==================== block 1
**Block 1: routing congestion map**

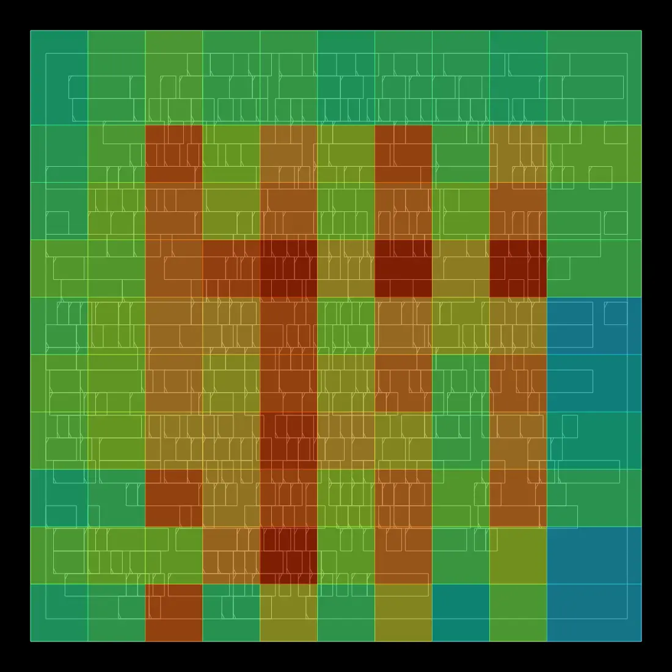

File: src/rtl/keypad_bcd_entry.sv
// keypad_bcd_entry
//   Clocked decimal keypad front end. Raw key lines are synchronised,
//   debounced and checked for a single key. Each accepted key gives a
//   one-cycle strobe and is shifted into a multi-digit BCD entry register.
//
// Ports
//   CLK        clock
//   RST        synchronous active-high reset
//   EN         active-low enable; when 1 the key lines read as all-zero
//   DEC        raw key lines, active-high, asynchronous to CLK
//   CLR        synchronous clear of DIGITS, COUNT and ERR
//   BCD        code of the last accepted key
//   AI         debounced key-held indicator
//   KEY_VALID  one-cycle strobe per accepted key
//   ERR        sticky flag: a stable multi-key pattern was debounced
//   DIGITS     entry register, digit 0 in [3:0] is the newest
//   COUNT      digits entered, saturating at NUM_DIGITS
//   FULL       COUNT == NUM_DIGITS
//
// state    | meaning
// IDLE     | no key seen
// DEBOUNCE | candidate pattern being qualified
// PRESSED  | key accepted and still held
// RELEASE  | all keys up, qualifying the release
module keypad_bcd_entry #(
  parameter int NUM_KEYS        = 10,
  parameter int DEBOUNCE_CYCLES = 4,
  parameter int NUM_DIGITS      = 4
) (
  input  logic                              CLK,
  input  logic                              RST,
  input  logic                              EN,
  input  logic [NUM_KEYS-1:0]               DEC,
  input  logic                              CLR,
  output logic [3:0]                        BCD,
  output logic                              AI,
  output logic                              KEY_VALID,
  output logic                              ERR,
  output logic [4*NUM_DIGITS-1:0]           DIGITS,
  output logic [$clog2(NUM_DIGITS+1)-1:0]   COUNT,
  output logic                              FULL
);

  localparam int CW    = $clog2(NUM_DIGITS + 1);
  localparam int CNT_W = $clog2(DEBOUNCE_CYCLES + 1);
  localparam logic [CNT_W-1:0] DB_MAX   = CNT_W'(DEBOUNCE_CYCLES);
  localparam logic [CNT_W-1:0] CNT_ONE  = CNT_W'(1);
  localparam logic [CW-1:0]    CNT_FULL = CW'(NUM_DIGITS);

  typedef enum logic [1:0] {
    IDLE     = 2'd0,
    DEBOUNCE = 2'd1,
    PRESSED  = 2'd2,
    RELEASE  = 2'd3
  } state_t;

  state_t                  state_q, state_d;
  logic [NUM_KEYS-1:0]     s_dec_q;
  logic [NUM_KEYS-1:0]     cand_q, cand_d;
  logic [CNT_W-1:0]        cnt_q, cnt_d;
  logic [3:0]              bcd_q, bcd_d;
  logic                    ai_q, ai_d;
  logic                    kv_q, kv_d;
  logic                    err_q, err_d;
  logic [4*NUM_DIGITS-1:0] digits_q, digits_d;
  logic [CW-1:0]           count_q, count_d;

  logic [NUM_KEYS-1:0]     p;
  logic                    accept;
  logic                    cand_onehot;
  logic [3:0]              cand_idx;

  assign p = EN ? '0 : s_dec_q;

  // Single-key check: exactly one bit set.
  assign cand_onehot = (cand_q != '0) && ((cand_q & (cand_q - 1'b1)) == '0);

  always_comb begin
    cand_idx = 4'd0;
    for (int k = 0; k < NUM_KEYS; k++) begin
      if (cand_q[k]) cand_idx = 4'(k);
    end
  end

  always_comb begin
    state_d  = state_q;
    cand_d   = cand_q;
    cnt_d    = cnt_q;
    accept   = 1'b0;
    kv_d     = 1'b0;
    bcd_d    = bcd_q;
    err_d    = err_q;
    digits_d = digits_q;
    count_d  = count_q;

    case (state_q)
      IDLE: begin
        if (p != '0) begin
          cand_d  = p;
          cnt_d   = CNT_ONE;
          state_d = DEBOUNCE;
        end
      end
      DEBOUNCE: begin
        if (p == '0) begin
          state_d = IDLE;
        end else if (p != cand_q) begin
          cand_d = p;
          cnt_d  = CNT_ONE;
        end else if (cnt_q < DB_MAX) begin
          cnt_d = cnt_q + CNT_ONE;
        end else begin
          accept  = 1'b1;
          state_d = PRESSED;
        end
      end
      PRESSED: begin
        // No rollover: any nonzero pattern keeps us here until a full release.
        if (p == '0) begin
          cnt_d   = CNT_ONE;
          state_d = RELEASE;
        end
      end
      RELEASE: begin
        if (p != '0) begin
          state_d = PRESSED;
        end else if (cnt_q < DB_MAX) begin
          cnt_d = cnt_q + CNT_ONE;
        end else begin
          state_d = IDLE;
        end
      end
      default: state_d = IDLE;
    endcase

    if (accept) begin
      if (cand_onehot) begin
        kv_d     = 1'b1;
        bcd_d    = cand_idx;
        digits_d = (digits_q << 4) | (4*NUM_DIGITS)'(cand_idx);
        if (count_q != CNT_FULL) count_d = count_q + CW'(1);
      end else begin
        err_d = 1'b1;
      end
    end

    // Clear beats a same-cycle accept for the entry register and ERR only.
    if (CLR) begin
      digits_d = '0;
      count_d  = '0;
      err_d    = 1'b0;
    end

    ai_d = (state_d == PRESSED) || (state_d == RELEASE);
  end

  always_ff @(posedge CLK) begin
    if (RST) begin
      state_q  <= IDLE;
      s_dec_q  <= '0;
      cand_q   <= '0;
      cnt_q    <= '0;
      bcd_q    <= '0;
      ai_q     <= 1'b0;
      kv_q     <= 1'b0;
      err_q    <= 1'b0;
      digits_q <= '0;
      count_q  <= '0;
    end else begin
      state_q  <= state_d;
      s_dec_q  <= DEC;
      cand_q   <= cand_d;
      cnt_q    <= cnt_d;
      bcd_q    <= bcd_d;
      ai_q     <= ai_d;
      kv_q     <= kv_d;
      err_q    <= err_d;
      digits_q <= digits_d;
      count_q  <= count_d;
    end
  end

  assign BCD       = bcd_q;
  assign AI        = ai_q;
  assign KEY_VALID = kv_q;
  assign ERR       = err_q;
  assign DIGITS    = digits_q;
  assign COUNT     = count_q;
  assign FULL      = (count_q == CNT_FULL);

endmodule

File: config.mk
export PLATFORM = sky130hd
export DESIGN_NAME = keypad_bcd_entry
export DESIGN_NICKNAME = d
export VERILOG_FILES = /design/src/rtl/keypad_bcd_entry.sv
export SDC_FILE = /design/constraint.sdc
export NUM_CORES = 1
export LEC_CHECK = 0
export ABC_AREA = 1
export ABC_CLOCK_PERIOD_IN_PS = 3000
export CORE_MARGIN = 1.5
export CORE_UTILIZATION = 50
export DETAILED_ROUTE_END_ITERATION = 10
export GPL_ROUTABILITY_DRIVEN = 0
export PLACE_DENSITY = 0.78
export SYNTH_ARGS = -nofsm -noshare
export SYNTH_HDL_FRONTEND = slang
export SYNTH_SLANG_ARGS = --single-unit
File: constraint.sdc
create_clock -name CLK -period 3 [get_ports CLK]
set_clock_uncertainty 0.15 [all_clocks]
set_input_delay 0.9 -clock CLK [delete_from_list [all_inputs] [get_ports CLK]]
set_output_delay 0.9 -clock CLK [all_outputs]
set_load 0.1 [all_outputs]
==================== block 2
[config.mk]
export PLATFORM = sky130hd
export DESIGN_NAME = led_bit_encoder
export DESIGN_NICKNAME = d
export VERILOG_FILES = /design/src/rtl/led_enc_pkg.sv /design/src/rtl/led_bit_timer.sv /design/src/rtl/led_bit_encoder.sv
export SDC_FILE = /design/constraint.sdc
export NUM_CORES = 1
export LEC_CHECK = 0
export ABC_AREA = 1
export CAP_MARGIN = 10
export CORE_MARGIN = 2
export CORE_UTILIZATION = 54
export CTS_CLUSTER_SIZE = 24
export DETAILED_ROUTE_END_ITERATION = 10
export PLACE_DENSITY = 0.84
export SYNTH_ARGS = -nofsm -noshare
export SYNTH_HDL_FRONTEND = slang
export SYNTH_SLANG_ARGS = --single-unit
[constraint.sdc]
create_clock -name clk -period 3.3 [get_ports clk]
set_input_delay 0.66 -clock clk [delete_from_list [all_inputs] [get_ports clk]]
set_output_delay 0.66 -clock clk [all_outputs]
set_load 0.01 [all_outputs]
[src/rtl/led_enc_pkg.sv]
// -----------------------------------------------------------------------------
// led_enc_pkg
//
// Shared definitions for the one-wire LED bit encoder:
//   - led_enc_state_e : encoder FSM state type (IDLE, SEND, STALL, LATCH)
//   - default 20 MHz timing constants (bit period, T0H, T1H, latch length)
//   - default pixel word width (24-bit GRB)
//   - led_sat_inc16   : saturating 16-bit increment used by the statistics
//                       counters
// -----------------------------------------------------------------------------
package led_enc_pkg;

  // Pixel word width: 8 bits each of G, R, B, shifted MSB first.
  localparam int LED_PIXEL_WIDTH    = 24;

  // Timing at 20 MHz: 1.25 us bit period, 0.4 us / 0.8 us high times,
  // 50 us latch low period.
  localparam int LED_BIT_CYCLES_20M = 25;
  localparam int LED_T0H_20M        = 8;
  localparam int LED_T1H_20M        = 16;
  localparam int LED_LATCH_20M      = 1000;

  typedef enum logic [1:0] {
    ST_IDLE  = 2'd0,
    ST_SEND  = 2'd1,
    ST_STALL = 2'd2,
    ST_LATCH = 2'd3
  } led_enc_state_e;

  // Increment that sticks at all-ones instead of wrapping.
  function automatic logic [15:0] led_sat_inc16(input logic [15:0] v);
    led_sat_inc16 = (v == 16'hFFFF) ? v : v + 16'd1;
  endfunction

endpackage

[src/rtl/led_bit_timer.sv]
// -----------------------------------------------------------------------------
// led_bit_timer
//
// Owns the within-bit cycle counter (bit_cnt) for the LED encoder and decides
// whether the serial line is in the high phase of the current bit.
//
// The level output is for the NEXT cycle: it is computed from the counter's
// next value and the next bit value, so the encoder can register it straight
// into led_sdi and have the line rise on the cycle after a pixel transfer.
//
// Ports:
//   clk, reset   - LED clock, synchronous active-high reset
//   start        - a new pixel is being loaded; counter restarts at 0
//   run          - encoder is in SEND this cycle; counter advances
//   active_next  - encoder will be in SEND next cycle
//   bit_next     - value of the bit being sent next cycle
//   level_next   - led_sdi value for the next cycle
//   bit_end      - this cycle is the last cycle of the current bit
// -----------------------------------------------------------------------------
module led_bit_timer
  import led_enc_pkg::*;
#(
  parameter int BIT_CYCLES = LED_BIT_CYCLES_20M,
  parameter int T0H_CYCLES = LED_T0H_20M,
  parameter int T1H_CYCLES = LED_T1H_20M
) (
  input  logic clk,
  input  logic reset,
  input  logic start,
  input  logic run,
  input  logic active_next,
  input  logic bit_next,
  output logic level_next,
  output logic bit_end
);

  localparam int CNT_W = (BIT_CYCLES > 1) ? $clog2(BIT_CYCLES) : 1;
  localparam logic [CNT_W-1:0] CNT_LAST = CNT_W'(BIT_CYCLES - 1);
  localparam logic [CNT_W-1:0] T0H_C    = CNT_W'(T0H_CYCLES);
  localparam logic [CNT_W-1:0] T1H_C    = CNT_W'(T1H_CYCLES);

  logic [CNT_W-1:0] bit_cnt_q;
  logic [CNT_W-1:0] bit_cnt_d;

  assign bit_end = run && (bit_cnt_q == CNT_LAST);

  always_comb begin
    bit_cnt_d = bit_cnt_q;
    if (start) begin
      bit_cnt_d = '0;
    end else if (run) begin
      // Wrap at the end of each bit; leaving SEND also lands on 0, so the
      // counter is already parked for the next pixel.
      bit_cnt_d = bit_end ? '0 : bit_cnt_q + 1'b1;
    end
  end

  // High while the position within the bit is below the coded high time.
  always_comb begin
    level_next = active_next && (bit_cnt_d < (bit_next ? T1H_C : T0H_C));
  end

  always_ff @(posedge clk) begin
    if (reset) begin
      bit_cnt_q <= '0;
    end else begin
      bit_cnt_q <= bit_cnt_d;
    end
  end

endmodule

[src/rtl/led_bit_encoder.sv]
// -----------------------------------------------------------------------------
// led_bit_encoder
//
// Per-string serializer: accepts 24-bit GRB pixel words over a valid/ready
// handshake and drives the one-wire LED waveform on led_sdi, MSB first, with
// T0H/T1H pulse-width coding. After the last pixel of a frame the line is held
// low for the latch period, then frame_done pulses.
//
// Optional build macro: LED_ENC_STATS_EN
//   defined   - frame_count / underrun_count are saturating 16-bit counters
//   undefined - both ports are constant zero
//
// Ports:
//   clk, reset      - 20 MHz LED clock, synchronous active-high reset
//   pixel_data      - pixel word
//   pixel_last      - pixel is the final one of the frame (sampled at transfer)
//   pixel_valid     - source offers a pixel
//   pixel_ready     - encoder accepts this cycle (combinational from state)
//   led_sdi         - registered serial LED data
//   busy            - high in any state except IDLE
//   underrun        - one-cycle pulse when a mid-frame pixel is missing
//   frame_done      - one-cycle pulse at the end of the latch period
//   frame_count     - saturating frame counter (stats build only)
//   underrun_count  - saturating underrun counter (stats build only)
// -----------------------------------------------------------------------------
module led_bit_encoder
  import led_enc_pkg::*;
#(
  parameter int PIXEL_WIDTH  = LED_PIXEL_WIDTH,
  parameter int BIT_CYCLES   = LED_BIT_CYCLES_20M,
  parameter int T0H_CYCLES   = LED_T0H_20M,
  parameter int T1H_CYCLES   = LED_T1H_20M,
  parameter int LATCH_CYCLES = LED_LATCH_20M
) (
  input  logic                   clk,
  input  logic                   reset,
  input  logic [PIXEL_WIDTH-1:0] pixel_data,
  input  logic                   pixel_last,
  input  logic                   pixel_valid,
  output logic                   pixel_ready,
  output logic                   led_sdi,
  output logic                   busy,
  output logic                   underrun,
  output logic                   frame_done,
  output logic [15:0]            frame_count,
  output logic [15:0]            underrun_count
);

  if (!((T0H_CYCLES > 0) && (T0H_CYCLES < T1H_CYCLES) &&
        (T1H_CYCLES < BIT_CYCLES) && (LATCH_CYCLES >= 1))) begin : g_bad_timing
    $error("led_bit_encoder: need 0 < T0H < T1H < BIT_CYCLES and LATCH_CYCLES >= 1");
  end

  localparam int IDX_W = (PIXEL_WIDTH > 1) ? $clog2(PIXEL_WIDTH) : 1;
  localparam int LAT_W = $clog2(LATCH_CYCLES + 1);
  localparam logic [IDX_W-1:0] IDX_LAST = IDX_W'(PIXEL_WIDTH - 1);
  localparam logic [LAT_W-1:0] LAT_LAST = LAT_W'(LATCH_CYCLES - 1);

  led_enc_state_e         state_q, state_d;
  logic [PIXEL_WIDTH-1:0] shift_q, shift_d;
  logic                   last_q, last_d;
  logic [IDX_W-1:0]       bit_idx_q, bit_idx_d;
  logic [LAT_W-1:0]       latch_cnt_q, latch_cnt_d;
  logic                   led_sdi_q;
  logic                   underrun_q, underrun_d;
  logic                   frame_done_q, frame_done_d;

  logic load;
  logic xfer;
  logic final_bit;
  logic bit_end;
  logic level_next;

  assign final_bit = (bit_idx_q == IDX_LAST);

  // Ready is decoded from the current state so the source sees it in the same
  // cycle; in SEND it opens only for the very last cycle of a non-final pixel,
  // which lets the next pixel start with no idle cycle in between.
  always_comb begin
    pixel_ready = 1'b0;
    unique case (state_q)
      ST_IDLE:  pixel_ready = 1'b1;
      ST_STALL: pixel_ready = 1'b1;
      ST_SEND:  pixel_ready = bit_end && final_bit && !last_q;
      ST_LATCH: pixel_ready = 1'b0;
      default:  pixel_ready = 1'b0;
    endcase
  end

  assign xfer = pixel_valid && pixel_ready;

  always_comb begin
    state_d      = state_q;
    shift_d      = shift_q;
    last_d       = last_q;
    bit_idx_d    = bit_idx_q;
    latch_cnt_d  = latch_cnt_q;
    underrun_d   = 1'b0;
    frame_done_d = 1'b0;
    load         = 1'b0;

    unique case (state_q)
      ST_IDLE, ST_STALL: begin
        if (xfer) begin
          load = 1'b1;
        end
      end

      ST_SEND: begin
        if (bit_end) begin
          if (final_bit) begin
            if (last_q) begin
              state_d     = ST_LATCH;
              latch_cnt_d = '0;
            end else if (xfer) begin
              load = 1'b1;
            end else begin
              // Source ran dry mid-frame: flag it once and hold the line low.
              state_d    = ST_STALL;
              underrun_d = 1'b1;
            end
          end else begin
            shift_d   = shift_q << 1;
            bit_idx_d = bit_idx_q + 1'b1;
          end
        end
      end

      ST_LATCH: begin
        if (latch_cnt_q == LAT_LAST) begin
          state_d      = ST_IDLE;
          frame_done_d = 1'b1;
          latch_cnt_d  = '0;
        end else begin
          latch_cnt_d = latch_cnt_q + 1'b1;
        end
      end

      default: begin
        state_d = ST_IDLE;
      end
    endcase

    if (load) begin
      state_d   = ST_SEND;
      shift_d   = pixel_data;
      last_d    = pixel_last;
      bit_idx_d = '0;
    end
  end

  led_bit_timer #(
    .BIT_CYCLES (BIT_CYCLES),
    .T0H_CYCLES (T0H_CYCLES),
    .T1H_CYCLES (T1H_CYCLES)
  ) u_bit_timer (
    .clk         (clk),
    .reset       (reset),
    .start       (load),
    .run         (state_q == ST_SEND),
    .active_next (state_d == ST_SEND),
    .bit_next    (shift_d[PIXEL_WIDTH-1]),
    .level_next  (level_next),
    .bit_end     (bit_end)
  );

  always_ff @(posedge clk) begin
    if (reset) begin
      state_q      <= ST_IDLE;
      shift_q      <= '0;
      last_q       <= 1'b0;
      bit_idx_q    <= '0;
      latch_cnt_q  <= '0;
      led_sdi_q    <= 1'b0;
      underrun_q   <= 1'b0;
      frame_done_q <= 1'b0;
    end else begin
      state_q      <= state_d;
      shift_q      <= shift_d;
      last_q       <= last_d;
      bit_idx_q    <= bit_idx_d;
      latch_cnt_q  <= latch_cnt_d;
      led_sdi_q    <= level_next;
      underrun_q   <= underrun_d;
      frame_done_q <= frame_done_d;
    end
  end

  assign led_sdi    = led_sdi_q;
  assign busy       = (state_q != ST_IDLE);
  assign underrun   = underrun_q;
  assign frame_done = frame_done_q;

`ifdef LED_ENC_STATS_EN
  logic [15:0] frame_cnt_q, frame_cnt_d;
  logic [15:0] underrun_cnt_q, underrun_cnt_d;

  // Counters advance on the same edge that raises the matching pulse.
  always_comb begin
    frame_cnt_d    = frame_done_d ? led_sat_inc16(frame_cnt_q)    : frame_cnt_q;
    underrun_cnt_d = underrun_d   ? led_sat_inc16(underrun_cnt_q) : underrun_cnt_q;
  end

  always_ff @(posedge clk) begin
    if (reset) begin
      frame_cnt_q    <= '0;
      underrun_cnt_q <= '0;
    end else begin
      frame_cnt_q    <= frame_cnt_d;
      underrun_cnt_q <= underrun_cnt_d;
    end
  end

  assign frame_count    = frame_cnt_q;
  assign underrun_count = underrun_cnt_q;
`else
  assign frame_count    = 16'h0000;
  assign underrun_count = 16'h0000;
`endif

endmodule
==================== block 3
--- src/rtl/seq_det_pkg.sv ---
// Shared types and sizing helpers for the programmable serial sequence detector.
package seq_det_pkg;

  localparam int SEQ_LEN_DEF = 16;

  // Host-side view of one lane's configuration at the default window length.
  typedef struct packed {
    logic [SEQ_LEN_DEF-1:0] pat;
    logic [SEQ_LEN_DEF-1:0] mask;
  } lane_cfg_t;

  // Width of a counter that must hold the values 0..seq_len (fill and blank counters).
  function automatic int ctr_w(input int seq_len);
    return $clog2(seq_len + 1);
  endfunction

  // Saturation value of a w-bit hit counter.
  function automatic logic [31:0] cnt_sat(input int w);
    if (w >= 32) return '1;
    return (32'd1 << w) - 32'd1;
  endfunction

endpackage

--- src/rtl/seq_det_lane.sv ---
// One detector lane: runtime pattern/mask, masked compare against the post-shift
// window, non-overlap blanking, registered hit pulse and saturating hit counter.
module seq_det_lane
  import seq_det_pkg::*;
#(
  parameter int               SEQ_LEN  = 16,
  parameter int               CNT_W    = 8,
  parameter logic [SEQ_LEN-1:0] RST_PAT  = '0,
  parameter logic [SEQ_LEN-1:0] RST_MASK = '0
) (
  input  logic               clk,
  input  logic               rst,
  input  logic               beat,
  input  logic               full,
  input  logic [SEQ_LEN-1:0] win_next,
  input  logic               mode_nonovl,
  input  logic               clr,
  input  logic               cfg_wr,
  input  logic [SEQ_LEN-1:0] cfg_pat,
  input  logic [SEQ_LEN-1:0] cfg_mask,
  output logic               match,
  output logic               hit,
  output logic [CNT_W-1:0]   hit_cnt
);

  localparam int                 BLANK_W    = ctr_w(SEQ_LEN);
  localparam logic [BLANK_W-1:0] BLANK_INIT = BLANK_W'(SEQ_LEN - 1);
  localparam logic [CNT_W-1:0]   CNT_MAX    = CNT_W'(cnt_sat(CNT_W));

  logic [SEQ_LEN-1:0] pat;
  logic [SEQ_LEN-1:0] mask;
  logic [BLANK_W-1:0] blank;

  // beat is already qualified by clr in the top, so a cleared cycle never matches.
  always_comb begin
    match = beat && full && (mask != '0) &&
            (((win_next ^ pat) & mask) == '0) && (blank == '0);
  end

  always_ff @(posedge clk or negedge rst) begin
    if (!rst) begin
      pat     <= RST_PAT;
      mask    <= RST_MASK;
      blank   <= '0;
      hit     <= 1'b0;
      hit_cnt <= '0;
    end else begin
      if (cfg_wr) begin
        pat  <= cfg_pat;
        mask <= cfg_mask;
      end
      if (clr) begin
        hit     <= 1'b0;
        hit_cnt <= '0;
        blank   <= '0;
      end else begin
        hit <= match;
        if (match && (hit_cnt != CNT_MAX)) hit_cnt <= hit_cnt + 1'b1;
        // A reconfigured lane, or overlap mode, always starts unblanked.
        if (cfg_wr || !mode_nonovl) blank <= '0;
        else if (match)             blank <= BLANK_INIT;
        else if (beat && (blank != '0)) blank <= blank - 1'b1;
      end
    end
  end

endmodule

--- src/rtl/seq_det_prog.sv ---
// Programmable multi-pattern serial sequence detector: shared shift window and
// fill tracking, config write decode, and NUM_PAT independent compare lanes.
module seq_det_prog
  import seq_det_pkg::*;
#(
  parameter int                 SEQ_LEN  = 16,
  parameter int                 NUM_PAT  = 2,
  parameter int                 CNT_W    = 8,
  parameter logic [SEQ_LEN-1:0] RST_PAT0 = 16'hABCD,
  localparam int                IDX_W    = (NUM_PAT > 1) ? $clog2(NUM_PAT) : 1
) (
  input  logic                     clk,
  input  logic                     rst,
  input  logic                     in_valid,
  input  logic                     in_bit,
  input  logic                     mode_nonovl,
  input  logic                     clr,
  input  logic                     cfg_we,
  input  logic [IDX_W-1:0]         cfg_idx,
  input  logic [SEQ_LEN-1:0]       cfg_pat,
  input  logic [SEQ_LEN-1:0]       cfg_mask,
  output logic [NUM_PAT-1:0]       hit,
  output logic                     hit_any,
  output logic [NUM_PAT*CNT_W-1:0] hit_cnt
);

  localparam int                FILL_W   = ctr_w(SEQ_LEN);
  localparam logic [FILL_W-1:0] FILL_MAX = FILL_W'(SEQ_LEN);

  // Only the newest SEQ_LEN-1 bits are stored: compares always use the post-shift
  // window, so the oldest bit would be shifted out before it is ever looked at.
  logic [SEQ_LEN-2:0] win;
  logic [SEQ_LEN-1:0] win_next;
  logic [FILL_W-1:0]  fill;
  logic [FILL_W-1:0]  fill_next;
  logic               beat;
  logic               full;
  logic [NUM_PAT-1:0] match;

  always_comb begin
    beat      = in_valid & ~clr;
    win_next  = {in_bit, win};
    fill_next = (fill == FILL_MAX) ? fill : fill + 1'b1;
    full      = (fill_next == FILL_MAX);
  end

  always_ff @(posedge clk or negedge rst) begin
    if (!rst) begin
      win     <= '0;
      fill    <= '0;
      hit_any <= 1'b0;
    end else if (clr) begin
      win     <= '0;
      fill    <= '0;
      hit_any <= 1'b0;
    end else begin
      if (beat) begin
        win  <= win_next[SEQ_LEN-1:1];
        fill <= fill_next;
      end
      hit_any <= |match;
    end
  end

  for (genvar i = 0; i < NUM_PAT; i++) begin : g_lane
    logic cfg_wr;
    assign cfg_wr = cfg_we && (cfg_idx == IDX_W'(i));

    seq_det_lane #(
      .SEQ_LEN  (SEQ_LEN),
      .CNT_W    (CNT_W),
      .RST_PAT  ((i == 0) ? RST_PAT0 : {SEQ_LEN{1'b0}}),
      .RST_MASK ((i == 0) ? {SEQ_LEN{1'b1}} : {SEQ_LEN{1'b0}})
    ) u_lane (
      .clk         (clk),
      .rst         (rst),
      .beat        (beat),
      .full        (full),
      .win_next    (win_next),
      .mode_nonovl (mode_nonovl),
      .clr         (clr),
      .cfg_wr      (cfg_wr),
      .cfg_pat     (cfg_pat),
      .cfg_mask    (cfg_mask),
      .match       (match[i]),
      .hit         (hit[i]),
      .hit_cnt     (hit_cnt[i*CNT_W +: CNT_W])
    );
  end

endmodule

--- config.mk ---
export PLATFORM = sky130hd
export DESIGN_NAME = seq_det_prog
export DESIGN_NICKNAME = d
export VERILOG_FILES = /design/src/rtl/seq_det_pkg.sv /design/src/rtl/seq_det_lane.sv /design/src/rtl/seq_det_prog.sv
export SDC_FILE = /design/constraint.sdc
export NUM_CORES = 1
export LEC_CHECK = 0
export CAP_MARGIN = 40
export CORE_MARGIN = 2
export CORE_UTILIZATION = 45
export CTS_CLUSTER_SIZE = 16
export DETAILED_ROUTE_END_ITERATION = 10
export GPL_TIMING_DRIVEN = 0
export PLACE_DENSITY = 0.66
export SYNTH_ARGS = -nofsm -noshare
export SYNTH_HDL_FRONTEND = slang
export SYNTH_SLANG_ARGS = --single-unit
--- constraint.sdc ---
create_clock -name clk -period 7 [get_ports clk]
set_input_delay 1.05 -clock clk [delete_from_list [all_inputs] [get_ports clk]]
set_output_delay 1.05 -clock clk [all_outputs]
set_load 0.05 [all_outputs]
==================== block 4
===== src/rtl/pio_irq_servicer.sv =====
// pio_irq_servicer: Avalon-MM master that services a button PIO interrupt and streams {edges, level} events.
// Revision 1.0
`default_nettype none

module pio_irq_servicer #(
  parameter int               WIDTH        = 2,
  parameter logic [WIDTH-1:0] IRQ_MASK     = {WIDTH{1'b1}},
  parameter int               READ_LATENCY = 1
) (
  input  logic             clk,
  input  logic             reset,
  input  logic             irq,
  input  logic [31:0]      readdata,
  output logic [1:0]       address,
  output logic             chipselect,
  output logic             write_n,
  output logic [31:0]      writedata,
  output logic             event_valid,
  input  logic             event_ready,
  output logic [WIDTH-1:0] event_edges,
  output logic [WIDTH-1:0] event_level,
  output logic             busy
);

  localparam logic [1:0] C_ADDR_DATA = 2'd0;
  localparam logic [1:0] C_ADDR_MASK = 2'd2;
  localparam logic [1:0] C_ADDR_EDGE = 2'd3;
  localparam logic [2:0] C_LAT       = 3'(READ_LATENCY);

  typedef enum logic [2:0] {
    S_INIT     = 3'd0,
    S_IDLE     = 3'd1,
    S_RD_EDGE  = 3'd2,
    S_CLR_EDGE = 3'd3,
    S_RD_DATA  = 3'd4,
    S_EMIT     = 3'd5
  } state_t;

  state_t           state_q;
  logic [1:0]       address_q;
  logic             chipselect_q;
  logic             write_n_q;
  logic [31:0]      writedata_q;
  logic             event_valid_q;
  logic [WIDTH-1:0] event_edges_q;
  logic [WIDTH-1:0] event_level_q;
  logic [WIDTH-1:0] edge_q;
  logic [2:0]       cnt_q;
  logic             busy_q;

  logic [WIDTH-1:0] rd_bits;
  logic             unused_readdata;

  assign rd_bits         = readdata[WIDTH-1:0];
  assign unused_readdata = ^readdata;

  always_ff @(posedge clk) begin
    if (reset) begin
      state_q       <= S_INIT;
      address_q     <= C_ADDR_DATA;
      chipselect_q  <= 1'b0;
      write_n_q     <= 1'b1;
      writedata_q   <= 32'd0;
      event_valid_q <= 1'b0;
      event_edges_q <= '0;
      event_level_q <= '0;
      edge_q        <= '0;
      cnt_q         <= 3'd0;
      busy_q        <= 1'b1;
    end else begin
      case (state_q)
        // First INIT cycle after reset drives the mask write; the second retires it.
        S_INIT: begin
          if (!chipselect_q) begin
            chipselect_q <= 1'b1;
            write_n_q    <= 1'b0;
            address_q    <= C_ADDR_MASK;
            writedata_q  <= 32'(IRQ_MASK);
          end else begin
            chipselect_q <= 1'b0;
            write_n_q    <= 1'b1;
            address_q    <= C_ADDR_DATA;
            writedata_q  <= 32'd0;
            busy_q       <= 1'b0;
            state_q      <= S_IDLE;
          end
        end
        S_IDLE: begin
          if (irq) begin
            chipselect_q <= 1'b1;
            write_n_q    <= 1'b1;
            address_q    <= C_ADDR_EDGE;
            cnt_q        <= 3'd0;
            busy_q       <= 1'b1;
            state_q      <= S_RD_EDGE;
          end
        end
        S_RD_EDGE: begin
          if (cnt_q == C_LAT) begin
            edge_q <= rd_bits;
            if (rd_bits == '0) begin
              chipselect_q <= 1'b0;
              address_q    <= C_ADDR_DATA;
              busy_q       <= 1'b0;
              state_q      <= S_IDLE;
            end else begin
              write_n_q   <= 1'b0;
              writedata_q <= 32'(rd_bits);
              state_q     <= S_CLR_EDGE;
            end
          end else begin
            cnt_q <= cnt_q + 3'd1;
          end
        end
        S_CLR_EDGE: begin
          write_n_q   <= 1'b1;
          writedata_q <= 32'd0;
          address_q   <= C_ADDR_DATA;
          cnt_q       <= 3'd0;
          state_q     <= S_RD_DATA;
        end
        S_RD_DATA: begin
          if (cnt_q == C_LAT) begin
            chipselect_q  <= 1'b0;
            event_valid_q <= 1'b1;
            event_edges_q <= edge_q;
            event_level_q <= rd_bits;
            state_q       <= S_EMIT;
          end else begin
            cnt_q <= cnt_q + 3'd1;
          end
        end
        S_EMIT: begin
          if (event_ready) begin
            event_valid_q <= 1'b0;
            busy_q        <= 1'b0;
            state_q       <= S_IDLE;
          end
        end
        default: begin
          chipselect_q  <= 1'b0;
          write_n_q     <= 1'b1;
          event_valid_q <= 1'b0;
          busy_q        <= 1'b1;
          state_q       <= S_INIT;
        end
      endcase
    end
  end

  assign address     = address_q;
  assign chipselect  = chipselect_q;
  assign write_n     = write_n_q;
  assign writedata   = writedata_q;
  assign event_valid = event_valid_q;
  assign event_edges = event_edges_q;
  assign event_level = event_level_q;
  assign busy        = busy_q;

endmodule

`default_nettype wire


===== config.mk =====
export PLATFORM = sky130hd
export DESIGN_NAME = pio_irq_servicer
export DESIGN_NICKNAME = d
export VERILOG_FILES = /design/src/rtl/pio_irq_servicer.sv
export SDC_FILE = /design/constraint.sdc
export NUM_CORES = 1
export LEC_CHECK = 0
export CAP_MARGIN = 20
export CORE_MARGIN = 2
export CORE_UTILIZATION = 34
export DETAILED_ROUTE_END_ITERATION = 8
export PLACE_DENSITY_LB_ADDON = 0.12
export SYNTH_ARGS = -nofsm -noshare
export SYNTH_HDL_FRONTEND = slang
export SYNTH_SLANG_ARGS = --single-unit

===== constraint.sdc =====
create_clock -name clk -period 1.6 [get_ports clk]
set_input_delay 0.16 -clock clk [delete_from_list [all_inputs] [get_ports clk]]
set_output_delay 0.16 -clock clk [all_outputs]
set_load 0.02 [all_outputs]


## Gallery

Local utilization.
panel A
The die is cut into 8 by 8 equal tiles; white is low, dark blue is high, 0 to 100% covered.
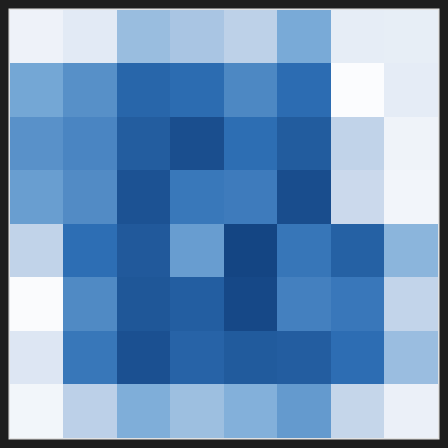
panel B
The die is cut into 7 by 7 equal tiles; white is low, dark blue is high, 0 to 100% covered.
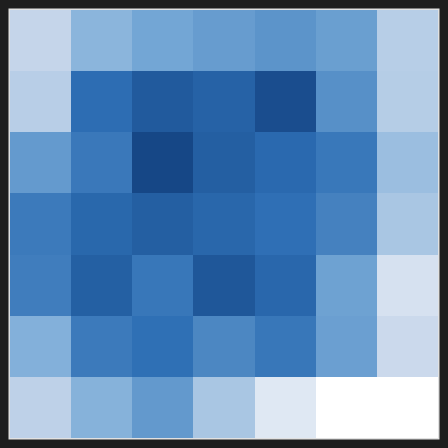
panel C
The die is cut into 7 by 7 equal tiles; white is low, dark blue is high, 0 to 100% covered.
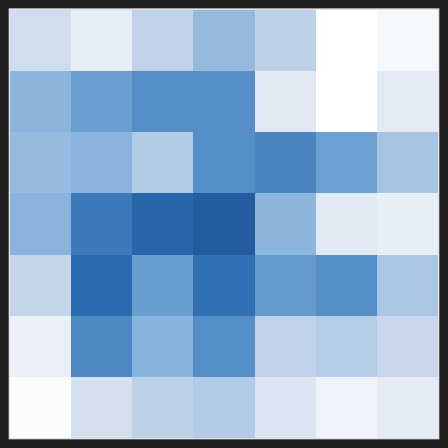
panel D
The die is cut into 11 by 11 equal tiles; white is low, dark blue is high, 0 to 100% covered.
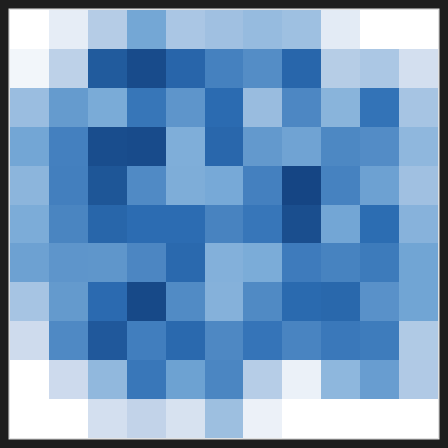
- block 4 = panel C
- block 2 = panel A
- block 1 = panel B
- block 3 = panel D
- lowest utilization: panel C

**Block 1: cell classes on the final placement**

The bar under the picture is 20 µm long. Fill, decap, tap and diode cells in gray.
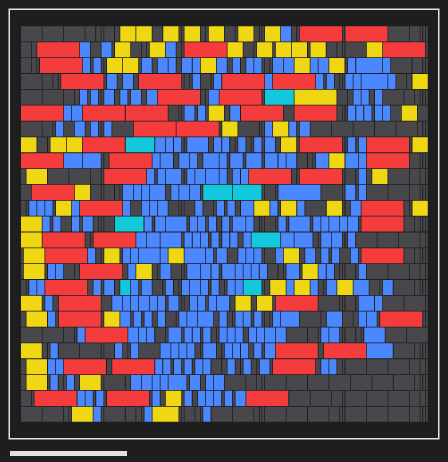
- cyan: clock drivers and dummy loads (cells 8; share of their area 3.1%)
- yellow: other buffers and delay cells (cells 64; share of their area 17%)
- red: flops (cells 51; share of their area 33%)
- blue: combinational and other logic (cells 306; share of their area 46%)
Core ar.: 4750 µm²
cell area after layout: 3140 µm²
row count: 25
flop share of the area: 32.5%

**Block 1: port wiring**

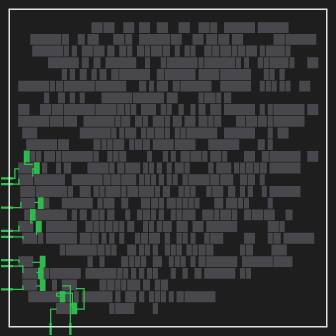
- green: DEC (direction input; end cells 10; buffers 10; wire 74.5 µm)
Port Buffers: 40
IO Count: 41

Notes on 'routing congestion map' of block 1 above:
met2 usage: 36.1%
WL per Instance: 11.3 µm
Finished Core Util: 66.1%
routing usage on met1: 31.0%
GRT Max-Usage Layer: met2

==> impl_metrics.py, block 1 <==
# Generated from Yosys and OpenROAD reports
metrics = {
    "grt": {
        "use_met3_pct": 4.39,
        "grt_overflow": 0,
    },
    "floorplan": {
        "die_h_um": 73.5,
        "die_area_um2": 5400,
    },
    "job": {
        "tool_warnings": 27,
    },
    "final_layout": {
        "num_antenna_cells": 0,
        "inv_count": 48,
        "clock_buffers": 6,
        "seq_area_um2": 1020,
        "buffers": 64,
        "stdcell_count": 496,
    },
    "clocking": {
        "cts_root_buf": "clkbuf_8",
        "cts_sinks": 51,
        "cts_resized": 0,
    },
    "setup_path": {
        "end_kind": "register",
        "cp_top_family": "simple AND/OR/NAND/NOR gates",
        "cpMaxStageDelayCell": "a21oi_1",
        "worstPathArrival_ns": 2.62,
        "ff2ff_setup_slack_ns": 0.84,
        "crit_path_start": "EN",
    },
    "sta": {
        "setup_viol": 0,
        "timing.slew.headroom_pct": 71.1,
        "hold_slack_ns": 0.334,
        "setup_tns_ns": 0,
    },
    "yosys": {
        "top_cell_area_share_pct": 41.1,
        "synthAdderAreaFrac_pct": 1.51,
        "synth.area.mux_share_pct": 0.403,
        "yosys_cells": 365,
    },
    "route": {
        "drt-total-wl_mm": 5.60,
    },
    "run_status": {
        "status": "completed",
    },
    "power_and_ir_drop": {
        "p_leak_uw": 0.00154,
        "max-vdd-ir-drop_v": 0.000349,
    },
    "place": {
        "place_ws_ns": -0.0855,
        "dp_cells": 487,
    },
    "worst_hold_path": {
        "hold_path_class": "register to register",
    },
}
## block 1: where the power goes
group | internal [µW] | switching (µW)
logic | 116 | 180
registers | 701 | 27.7
clock network | 189 | 222
total | 1010 | 430
## block 1: per-stage QoR
stage / utilization, % / cell area, µm²
floorplan: - / 2480
global placement: 63.7 / 3030
detailed placement: 63.7 / 3030
CTS: 65.7 / 3130
global route: 66.1 / 3140
finish: 66.1 / 3140
## block 1: routing by layer
metal / vias up / share of wire, %
met1: 1107 / 47
met5: - / 0
li1: 1272 / -
met2: 82 / 46
met4: 0 / 0.88
met3: 6 / 6.4
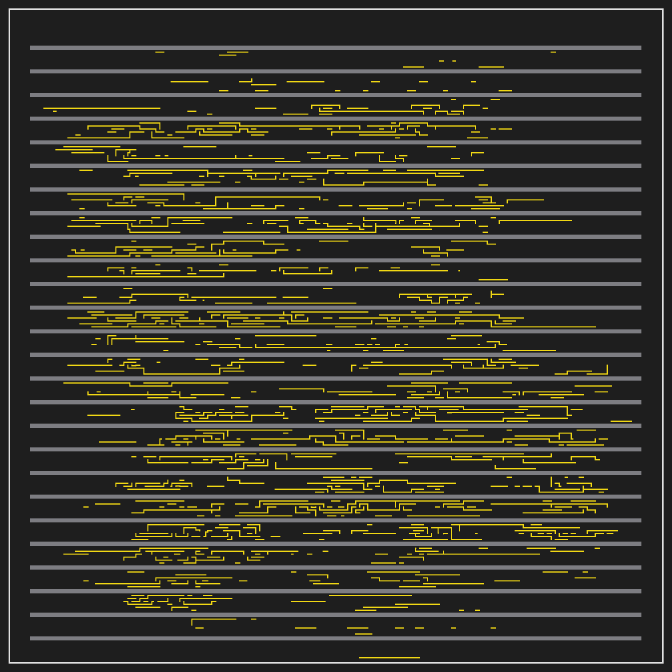
**Above:** block 2 (metal 1).
Supply wires on this layer in gray.
- longest straight run: 27.6 µm
- nets with wire on the layer: 356
- main direction: horizontal
final WL: 5.07 mm
routing usage on met1: 24.4%

==> impl_metrics.py, block 2 <==
# Generated from Yosys and OpenROAD reports
metrics = {
    "run_status": {
        "status": "completed",
    },
    "clocking": {
        "cts_root_buf": "clkbuf_8",
        "cts_sinks": 50,
        "cts_resized": 0,
        "h-tree-depth": 2,
        "post_cts.repair.setup_buffers": 0,
        "clockBufferDepth": 2,
    },
    "yosys": {
        "synth_area_leader_cell": "dfxtp_1",
        "top_cell_area_share_pct": 36.7,
        "ys_sh_aoi_pct": 20.1,
    },
    "power_and_ir_drop": {
        "power_uw": 1170,
        "p_leak_uw": 0.00117,
    },
    "final_layout": {
        "drive_above_1_share_pct": 11.3,
        "logic_area_um2": 1440,
        "clock_buffers": 7,
        "seq_area_um2": 1000,
    },
    "place": {
        "place_hpwl_mm": 3.63,
        "placed_cell_area_um2": 2960,
        "place.gp.congestion": 0.802,
    },
    "worst_hold_path": {
        "worstHoldStart": "shift_q[0]$_SDFFE_PP0P_",
    },
    "route": {
        "drc": 0,
        "post_drt_wl_per_cell_um": 11.1,
        "wl_met2_mm": 2.40,
        "viasPerCell": 4.95,
        "wl_met1_mm": 2.28,
    },
    "floorplan": {
        "num_rows": 25,
        "ios": 65,
    },
    "setup_path": {
        "crit_end": "pixel_ready",
        "crit_cells": 6,
    },
}
==> block 2: power by group through the flow <==
stage / clock, µW / combinational [µW] / sequential, µW
2_1_floorplan: 0 / 135 / 654
5_1_grt: 395 / 180 / 646
3_3_place_gp: 0 / 159 / 655
3_5_place_dp: 0 / 161 / 656
4_1_cts: 375 / 162 / 642
6_report: 368 / 162 / 642
==> block 2: flip-flops by register name (all words and copies together) (netlist names) <==
register,flops
shift_q,24
latch_cnt_q,10
bit_idx_q,5
u_bit_timer.bit_cnt_q,5
state_q,2
frame_done,1
last_q,1
led_sdi,1
underrun,1
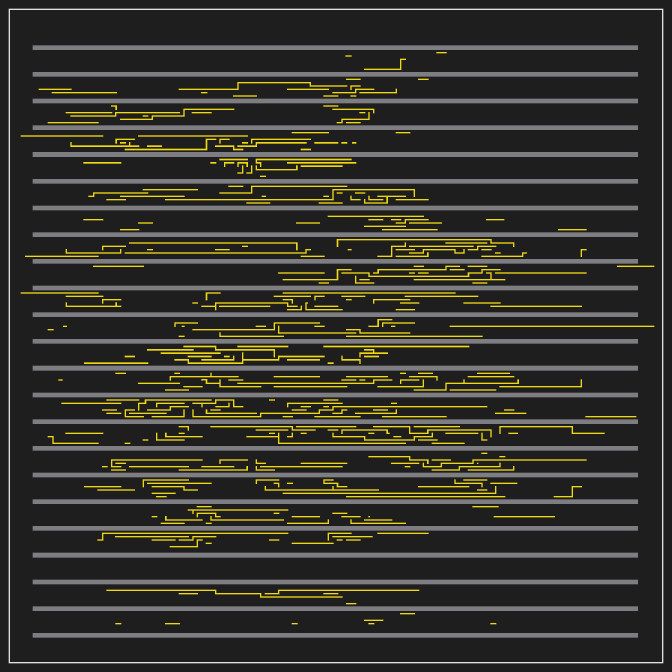
**Above:** block 4 (metal 1).
Supply wires on this layer in gray.
- wire length on this layer: 1500 µm
- longest straight run: 21.6 µm
- nets with wire on the layer: 172
- share of all routed wire: 49%
total vias in the final route: 1152
final WL: 3.04 mm
routing usage on met1: 20.7%

**Block 4: port wiring**

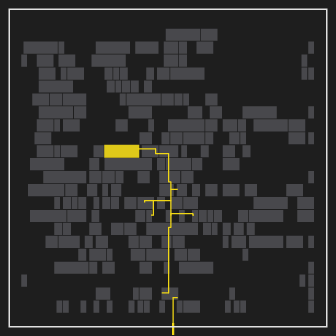
- yellow: chipselect (direction output; end cells 1; buffers 1; wire 61.7 µm)
Port Buffers: 17
IO Count: 78

==> impl_metrics.py, block 4 <==
# Generated from Yosys and OpenROAD reports
metrics = {
    "setup_path": {
        "worstPathArrival_ns": 1.90,
        "crit_end": "chipselect$_SDFFE_PP0P_",
        "ff2ff_setup_slack_ns": -0.08,
    },
    "power_and_ir_drop": {
        "power.clock.fraction_pct": 23.6,
        "max-vdd-ir-drop_v": 0.000400,
        "p_leak_uw": 0.000694,
        "p_sw_uw": 831,
    },
    "sta": {
        "worst_slack_ns": -0.0789,
        "hold_slack_ns": 0.471,
        "setup_tns_ns": -0.110,
        "setup_viol": 3,
    },
    "final_layout": {
        "logic_area_um2": 786,
        "clkCellAreaFrac_pct": 4.20,
        "largestClassByArea": "logic gates",
    },
    "route": {
        "route.met3.wl_um": 115,
        "post_drt_wl_per_cell_um": 12.3,
        "highest_layer": "met4",
        "drtIter0Drc": 48,
    },
    "clocking": {
        "path_clk_slew_ns": 0.08,
        "cts_root_buf": "clkbuf_8",
        "clkLatencyLatePin_ns": 0.27,
    },
    "floorplan": {
        "n_tap_cell": 48,
    },
    "worst_hold_path": {
        "holdPathStages": 2,
    },
    "yosys": {
        "synth-edff-count": 0,
        "ys_types": 42,
        "ys_dominant_reg_cell": "dfxtp_1",
        "yosys_cells": 164,
    },
    "run_status": {
        "status": "finished, violations left",
        "violations": "setup timing",
    },
    "grt": {
        "grt_pass1_wl_mm": 4.97,
        "grt_use_met2_pct": 22.8,
    },
    "place": {
        "place_ws_ns": -0.247,
        "dp_cells": 242,
        "place.gp.congestion": 0.859,
    },
    "job": {
        "tool_warnings": 60,
    },
}
block 4: power by group through the flow:
| stage | registers [µW] | clock network, µW | logic (µW) |
|---|---|---|---|
| 2_1_floorplan | 752 | 0 | 596 |
| 3_3_place_gp | 680 | 0 | 985 |
| 3_5_place_dp | 685 | 0 | 992 |
| 4_1_cts | 678 | 533 | 1010 |
| 5_1_grt | 691 | 547 | 1140 |
| 6_report | 677 | 530 | 1040 |
block 4: timing repair:
item | in CTS | in global routing
setup endpoints to repair | 5 | 12
setup buffers | 2 | 0
pin swaps | 0 | 0
resized | 5 | 6
**Block 3: metal 4**

The bar under the picture is 20 µm long. Supply wires on this layer in gray.
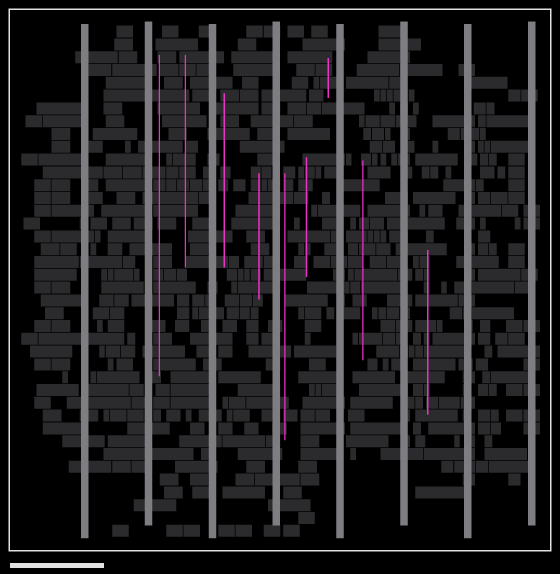
- wire length on this layer: 343 µm
- main direction: vertical
- share of all routed wire: 2.6%
- longest straight run: 68.0 µm
total vias in the final route: 4164
final WL: 13.3 mm

==> impl_metrics.py, block 3 <==
# Generated from Yosys and OpenROAD reports
metrics = {
    "run_status": {
        "status": "completed",
    },
    "setup_path": {
        "worst-path-buf-inv": 2,
        "crit_end": "g_lane[0].u_lane.hit_cnt[7]$_DFFE_PN0P_",
        "crit_required_ns": 7.28,
        "cpMaxStageDelayCell": "nor4_1",
        "cp_top_family": "simple AND/OR/NAND/NOR gates",
    },
    "yosys": {
        "syn_area_um2": 5520,
        "synth-edff-count": 0,
        "synth_nets": 524,
        "top_cell_area_share_pct": 39.4,
    },
    "final_layout": {
        "final_util_pct": 57.3,
        "seq_area_um2": 2860,
        "inv_count": 12,
        "layout.cells.most_common": "dfrtp_1",
        "num_antenna_cells": 0,
        "clock_buffers": 27,
    },
    "place": {
        "portBuffers": 56,
    },
    "route": {
        "drc": 0,
    },
    "grt": {
        "track_usage_pct": 21.4,
        "grt_pass1_wl_mm": 21.4,
    },
    "sta": {
        "setup_viol": 0,
    },
    "floorplan": {
        "ios": 59,
    },
    "power_and_ir_drop": {
        "p_comb_uw": 211,
    },
    "clocking": {
        "cts-hold-fix-buffers": 0,
        "clkLatencyLatePin_ns": 0.42,
    },
}
==> block 3: per-layer routing <==
metal / wire, µm / vias to the layer above / share of wire [%]
met2: 6590 / 166 / 49
met1: 5640 / 2072 / 42
met5: 0 / - / 0
li1: - / 1903 / -
met3: 773 / 23 / 5.8
met4: 342 / 0 / 2.6
==> block 3: metrics by stage <==
stage          std cells  hold WS, ns  instance area (µm²)  total power [µW]
6_report             714        0.501                 6880              1850
5_1_grt              714        0.521                 6880              1930
4_1_cts              714        0.502                 6880              1870
3_5_place_dp         682        0.496                 6290              1000
3_3_place_gp         681        0.485                 6260               995
2_1_floorplan        478        0.477                 5520               909

==================== block 5
**Block 5: routing congestion map**

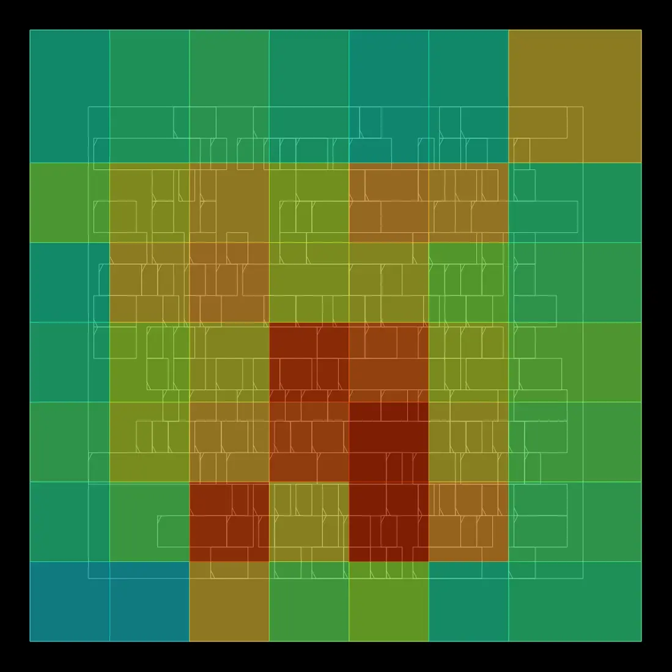

==> config.mk <==
export PLATFORM = sky130hd
export DESIGN_NAME = mux_rr_arbiter
export DESIGN_NICKNAME = d
export VERILOG_FILES = /design/src/rtl/mux_arb_pkg.sv /design/src/rtl/mux_rr_pick.sv /design/src/rtl/mux_rr_arbiter.sv
export SDC_FILE = /design/constraint.sdc
export NUM_CORES = 1
export LEC_CHECK = 0
export ABC_AREA = 1
export ABC_CLOCK_PERIOD_IN_PS = 1800
export CORE_MARGIN = 5
export CORE_UTILIZATION = 47
export CTS_CLUSTER_DIAMETER = 60
export DETAILED_ROUTE_END_ITERATION = 16
export GPL_TIMING_DRIVEN = 0
export HOLD_SLACK_MARGIN = 0.05
export PLACE_DENSITY_LB_ADDON = 0.12
export SLEW_MARGIN = 30
export SYNTH_ARGS = -nofsm -noshare
export SYNTH_HDL_FRONTEND = slang
export SYNTH_SLANG_ARGS = --single-unit
export TNS_END_PERCENT = 20
==> constraint.sdc <==
create_clock -name clk -period 1.8 [get_ports clk]
set_clock_uncertainty 0.1 [all_clocks]
set_input_delay 0.36 -clock clk [delete_from_list [all_inputs] [get_ports clk]]
set_output_delay 0.36 -clock clk [all_outputs]
set_load 0.02 [all_outputs]
==> src/rtl/mux_arb_pkg.sv <==
// mux_arb_pkg
// Shared definitions for the round-robin mux arbiter slice.
//   arb_state_t : FSM encoding (IDLE, GRANT)
//   NUM_CH      : number of arbitrated channels (4)
//   IDX_W       : width of a channel index (2)
//   ch_onehot   : converts a channel index into a one-hot channel mask
package mux_arb_pkg;

  localparam int NUM_CH = 4;
  localparam int IDX_W  = 2;

  typedef enum logic {
    IDLE  = 1'b0,
    GRANT = 1'b1
  } arb_state_t;

  // One-hot mask for a channel index, used for gnt
  function automatic logic [NUM_CH-1:0] ch_onehot(input logic [IDX_W-1:0] idx);
    logic [NUM_CH-1:0] mask;
    mask = '0;
    mask[idx] = 1'b1;
    return mask;
  endfunction

endpackage

==> src/rtl/mux_rr_pick.sv <==
// mux_rr_pick
// Wrap-around priority search: returns the first requesting channel found
// when scanning upward from ptr (3 wraps to 0).
// Ports:
//   req    in  4  per-channel request mask
//   ptr    in  2  channel index the search starts from
//   winner out 2  index of the first requester found (0 when none)
//   any    out 1  at least one request bit is set
import mux_arb_pkg::*;

module mux_rr_pick (
  input  logic [NUM_CH-1:0] req,
  input  logic [IDX_W-1:0]  ptr,
  output logic [IDX_W-1:0]  winner,
  output logic              any
);

  logic [IDX_W-1:0] idx;

  // Scan ptr, ptr+1, ... with natural 2-bit wrap; the first hit wins
  always_comb begin
    winner = '0;
    any    = 1'b0;
    idx    = ptr;
    for (int i = 0; i < NUM_CH; i++) begin
      idx = ptr + IDX_W'(i);
      if (!any && req[idx]) begin
        winner = idx;
        any    = 1'b1;
      end
    end
  end

endmodule

==> src/rtl/mux_rr_arbiter.sv <==
// mux_rr_arbiter
// Round-robin arbiter for four single-bit channels feeding an external 4:1
// mux. A grant holds for BURST transfers (or until its requester drops),
// then rotates to the next requester. Outputs are fully registered.
// Parameters:
//   BURST      transfers per grant before rotating (1..15)
// Ports:
//   clk        in  1  rising-edge clock
//   rst_n      in  1  asynchronous active-low reset
//   req        in  4  per-channel request (bit0=a .. bit3=d)
//   data       in  4  per-channel data bit
//   lock       in  4  per-channel grant lock (only honoured with the macro)
//   out_ready  in  1  downstream accepts the current transfer
//   out_valid  out 1  sel/gnt/y hold a valid transfer
//   sel        out 2  granted channel index (downstream mux select)
//   gnt        out 4  one-hot grant, zero when idle
//   y          out 1  registered data bit of the granted channel
// Configuration:
//   MUX_ARB_LOCK_EN  when defined, lock[sel] with req[sel] keeps the grant
//                    regardless of BURST and clears the transfer counter.
import mux_arb_pkg::*;

module mux_rr_arbiter #(
  parameter int BURST = 1
) (
  input  logic              clk,
  input  logic              rst_n,
  input  logic [NUM_CH-1:0] req,
  input  logic [NUM_CH-1:0] data,
  input  logic [NUM_CH-1:0] lock,
  input  logic              out_ready,
  output logic              out_valid,
  output logic [IDX_W-1:0]  sel,
  output logic [NUM_CH-1:0] gnt,
  output logic              y
);

  localparam logic [3:0] BURST_LAST = 4'(BURST - 1);

  arb_state_t       state;
  arb_state_t       state_next;
  logic [IDX_W-1:0] ptr;
  logic [3:0]       cnt;
  logic [IDX_W-1:0] pick_winner;
  logic             pick_any;
  logic             xfer;
  logic             hold_lock;
  logic             rotate;
  logic             load_grant;
  logic             keep_grant;

  // ptr always sits one past the current/last grant, so searching from it
  // naturally puts sel last: sel only wins again if it is the sole requester.
  mux_rr_pick u_pick (
    .req    (req),
    .ptr    (ptr),
    .winner (pick_winner),
    .any    (pick_any)
  );

`ifdef MUX_ARB_LOCK_EN
  // A locked, still-requesting channel keeps the grant
  assign hold_lock = lock[sel] & req[sel];
`else
  logic lock_unused;
  assign lock_unused = ^lock;
  assign hold_lock   = 1'b0;
`endif

  assign xfer   = (state == GRANT) && out_ready;
  assign rotate = ((cnt == BURST_LAST) || !req[sel]) && !hold_lock;

  // Grant loads on entry from IDLE and on a rotating transfer with a
  // requester available; otherwise a non-rotating transfer just refreshes y.
  always_comb begin
    load_grant = 1'b0;
    keep_grant = 1'b0;
    if (state == IDLE) begin
      load_grant = pick_any;
    end else if (xfer) begin
      load_grant = rotate && pick_any;
      keep_grant = !rotate;
    end
  end

  // State register
  always_ff @(posedge clk or negedge rst_n) begin
    if (!rst_n) begin
      state <= IDLE;
    end else begin
      state <= state_next;
    end
  end

  // Next-state logic: leave GRANT only when rotating with nobody requesting
  always_comb begin
    state_next = state;
    case (state)
      IDLE:    if (pick_any) state_next = GRANT;
      GRANT:   if (xfer && rotate && !pick_any) state_next = IDLE;
      default: state_next = IDLE;
    endcase
  end

  // Output logic: validity and grant follow the state; gnt mirrors sel
  always_comb begin
    out_valid = (state == GRANT);
    gnt       = out_valid ? ch_onehot(sel) : '0;
  end

  // Datapath: sel, y, ptr and the burst counter only move on a new grant or
  // an accepted transfer, so everything holds during a stall. sel keeps its
  // last value when the arbiter drops back to IDLE.
  always_ff @(posedge clk or negedge rst_n) begin
    if (!rst_n) begin
      sel <= '0;
      y   <= 1'b0;
      ptr <= '0;
      cnt <= '0;
    end else if (load_grant) begin
      sel <= pick_winner;
      y   <= data[pick_winner];
      ptr <= pick_winner + IDX_W'(1);
      cnt <= '0;
    end else if (keep_grant) begin
      y   <= data[sel];
      cnt <= hold_lock ? 4'd0 : cnt + 4'd1;
    end
  end

endmodule

==================== block 6
--- src/rtl/block_transfer_sequencer.sv ---
// block_transfer_sequencer
//
// Purpose:
//   Initiator-side register sequencer for ARM1 block data transfers (LDM/STM).
//   It latches a 16-bit register list and walks it lowest register first. For
//   each accepted beat it presents one register number to the register bank.
//   It also drives the matching bus-B read enable (store) or write enable
//   (load), and the user-bank force_mode qualifier. The transfer count and the
//   PC-in-list flag are reported for base offset and writeback logic.
//
// Ports:
//   phi1_clock  in   single clock, rising-edge
//   reset       in   synchronous, active-high
//   start       in   transfer request, sampled only while idle
//   reg_list    in   register list, bit n = rn (sampled with start)
//   load        in   1 = LDM, 0 = STM (sampled with start)
//   force_user  in   S bit, user-bank access (sampled with start)
//   mem_ready   in   memory side accepts the current beat this cycle
//   busy        out  high while a transfer is in progress (COUNT/XFER/DONE)
//   reg_nb      out  register number of the current beat
//   reg_valid   out  a beat is being presented
//   read_b_en   out  bank read on bus B (store beats)
//   write_en    out  bank write (load beats)
//   force_mode  out  user-bank qualifier while busy
//   first       out  current beat is the first of the transfer
//   last        out  current beat is the final one
//   xfer_count  out  number of registers in the latched list (0..16)
//   pc_in_list  out  r15 is part of the latched list
//   done        out  one-cycle completion pulse
module block_transfer_sequencer #(
  parameter int LIST_W = 16
) (
  input  logic              phi1_clock,
  input  logic              reset,
  input  logic              start,
  input  logic [LIST_W-1:0] reg_list,
  input  logic              load,
  input  logic              force_user,
  input  logic              mem_ready,
  output logic              busy,
  output logic [3:0]        reg_nb,
  output logic              reg_valid,
  output logic              read_b_en,
  output logic              write_en,
  output logic              force_mode,
  output logic              first,
  output logic              last,
  output logic [4:0]        xfer_count,
  output logic              pc_in_list,
  output logic              done
);

  typedef enum logic [1:0] {
    ST_IDLE,
    ST_COUNT,
    ST_XFER,
    ST_DONE
  } state_t;

  state_t            state_q;
  state_t            state_d;

  logic [LIST_W-1:0] pending;
  logic              load_q;
  logic              force_user_q;
  logic              first_q;

  logic [3:0]        lowest_nb;
  logic [LIST_W-1:0] lowest_onehot;
  logic [4:0]        pending_count;
  logic              single_bit;
  logic              beat_accept;

  // Priority encoder, lowest set bit wins. Scanning from the top down lets
  // the lowest index overwrite any higher one.
  always_comb begin
    lowest_nb = '0;
    for (int i = LIST_W - 1; i >= 0; i--) begin
      if (pending[i]) lowest_nb = 4'(i);
    end
  end

  always_comb begin
    pending_count = '0;
    for (int i = 0; i < LIST_W; i++) begin
      pending_count = pending_count + 5'(pending[i]);
    end
  end

  // x & -x isolates the lowest set bit. x & (x-1) is zero only when at most
  // one bit is set.
  assign lowest_onehot = pending & (~pending + {{(LIST_W-1){1'b0}}, 1'b1});
  assign single_bit    = (pending != '0) &&
                         ((pending & (pending - {{(LIST_W-1){1'b0}}, 1'b1})) == '0);
  assign beat_accept   = (state_q == ST_XFER) && mem_ready;

  always_ff @(posedge phi1_clock) begin
    if (reset) begin
      state_q <= ST_IDLE;
    end else begin
      state_q <= state_d;
    end
  end

  // Datapath registers. xfer_count and pc_in_list are captured at COUNT exit
  // and then hold until the next accepted start.
  always_ff @(posedge phi1_clock) begin
    if (reset) begin
      pending      <= '0;
      load_q       <= 1'b0;
      force_user_q <= 1'b0;
      first_q      <= 1'b0;
      xfer_count   <= '0;
      pc_in_list   <= 1'b0;
    end else begin
      if (state_q == ST_IDLE && start) begin
        pending      <= reg_list;
        load_q       <= load;
        force_user_q <= force_user;
      end
      if (state_q == ST_COUNT) begin
        xfer_count <= pending_count;
        pc_in_list <= pending[LIST_W-1];
        first_q    <= 1'b1;
      end
      if (beat_accept) begin
        pending <= pending & ~lowest_onehot;
        first_q <= 1'b0;
      end
    end
  end

  always_comb begin
    state_d    = state_q;
    busy       = 1'b0;
    reg_valid  = 1'b0;
    reg_nb     = '0;
    first      = 1'b0;
    last       = 1'b0;
    done       = 1'b0;

    case (state_q)
      ST_IDLE: begin
        if (start) state_d = ST_COUNT;
      end
      ST_COUNT: begin
        busy    = 1'b1;
        state_d = (pending == '0) ? ST_DONE : ST_XFER;
      end
      ST_XFER: begin
        busy      = 1'b1;
        reg_valid = 1'b1;
        reg_nb    = lowest_nb;
        first     = first_q;
        last      = single_bit;
        if (mem_ready && single_bit) state_d = ST_DONE;
      end
      ST_DONE: begin
        busy    = 1'b1;
        done    = 1'b1;
        state_d = ST_IDLE;
      end
      default: state_d = ST_IDLE;
    endcase
  end

  assign read_b_en  = reg_valid & ~load_q;
  assign write_en   = reg_valid & load_q;
  assign force_mode = force_user_q & busy;

endmodule

--- config.mk ---
export PLATFORM = sky130hd
export DESIGN_NAME = block_transfer_sequencer
export DESIGN_NICKNAME = d
export VERILOG_FILES = /design/src/rtl/block_transfer_sequencer.sv
export SDC_FILE = /design/constraint.sdc
export NUM_CORES = 1
export LEC_CHECK = 0
export CAP_MARGIN = 20
export CELL_PAD_IN_SITES_DETAIL_PLACEMENT = 1
export CELL_PAD_IN_SITES_GLOBAL_PLACEMENT = 1
export CORE_MARGIN = 2
export CORE_UTILIZATION = 39
export DETAILED_ROUTE_END_ITERATION = 12
export PLACE_DENSITY_LB_ADDON = 0.1
export SLEW_MARGIN = 40
export SYNTH_ARGS = -nofsm -noshare
export SYNTH_HDL_FRONTEND = slang
export SYNTH_SLANG_ARGS = --single-unit
export TNS_END_PERCENT = 10
--- constraint.sdc ---
create_clock -name phi1_clock -period 4.2 [get_ports phi1_clock]
set_input_delay 1.26 -clock phi1_clock [delete_from_list [all_inputs] [get_ports phi1_clock]]
set_output_delay 1.26 -clock phi1_clock [all_outputs]
set_load 0.01 [all_outputs]
==================== block 7
### config.mk
export PLATFORM = sky130hd
export DESIGN_NAME = handwriting_rx
export DESIGN_NICKNAME = d
export VERILOG_FILES = /design/src/rtl/handwriting_rx_pkg.sv /design/src/rtl/handwriting_rx_mnist_model.sv /design/src/rtl/handwriting_rx.sv
export SDC_FILE = /design/constraint.sdc
export NUM_CORES = 2
export LEC_CHECK = 0
export CAP_MARGIN = 20
export CORE_MARGIN = 2
export CORE_UTILIZATION = 40
export DETAILED_ROUTE_END_ITERATION = 10
export PLACE_DENSITY = 0.53
export SETUP_SLACK_MARGIN = 0.1
export SLEW_MARGIN = 40
export SYNTH_ARGS = -nofsm -noshare
export SYNTH_HDL_FRONTEND = slang
export SYNTH_SLANG_ARGS = --single-unit
### constraint.sdc
create_clock -name clk -period 12.45 [get_ports clk]
set_input_delay 1.8675 -clock clk [delete_from_list [all_inputs] [get_ports clk]]
set_output_delay 1.8675 -clock clk [all_outputs]
set_load 0.05 [all_outputs]
### src/rtl/handwriting_rx_pkg.sv
// Shared definitions for the handwriting_rx serial front end and the
// mnist_model inference core.
//   N_PIXELS : serial image bits per frame (28x28, 1 bit per pixel)
//   CNT_W    : bit-counter width, covers 0..N_PIXELS-1
//   DIGIT_W  : width of the classified digit (0-9)
//   state_t  : sequencer states
package handwriting_rx_pkg;

    localparam int N_PIXELS = 784;
    localparam int CNT_W    = 10;
    localparam int DIGIT_W  = 4;

    typedef enum logic [1:0] {
        RECV  = 2'd0,
        START = 2'd1,
        WAIT  = 2'd2,
        DONE  = 2'd3
    } state_t;

endpackage

### src/rtl/handwriting_rx_mnist_model.sv
// mnist_model: inference core interface used by handwriting_rx.
// This is a small behavioural stand-in with the same port contract as the
// production core: it classifies an image as (number of set pixels) mod 10
// after a fixed multi-cycle latency.
// Ports:
//   clk        clock
//   rst        asynchronous reset, active-high
//   image_in   flattened image, pixel k at image_in[k]
//   start      sampled on rising clk, launches one inference
//   digit_out  classified digit, stable once valid is high
//   valid      rises after inference, stays high until reset
module mnist_model
    import handwriting_rx_pkg::*;
(
    input  logic                clk,
    input  logic                rst,
    input  logic [N_PIXELS-1:0] image_in,
    input  logic                start,
    output logic [DIGIT_W-1:0]  digit_out,
    output logic                valid
);

    localparam int LAT = 6;

    logic [CNT_W-1:0] ones;
    logic [2:0]       lat_cnt;
    logic             running;

    always_comb begin
        ones = '0;
        for (int i = 0; i < N_PIXELS; i++) begin
            ones = ones + CNT_W'(image_in[i]);
        end
    end

    // One inference per reset: start is ignored once running or finished.
    always_ff @(posedge clk or posedge rst) begin
        if (rst) begin
            digit_out <= '0;
            valid     <= 1'b0;
            lat_cnt   <= '0;
            running   <= 1'b0;
        end else if (start && !running && !valid) begin
            digit_out <= DIGIT_W'(ones % CNT_W'(10));
            lat_cnt   <= 3'(LAT);
            running   <= 1'b1;
        end else if (running) begin
            if (lat_cnt == 3'd0) begin
                running <= 1'b0;
                valid   <= 1'b1;
            end else begin
                lat_cnt <= lat_cnt - 3'd1;
            end
        end
    end

endmodule

### src/rtl/handwriting_rx.sv
// handwriting_rx: serial front end and sequencer for the MNIST classifier.
// A host streams one image bit per rising clk (bit 0 first); after the last
// bit the mnist_model core is started, and its digit is latched and flagged.
// A new frame requires reset. The clock may be stopped at any time; there is
// no time-based behaviour.
// Ports:
//   clk           sole clock, host-driven, may be gated or stopped
//   rst           asynchronous reset, active-low
//   data_in       serial pixel bit, sampled on rising clk
//   busy          high while inference is pending (registered)
//   digit_out     classified digit 0-9
//   result_valid  high when digit_out holds a completed result (registered)
module handwriting_rx
    import handwriting_rx_pkg::*;
#(
    parameter int N_PIXELS = handwriting_rx_pkg::N_PIXELS,
    parameter int CNT_W    = handwriting_rx_pkg::CNT_W
) (
    input  logic               clk,
    input  logic               rst,
    input  logic               data_in,
    output logic               busy,
    output logic [DIGIT_W-1:0] digit_out,
    output logic               result_valid
);

    state_t                state;
    logic [CNT_W-1:0]      cnt;
    logic [N_PIXELS-1:0]   image;
    logic                  core_start;
    logic [DIGIT_W-1:0]    core_digit;
    logic                  core_valid;

    always_ff @(posedge clk or negedge rst) begin
        if (!rst) begin
            state        <= RECV;
            cnt          <= '0;
            image        <= '0;
            busy         <= 1'b0;
            result_valid <= 1'b0;
            digit_out    <= '0;
            core_start   <= 1'b0;
        end else begin
            case (state)
                RECV: begin
                    image[cnt] <= data_in;
                    if (cnt == CNT_W'(N_PIXELS - 1)) begin
                        // busy and start rise on the capturing edge itself so
                        // a polling host never sees a gap between frame end
                        // and busy.
                        cnt        <= '0;
                        state      <= START;
                        busy       <= 1'b1;
                        core_start <= 1'b1;
                    end else begin
                        cnt <= cnt + CNT_W'(1);
                    end
                end
                START: begin
                    // core_valid is deliberately not looked at here; a stale
                    // flag from before start must not be taken as a result.
                    core_start <= 1'b0;
                    state      <= WAIT;
                end
                WAIT: begin
                    if (core_valid) begin
                        digit_out    <= core_digit;
                        result_valid <= 1'b1;
                        busy         <= 1'b0;
                        state        <= DONE;
                    end
                end
                DONE: begin
                    // Terminal until reset.
                end
                default: state <= RECV;
            endcase
        end
    end

    mnist_model u_core (
        .clk       (clk),
        .rst       (~rst),
        .image_in  (image),
        .start     (core_start),
        .digit_out (core_digit),
        .valid     (core_valid)
    );

endmodule

==================== block 8
===== config.mk =====
export PLATFORM = sky130hd
export DESIGN_NAME = hazard_sequencer
export DESIGN_NICKNAME = d
export VERILOG_FILES = /design/src/rtl/hazard_pkg.sv /design/src/rtl/hazard_sequencer_load_use_detect.sv /design/src/rtl/hazard_sequencer.sv
export SDC_FILE = /design/constraint.sdc
export NUM_CORES = 1
export LEC_CHECK = 0
export CAP_MARGIN = 20
export CORE_UTILIZATION = 35
export DETAILED_ROUTE_END_ITERATION = 16
export GPL_TIMING_DRIVEN = 0
export MAX_ROUTING_LAYER = met4
export PLACE_DENSITY = 0.79
export SYNTH_ARGS = -nofsm -noshare
export SYNTH_HDL_FRONTEND = slang
export SYNTH_SLANG_ARGS = --single-unit

===== constraint.sdc =====
create_clock -name clk -period 2 [get_ports clk]
set_clock_uncertainty 0.05 [all_clocks]
set_input_delay 0.4 -clock clk [delete_from_list [all_inputs] [get_ports clk]]
set_output_delay 0.4 -clock clk [all_outputs]
set_load 0.05 [all_outputs]

===== src/rtl/hazard_pkg.sv =====
// rtl/hazard_pkg.sv - shared types and constants for the pipeline hazard sequencer
package hazard_pkg;

    typedef enum logic {
        RUN     = 1'b0,
        MC_WAIT = 1'b1
    } state_e;

    localparam logic [4:0] REG_ZERO       = 5'd0;
    localparam int         MC_LATENCY_MIN = 2;

endpackage


===== src/rtl/hazard_sequencer_load_use_detect.sv =====
// rtl/hazard_sequencer_load_use_detect.sv - combinational load-use hazard compare between EX load and ID sources
module load_use_detect
    import hazard_pkg::*;
(
    input  logic [4:0] id_rs,
    input  logic [4:0] id_rt,
    input  logic       id_uses_rt,
    input  logic       ex_mem_read,
    input  logic       ex_reg_write,
    input  logic [4:0] ex_write_reg,
    output logic       hazard
);

    logic rs_match;
    logic rt_match;

    assign rs_match = (ex_write_reg == id_rs);
    assign rt_match = id_uses_rt & (ex_write_reg == id_rt);

    // r0 is hardwired zero, so a load targeting it can never feed a consumer
    assign hazard = ex_mem_read & ex_reg_write & (ex_write_reg != REG_ZERO)
                  & (rs_match | rt_match);

endmodule


===== src/rtl/hazard_sequencer.sv =====
// rtl/hazard_sequencer.sv - PC/pipeline-register control for load-use, branch flush and multi-cycle EX
// Optional HAZARD_PERF_EN adds stall_cycles/flush_count performance counters.
module hazard_sequencer
    import hazard_pkg::*;
#(
    parameter int MC_LATENCY = 4,
    parameter int CNT_W      = 4
) (
    input  logic        clk,
    input  logic        rst,
    input  logic [4:0]  id_rs,
    input  logic [4:0]  id_rt,
    input  logic        id_uses_rt,
    input  logic        ex_mem_read,
    input  logic        ex_reg_write,
    input  logic [4:0]  ex_write_reg,
    input  logic        ex_mc_start,
    input  logic        mem_branch_taken,
    output logic        pc_write,
    output logic        if_id_write,
    output logic        if_id_flush,
    output logic        id_ex_write,
    output logic        id_ex_bubble,
    output logic        ex_mem_bubble,
`ifdef HAZARD_PERF_EN
    output logic [31:0] stall_cycles,
    output logic [31:0] flush_count,
`endif
    output logic        mc_busy
);

    localparam int             MC_LAT_EFF  = (MC_LATENCY < MC_LATENCY_MIN) ? MC_LATENCY_MIN : MC_LATENCY;
    localparam logic [CNT_W-1:0] MC_CNT_INIT = CNT_W'(MC_LAT_EFF - 2);

    state_e           state_q, state_d;
    logic [CNT_W-1:0] cnt_q, cnt_d;
    logic             hazard;
    logic             branch_flush;

    load_use_detect u_load_use_detect (
        .id_rs        (id_rs),
        .id_rt        (id_rt),
        .id_uses_rt   (id_uses_rt),
        .ex_mem_read  (ex_mem_read),
        .ex_reg_write (ex_reg_write),
        .ex_write_reg (ex_write_reg),
        .hazard       (hazard)
    );

    always_ff @(posedge clk) begin
        if (rst) begin
            state_q <= RUN;
            cnt_q   <= '0;
        end else begin
            state_q <= state_d;
            cnt_q   <= cnt_d;
        end
    end

    always_comb begin
        state_d = state_q;
        cnt_d   = cnt_q;
        case (state_q)
            RUN: begin
                if (!mem_branch_taken && ex_mc_start) begin
                    state_d = MC_WAIT;
                    cnt_d   = MC_CNT_INIT;
                end
            end
            MC_WAIT: begin
                // A taken branch here abandons the wrong-path op in EX
                if (mem_branch_taken) begin
                    state_d = RUN;
                    cnt_d   = '0;
                end else if (cnt_q != '0) begin
                    cnt_d = cnt_q - 1'b1;
                end else begin
                    state_d = RUN;
                end
            end
            default: begin
                state_d = RUN;
                cnt_d   = '0;
            end
        endcase
    end

    always_comb begin
        pc_write      = 1'b1;
        if_id_write   = 1'b1;
        if_id_flush   = 1'b0;
        id_ex_write   = 1'b1;
        id_ex_bubble  = 1'b0;
        ex_mem_bubble = 1'b0;
        mc_busy       = 1'b0;
        branch_flush  = 1'b0;
        if (rst) begin
            pc_write      = 1'b0;
            if_id_write   = 1'b0;
            if_id_flush   = 1'b1;
            id_ex_bubble  = 1'b1;
            ex_mem_bubble = 1'b1;
        end else if (mem_branch_taken) begin
            if_id_flush   = 1'b1;
            id_ex_bubble  = 1'b1;
            ex_mem_bubble = 1'b1;
            branch_flush  = 1'b1;
        end else if ((state_q == RUN && ex_mc_start) || (state_q == MC_WAIT && cnt_q != '0)) begin
            pc_write      = 1'b0;
            if_id_write   = 1'b0;
            id_ex_write   = 1'b0;
            ex_mem_bubble = 1'b1;
            mc_busy       = 1'b1;
        end else begin
            // Plain RUN or the release cycle, where EX/MEM takes the result
            mc_busy = (state_q == MC_WAIT);
            if (hazard) begin
                pc_write     = 1'b0;
                if_id_write  = 1'b0;
                id_ex_bubble = 1'b1;
            end
        end
    end

`ifdef HAZARD_PERF_EN
    logic [31:0] stall_cycles_q;
    logic [31:0] flush_count_q;

    always_ff @(posedge clk) begin
        if (rst) begin
            stall_cycles_q <= '0;
            flush_count_q  <= '0;
        end else begin
            if (!pc_write) begin
                stall_cycles_q <= stall_cycles_q + 32'd1;
            end
            if (branch_flush) begin
                flush_count_q <= flush_count_q + 32'd1;
            end
        end
    end

    assign stall_cycles = stall_cycles_q;
    assign flush_count  = flush_count_q;
`endif

endmodule


==================== block 9
## src/rtl/reg_transfer_sequencer.sv

```systemverilog
// Register transfer sequencer: drives a single-ported register file through
// MOV, SWAP, load-immediate and clear operations over a shared data bus.
module reg_transfer_sequencer #(
    parameter int DATA_WIDTH = 8
) (
    input  logic                  clk,
    input  logic                  rst,
    input  logic                  reqValid,
    output logic                  reqReady,
    input  logic [1:0]            reqOp,
    input  logic [2:0]            reqSrc,
    input  logic [2:0]            reqDst,
    input  logic [DATA_WIDTH-1:0] reqImm,
    input  logic [DATA_WIDTH-1:0] busIn,
    output logic [2:0]            rOutSel,
    output logic                  rOutEn,
    output logic [2:0]            rInSel,
    output logic                  rInEn,
    output logic [DATA_WIDTH-1:0] busOut,
    output logic                  busy,
    output logic                  done
);

    localparam logic [2:0] IDLE = 3'd0;
    localparam logic [2:0] RD_A = 3'd1;
    localparam logic [2:0] RD_B = 3'd2;
    localparam logic [2:0] WR_A = 3'd3;
    localparam logic [2:0] WR_B = 3'd4;

    localparam logic [1:0] OP_MOV  = 2'b00;
    localparam logic [1:0] OP_SWAP = 2'b01;
    localparam logic [1:0] OP_LDI  = 2'b10;
    localparam logic [1:0] OP_CLR  = 2'b11;

    logic [2:0]            state;
    logic [2:0]            next_state;
    logic [1:0]            op_q;
    logic [2:0]            src_q;
    logic [2:0]            dst_q;
    logic [DATA_WIDTH-1:0] imm_q;
    logic [DATA_WIDTH-1:0] tmp_a;
    logic [DATA_WIDTH-1:0] tmp_b;

    always_comb begin
        next_state = state;
        case (state)
            IDLE: begin
                if (reqValid) begin
                    if (reqOp == OP_MOV || reqOp == OP_SWAP) next_state = RD_A;
                    else                                      next_state = WR_A;
                end
            end
            RD_A:    next_state = (op_q == OP_SWAP) ? RD_B : WR_A;
            RD_B:    next_state = WR_A;
            WR_A:    next_state = (op_q == OP_SWAP) ? WR_B : IDLE;
            WR_B:    next_state = IDLE;
            default: next_state = IDLE;
        endcase
    end

    // Operands are latched only on acceptance, so request inputs are ignored while busy.
    always_ff @(posedge clk or negedge rst) begin
        if (!rst) begin
            state <= IDLE;
            op_q  <= OP_MOV;
            src_q <= '0;
            dst_q <= '0;
            imm_q <= '0;
            tmp_a <= '0;
            tmp_b <= '0;
        end else begin
            state <= next_state;
            if (state == IDLE && reqValid) begin
                op_q  <= reqOp;
                src_q <= reqSrc;
                dst_q <= reqDst;
                imm_q <= reqImm;
            end
            if (state == RD_A) tmp_a <= busIn;
            if (state == RD_B) tmp_b <= busIn;
        end
    end

    // All bus controls decode from registered state; ready is also gated off while in reset.
    assign reqReady = (state == IDLE) && rst;
    assign busy     = (state != IDLE);
    assign rOutEn   = (state == RD_A) || (state == RD_B);
    assign rInEn    = (state == WR_A) || (state == WR_B);
    assign rOutSel  = (state == RD_B) ? dst_q : src_q;
    assign rInSel   = (state == WR_B) ? src_q : dst_q;
    assign done     = (state == WR_B) || ((state == WR_A) && (op_q != OP_SWAP));

    always_comb begin
        busOut = '0;
        case (state)
            WR_A: begin
                case (op_q)
                    OP_MOV, OP_SWAP: busOut = tmp_a;
                    OP_LDI:          busOut = imm_q;
                    default:         busOut = '0;
                endcase
            end
            WR_B:    busOut = tmp_b;
            default: busOut = '0;
        endcase
    end

endmodule

```

## config.mk

```make
export PLATFORM = sky130hd
export DESIGN_NAME = reg_transfer_sequencer
export DESIGN_NICKNAME = d
export VERILOG_FILES = /design/src/rtl/reg_transfer_sequencer.sv
export SDC_FILE = /design/constraint.sdc
export NUM_CORES = 1
export LEC_CHECK = 0
export ABC_AREA = 0
export CORE_MARGIN = 4
export CORE_UTILIZATION = 43
export DETAILED_ROUTE_END_ITERATION = 10
export GPL_ROUTABILITY_DRIVEN = 0
export PLACE_DENSITY = 0.76
export SLEW_MARGIN = 20
export SYNTH_ARGS = -nofsm -noshare
export SYNTH_HDL_FRONTEND = slang
export SYNTH_SLANG_ARGS = --single-unit
export TNS_END_PERCENT = 1
```

## constraint.sdc

```tcl
create_clock -name clk -period 1.57 [get_ports clk]
set_input_delay 0.314 -clock clk [delete_from_list [all_inputs] [get_ports clk]]
set_output_delay 0.314 -clock clk [all_outputs]
set_load 0.01 [all_outputs]
```


==> notes/layouts.md <==
Pictures saved along the way, in no particular order.

Routing congestion map.
shot_01.png
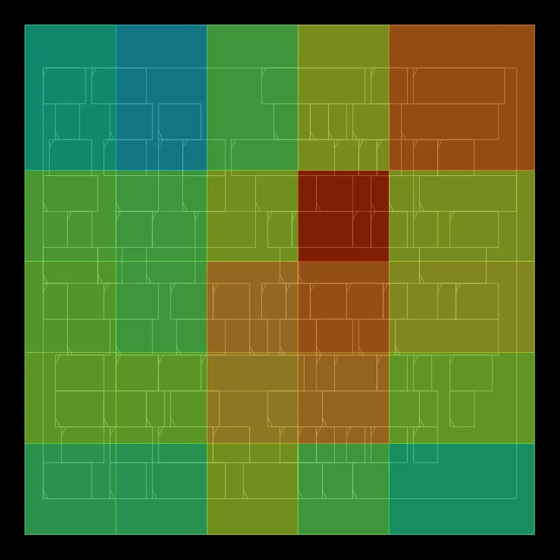
shot_02.png
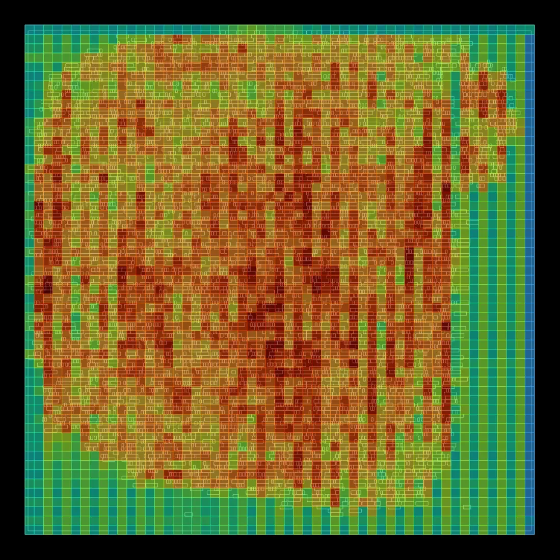
shot_03.png
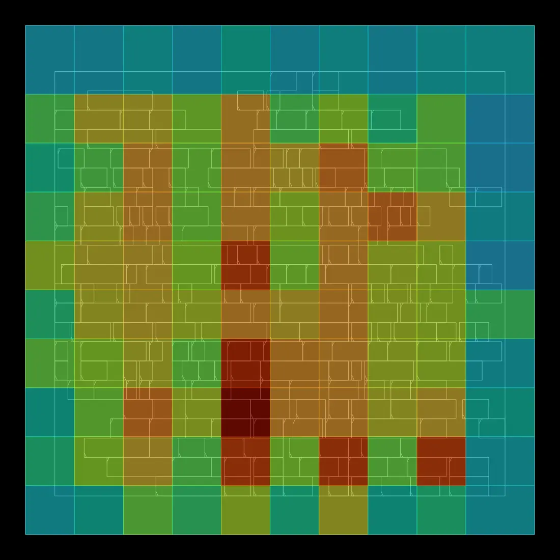
shot_04.png
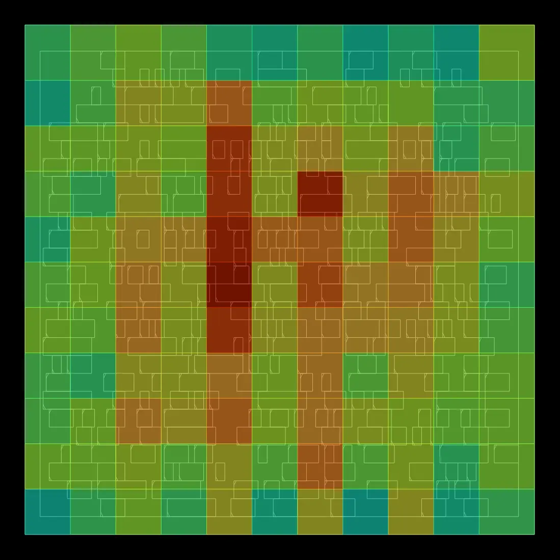
- highest track usage: shot_02.png
- least wire per cell: shot_01.png
block 9: shot_03.png
block 6: shot_04.png
block 8: shot_01.png
block 7: shot_02.png

**Block 8: local utilization**

The die is cut into 8 by 8 equal tiles; white is low, dark blue is high, 0 to 100% covered.
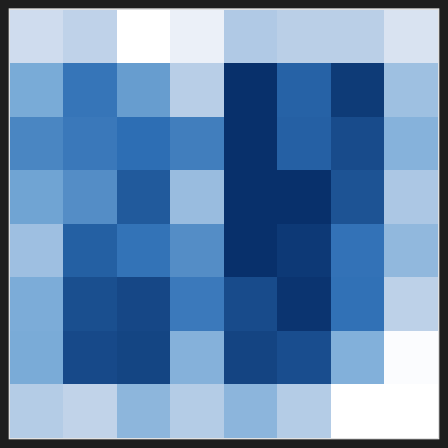
- emptiest ninth of the die: lower right
- tiles over 75% full: 33%
- densest ninth of the die: center
- nearly empty tiles: 6.2%
Core ar.: 1170 µm²
Finished Core Util: 75.2%
fp util: 40.1%

==> impl_metrics.py, block 8 <==
# Generated from Yosys and OpenROAD reports
metrics = {
    "clocking": {
        "path_clk_slew_ns": 0.04,
    },
    "final_layout": {
        "clkCellAreaFrac_pct": 2.98,
        "num_antenna_cells": 0,
        "layout.cells.most_common": "buf_4",
        "buffers": 37,
    },
    "sta": {
        "setup_viol": 4,
        "worst_slack_ns": -0.151,
    },
    "run_status": {
        "status": "finished, violations left",
        "violations": "setup timing",
    },
    "route": {
        "drc": 0,
    },
    "yosys": {
        "synth.area.mux_share_pct": 0,
    },
    "setup_path": {
        "worstPathMaxFanout": 2,
    },
    "job": {
        "cap_violations": 0,
    },
    "worst_hold_path": {
        "hold_path_class": "register to register",
    },
}
## block 8: flip-flops by register name (all words and copies together), names as in the netlist
register,count
cnt_q,4
state_q,1
## block 8: routing by layer
layer  global-route usage, %  up-vias
met5                       -        -
met4                    10.3        0
met3                    5.20        4
met2                    38.8       31
met1                    22.6      258
li1                        -      289
## block 8: synth_stat cells (all sizes together) (2+ instances only)
master	instances
a21oi	5
dfxtp	5
ha	2
inv	5
nand3b	2
nor2	11
nor3	3
o21ai	3
xor2	9
## block 8: per-stage QoR
step	cells	area [µm²]
finish	114	881
detailed placement	102	786
global route	114	881
floorplan	60	488
CTS	113	872
global placement	102	786
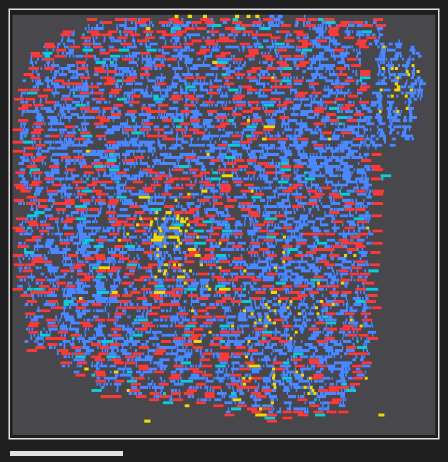
**Above:** block 7 (cell classes on the final placement).
The bar under the picture is 100 µm long. Fill, decap, tap and diode cells in gray.
- yellow: other buffers and delay cells (cells 167; share of their area 2.7%)
- blue: combinational and other logic (cells 4750; share of their area 58%)
- cyan: clock drivers and dummy loads (cells 181; share of their area 5.5%)
- red: flops (cells 812; share of their area 34%)
flop share of the area: 32.5%
cell area after layout: 62600 µm²
row count: 137
Core ar.: 140000 µm²

==> impl_metrics.py, block 7 <==
# Generated from Yosys and OpenROAD reports
metrics = {
    "floorplan": {
        "die_area_um2": 144000,
        "n_tap_cell": 1876,
        "die_h_um": 380,
    },
    "yosys": {
        "ys_sh_xor_pct": 0.319,
        "ys_dominant_reg_cell": "dfrtp_1",
        "synth_seq_share_pct": 36.0,
        "synth-edff-count": 0,
        "ys.warnings.count": 0,
    },
    "grt": {
        "grt_overflow": 0,
        "antenna_found_initial": 15,
        "grt_pass1_wl_mm": 318,
    },
    "setup_path": {
        "crit_required_ns": 13.09,
        "end_kind": "register",
        "crit_end": "u_core.digit_out[3]$_DFFE_PN0P_",
        "crit_type": "register to register",
    },
    "route": {
        "wl_met1_mm": 88.0,
        "drc": 0,
        "post_drt_wl_per_cell_um": 27.9,
        "wl_met2_mm": 97.8,
    },
    "final_layout": {
        "num_antenna_cells": 13,
        "buffers": 167,
        "area_growth_pct": 10.9,
        "layout.cells.most_common": "inv_1",
        "clock_buffers": 137,
    },
    "clocking": {
        "post_cts.repair.setup_buffers": 0,
    },
    "run_status": {
        "status": "completed",
    },
}
block 7: sequential cells by signal, summed over array words and instances (netlist names):
| signal | cells |
|---|---|
| busy | 1 |
| cnt | 10 |
| core_start | 1 |
| digit_out | 4 |
| image | 784 |
| result_valid | 1 |
| state | 2 |
| u_core.digit_out | 4 |
| u_core.lat_cnt | 3 |
| u_core.running | 1 |
| u_core.valid | 1 |
block 7: critical path, delay by kind of cell, from the launching register on:
kind                       cells  cell delay, ns
adders and majority gates     17            7.90
and+or+nand+nor                5            1.39
AOI/OAI and AO/OA              7            1.38
buffers and inverters         12            0.77
DFF                            1            0.40
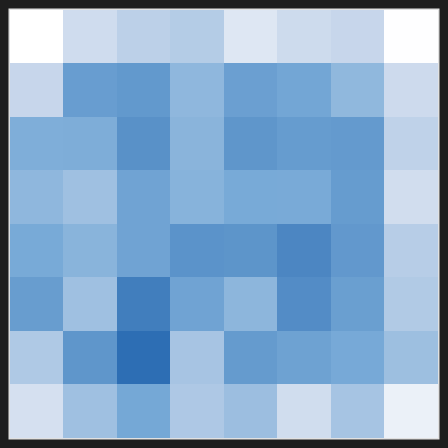
**Above:** block 6 (local utilization).
The die is cut into 8 by 8 equal tiles; white is low, dark blue is high, 0 to 100% covered.
- mean over tiles: 43%
- emptiest ninth of the die: upper right
- fullest tile: 75%
- nearly empty tiles: 3.1%
- densest ninth of the die: center
Core ar.: 5140 µm²
fp util: 40.9%
Finished Core Util: 51.3%

==> impl_metrics.py, block 6 <==
# Generated from Yosys and OpenROAD reports
metrics = {
    "sta": {
        "setup_viol": 0,
        "finalHoldViolCount": 0,
        "hold_slack_ns": 0.459,
        "fmax_ghz": 0.250,
    },
    "yosys": {
        "synth-edff-count": 0,
        "synth_area_leader_cell": "dfxtp_1",
    },
    "setup_path": {
        "worstPathMaxFanout": 6,
        "cp_top_family": "simple AND/OR/NAND/NOR gates",
    },
    "final_layout": {
        "layout.cells.most_common": "clkdlybuf4s50_1",
        "fin_area_um2": 2640,
        "stdcell_count": 365,
        "flops": 27,
    },
    "clocking": {
        "cts_resized": 2,
    },
    "floorplan": {
        "die_h_um": 77.4,
    },
    "run_status": {
        "status": "completed",
    },
    "place": {
        "place_hpwl_mm": 4.80,
    },
    "grt": {
        "grt_start_max_net_pins": 21,
    },
}
## block 6: layer usage
| layer | vias up | wire length, µm | global-route usage [%] |
|---|---|---|---|
| li1 | 974 | - | - |
| met1 | 985 | 2870 | 30.9 |
| met2 | 45 | 3000 | 36.8 |
| met3 | 2 | 261 | 3.49 |
| met4 | 0 | 30 | 3.57 |
| met5 | - | 0 | 0 |
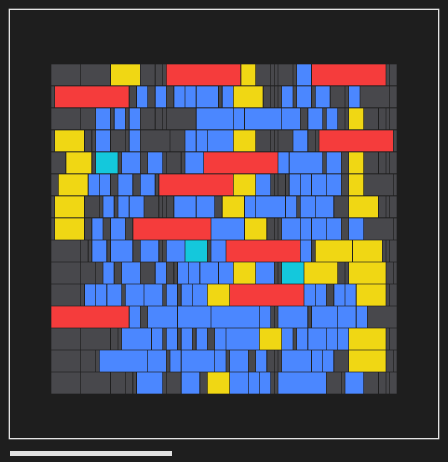
**Above:** block 5 (cell classes on the final placement).
The bar under the picture is 20 µm long. Fill, decap, tap and diode cells in gray.
- cyan: clock drivers (cells 3; share of their area 1.9%)
- red: flops (cells 10; share of their area 21%)
- yellow: other buffers and delay cells (cells 27; share of their area 20%)
- blue: combinational and other logic (cells 123; share of their area 57%)
flop share of the area: 20.4%
Core ar.: 1750 µm²
cell area after layout: 1240 µm²
Finished Core Util: 71.0%

About 'routing congestion map' of block 5:
WL per Instance: 13.5 µm
routing usage on met1: 22.9%

==> impl_metrics.py, block 5 <==
# Generated from Yosys and OpenROAD reports
metrics = {
    "final_layout": {
        "seq_area_um2": 253,
        "drive_above_1_share_pct": 30.1,
        "flops": 10,
        "final_cell_mix": "nand2_1 (32), inv_1 (18), nand3_1 (14)",
        "sh_comb_area_pct": 48.1,
        "area_growth_pct": 43.4,
    },
    "floorplan": {
        "n_tap_cell": 25,
        "fp-utilization_pct": 49.5,
        "die_h_um": 52.9,
        "die_w_um": 52.9,
    },
    "setup_path": {
        "cpMaxStageDelayCell": "clkdlybuf4s50_1",
        "worst-path-buf-inv": 3,
        "cp_top_family": "simple AND/OR/NAND/NOR gates",
        "critical_path.cell_chain": "clkdlybuf4s50_1, inv_1, nand2_2, nand3_2, o21ai_4, inv_1, nand3_2, nand2_2, nand2_2, nand2_1, nand3_1, nand3_1",
        "crit_path_start": "req[2]",
        "crit_required_ns": 1.86,
    },
    "sta": {
        "setup_viol": 1,
        "period_needed_ns": 1.81,
        "fmax_ghz": 0.553,
        "worst_slack_ns": -0.00704,
    },
    "yosys": {
        "ys_types": 26,
        "top_cells_by_area": "dfrtp_1 (29%), nand2_1 (16%), nand3_1 (10%)",
        "synth-edff-count": 0,
        "ys.warnings.count": 0,
        "synth_cells": 134,
        "top_cells_by_count": "nand2_1 (38), inv_1 (19), nand3_1 (18)",
        "async_flop_share_pct": 100,
        "top_cell": "nand2_1",
        "ys_sh_simple_pct": 46.0,
    },
    "clocking": {
        "cts-hold-fix-buffers": 0,
        "clkLatencyLatePin_ns": 0.28,
        "cts_tree": "done",
    },
    "job": {
        "tool_warnings": 32,
    },
    "route": {
        "first_pass_iters": 5,
        "drc": 0,
        "highest_layer": "met4",
    },
    "run_status": {
        "violations": "setup timing",
        "status": "finished, violations left",
    },
    "grt": {
        "grt_pass1_wl_mm": 3.64,
        "busiest_layer": "met2",
    },
    "place": {
        "place_hpwl_mm": 1.59,
    },
}
==> block 5: path summary, 6_finish.rpt <==
| check | endpoint | slack [ns] | cells after the start |
|---|---|---|---|
| setup / recovery | y$_DFFE_PN0P_ | -0.007 | 12 |
| hold / removal | ptr[0]$_DFFE_PN0P_ | 0.32 | 1 |
| setup reg to reg | y$_DFFE_PN0P_ | 0 | 13 |
| hold reg to reg | cnt[3]$_DFFE_PN0P_ | 0.45 | 2 |
| max in group asynchronous | ptr[1]$_DFFE_PN0P_ | 0.90 | 1 |
| min in group clk | cnt[3]$_DFFE_PN0P_ | 0.45 | 2 |
**Block 9: metal 1**

Supply wires on this layer in gray.
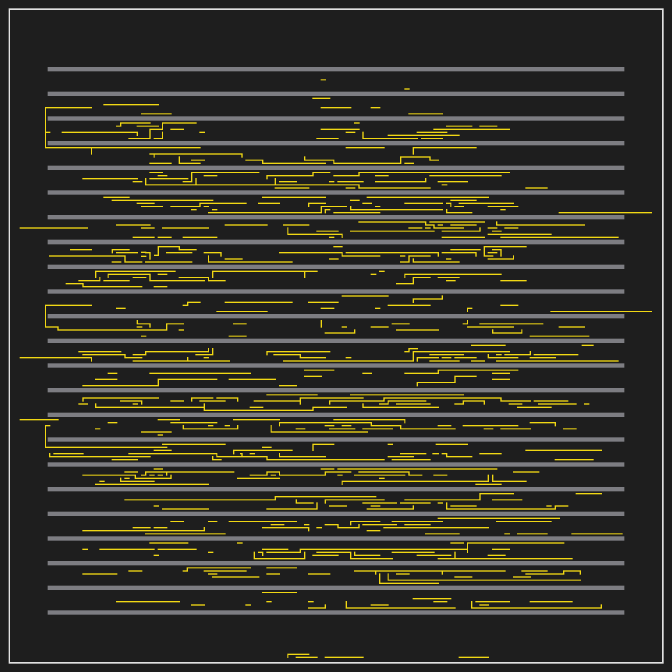
- wire length on this layer: 1970 µm
- share of all routed wire: 43%
- longest straight run: 23.5 µm
- main direction: horizontal
- nets with wire on the layer: 205
routing usage on met1: 25.0%
final WL: 4.60 mm
total vias in the final route: 1318

**Block 9: port wiring**

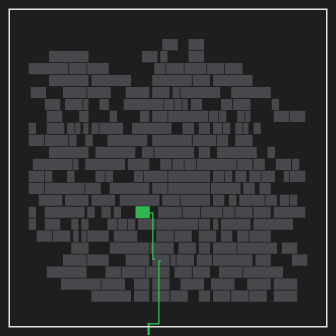
- green: rOutEn (direction output; end cells 1; buffers 1; wire 29.1 µm)
Port Buffers: 45
IO Count: 46

==> impl_metrics.py, block 9 <==
# Generated from Yosys and OpenROAD reports
metrics = {
    "final_layout": {
        "final_util_pct": 68.4,
        "stdcell_count": 259,
        "logic_area_um2": 851,
        "final_cell_mix": "dfrtp_1 (32), clkdlybuf4s50_1 (26), mux2_4 (25)",
        "nets": 237,
    },
    "setup_path": {
        "cp_top_family": "flip-flops",
        "critical_path.cell_chain": "nor3b_4, buf_4, mux2_4, buf_6",
        "r2r_end": "imm_q[0]$_DFFE_PN0P_",
        "ff2ff_setup_slack_ns": -0.24,
    },
    "sta": {
        "worst_slack_ns": -0.326,
        "setup_viol": 44,
        "rsz0062_at_grt": "true",
    },
    "clocking": {
        "path_clk_slew_ns": 0.07,
        "cts_tree": "done",
        "clockBufferDepth": 2,
        "cts_buffers": 5,
        "cts_root_buf": "clkbuf_8",
    },
    "yosys": {
        "ys_sh_simple_pct": 11.2,
        "ys.warnings.count": 0,
        "syn_area_um2": 1750,
        "synth-edff-count": 0,
        "ys_ff": 35,
        "ys_dominant_reg_cell": "dfrtp_1",
    },
    "floorplan": {
        "core_area_um2": 3800,
        "die_h_um": 71.8,
        "num_rows": 22,
        "die_w_um": 71.8,
        "fp-utilization_pct": 46.0,
    },
    "run_status": {
        "violations": "setup timing",
        "status": "finished, violations left",
    },
    "place": {
        "placed_cell_area_um2": 2370,
    },
}
## block 9: layout make-up
| class | instances | share of cell area [%] |
|---|---|---|
| inverter | 2 | 0.289 |
| clock buffer | 8 | 3.85 |
| multi-input combinational | 88 | 32.7 |
| tap | 48 | 2.31 |
| timing repair buffer | 78 | 27.0 |
| sequential | 35 | 33.8 |
## block 9: sequential cells by signal, indices dropped and copies added (netlist names)
name	flops
dst_q	3
imm_q	8
op_q	2
src_q	3
state	3
tmp_a	8
tmp_b	8


==> layout pictures side by side <==
Cell classes on the final placement.
Plate I
The bar under the picture is 20 µm long. Fill, decap, tap and diode cells in gray.
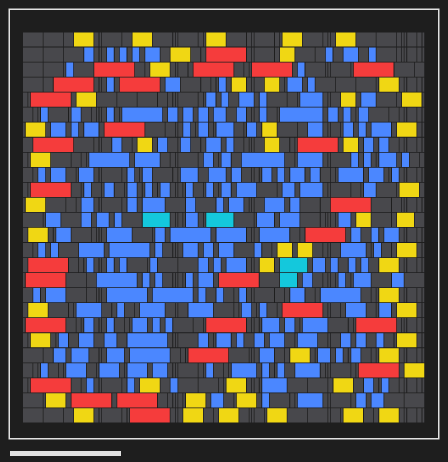
Plate II
The bar under the picture is 20 µm long. Fill, decap, tap and diode cells in gray.
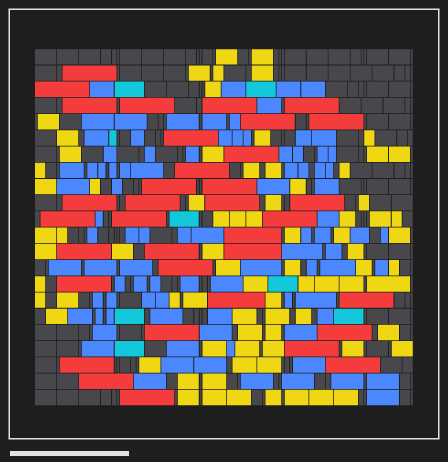
Plate III
The bar under the picture is 20 µm long. Fill, decap, tap and diode cells in gray.
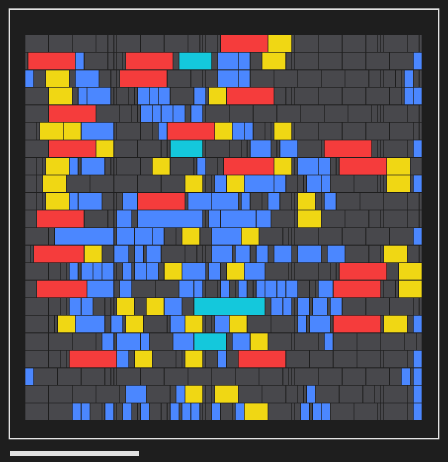
Plate IV
The bar under the picture is 20 µm long. Fill, decap, tap and diode cells in gray.
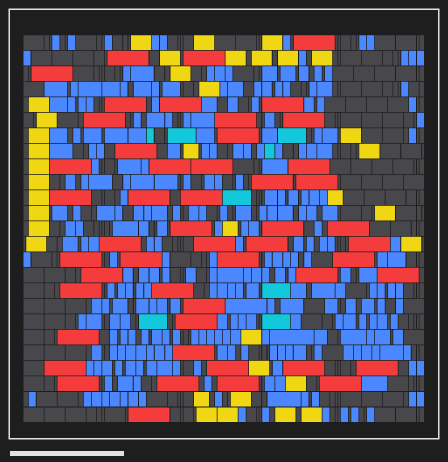
Plate V
The bar under the picture is 20 µm long. Fill, decap, tap and diode cells in gray.
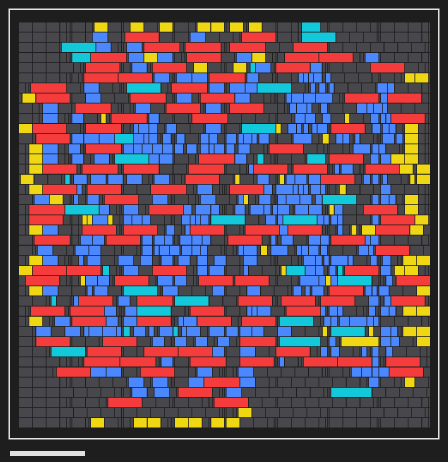
Plate VI
The bar under the picture is 10 µm long. Fill, decap, tap and diode cells in gray.
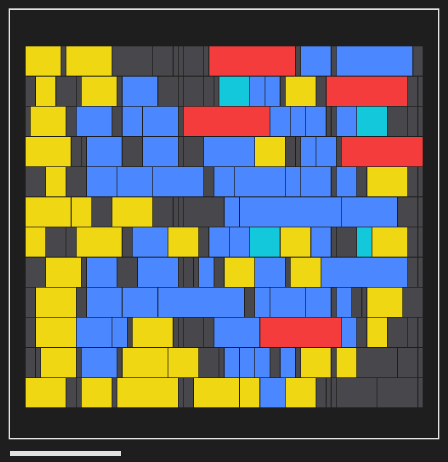
Plate III comes from block 4.
Plate II comes from block 9.
Plate V comes from block 3.
Plate IV comes from block 2.
Plate I comes from block 6.
Plate VI comes from block 8.


==> screenshots <==
Port wiring.
(a)
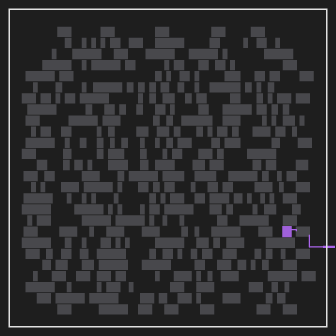
(b)
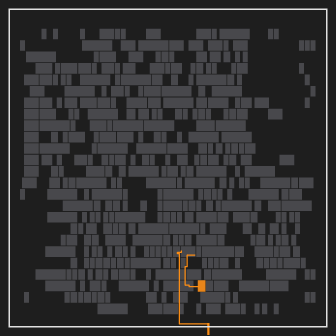
(c)
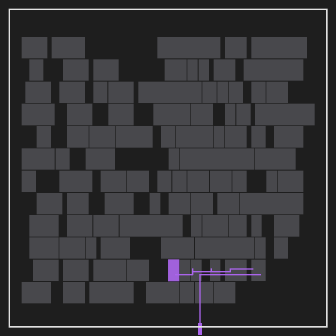
(d)
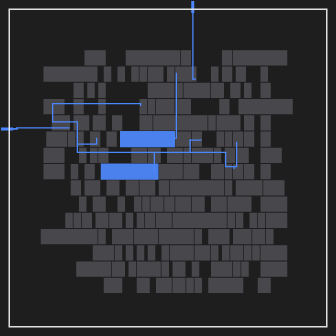
The one with the most cells is (b).
The one with the fewest cells is (c).
block 5 -> (d)
block 8 -> (c)
block 2 -> (b)
block 6 -> (a)

Key to (b):
- orange: pixel_last (direction input; end cells 1; buffers 1; wire 38.8 µm)

Power figures rest on the tool's default switching activity, not on a simulated workload.
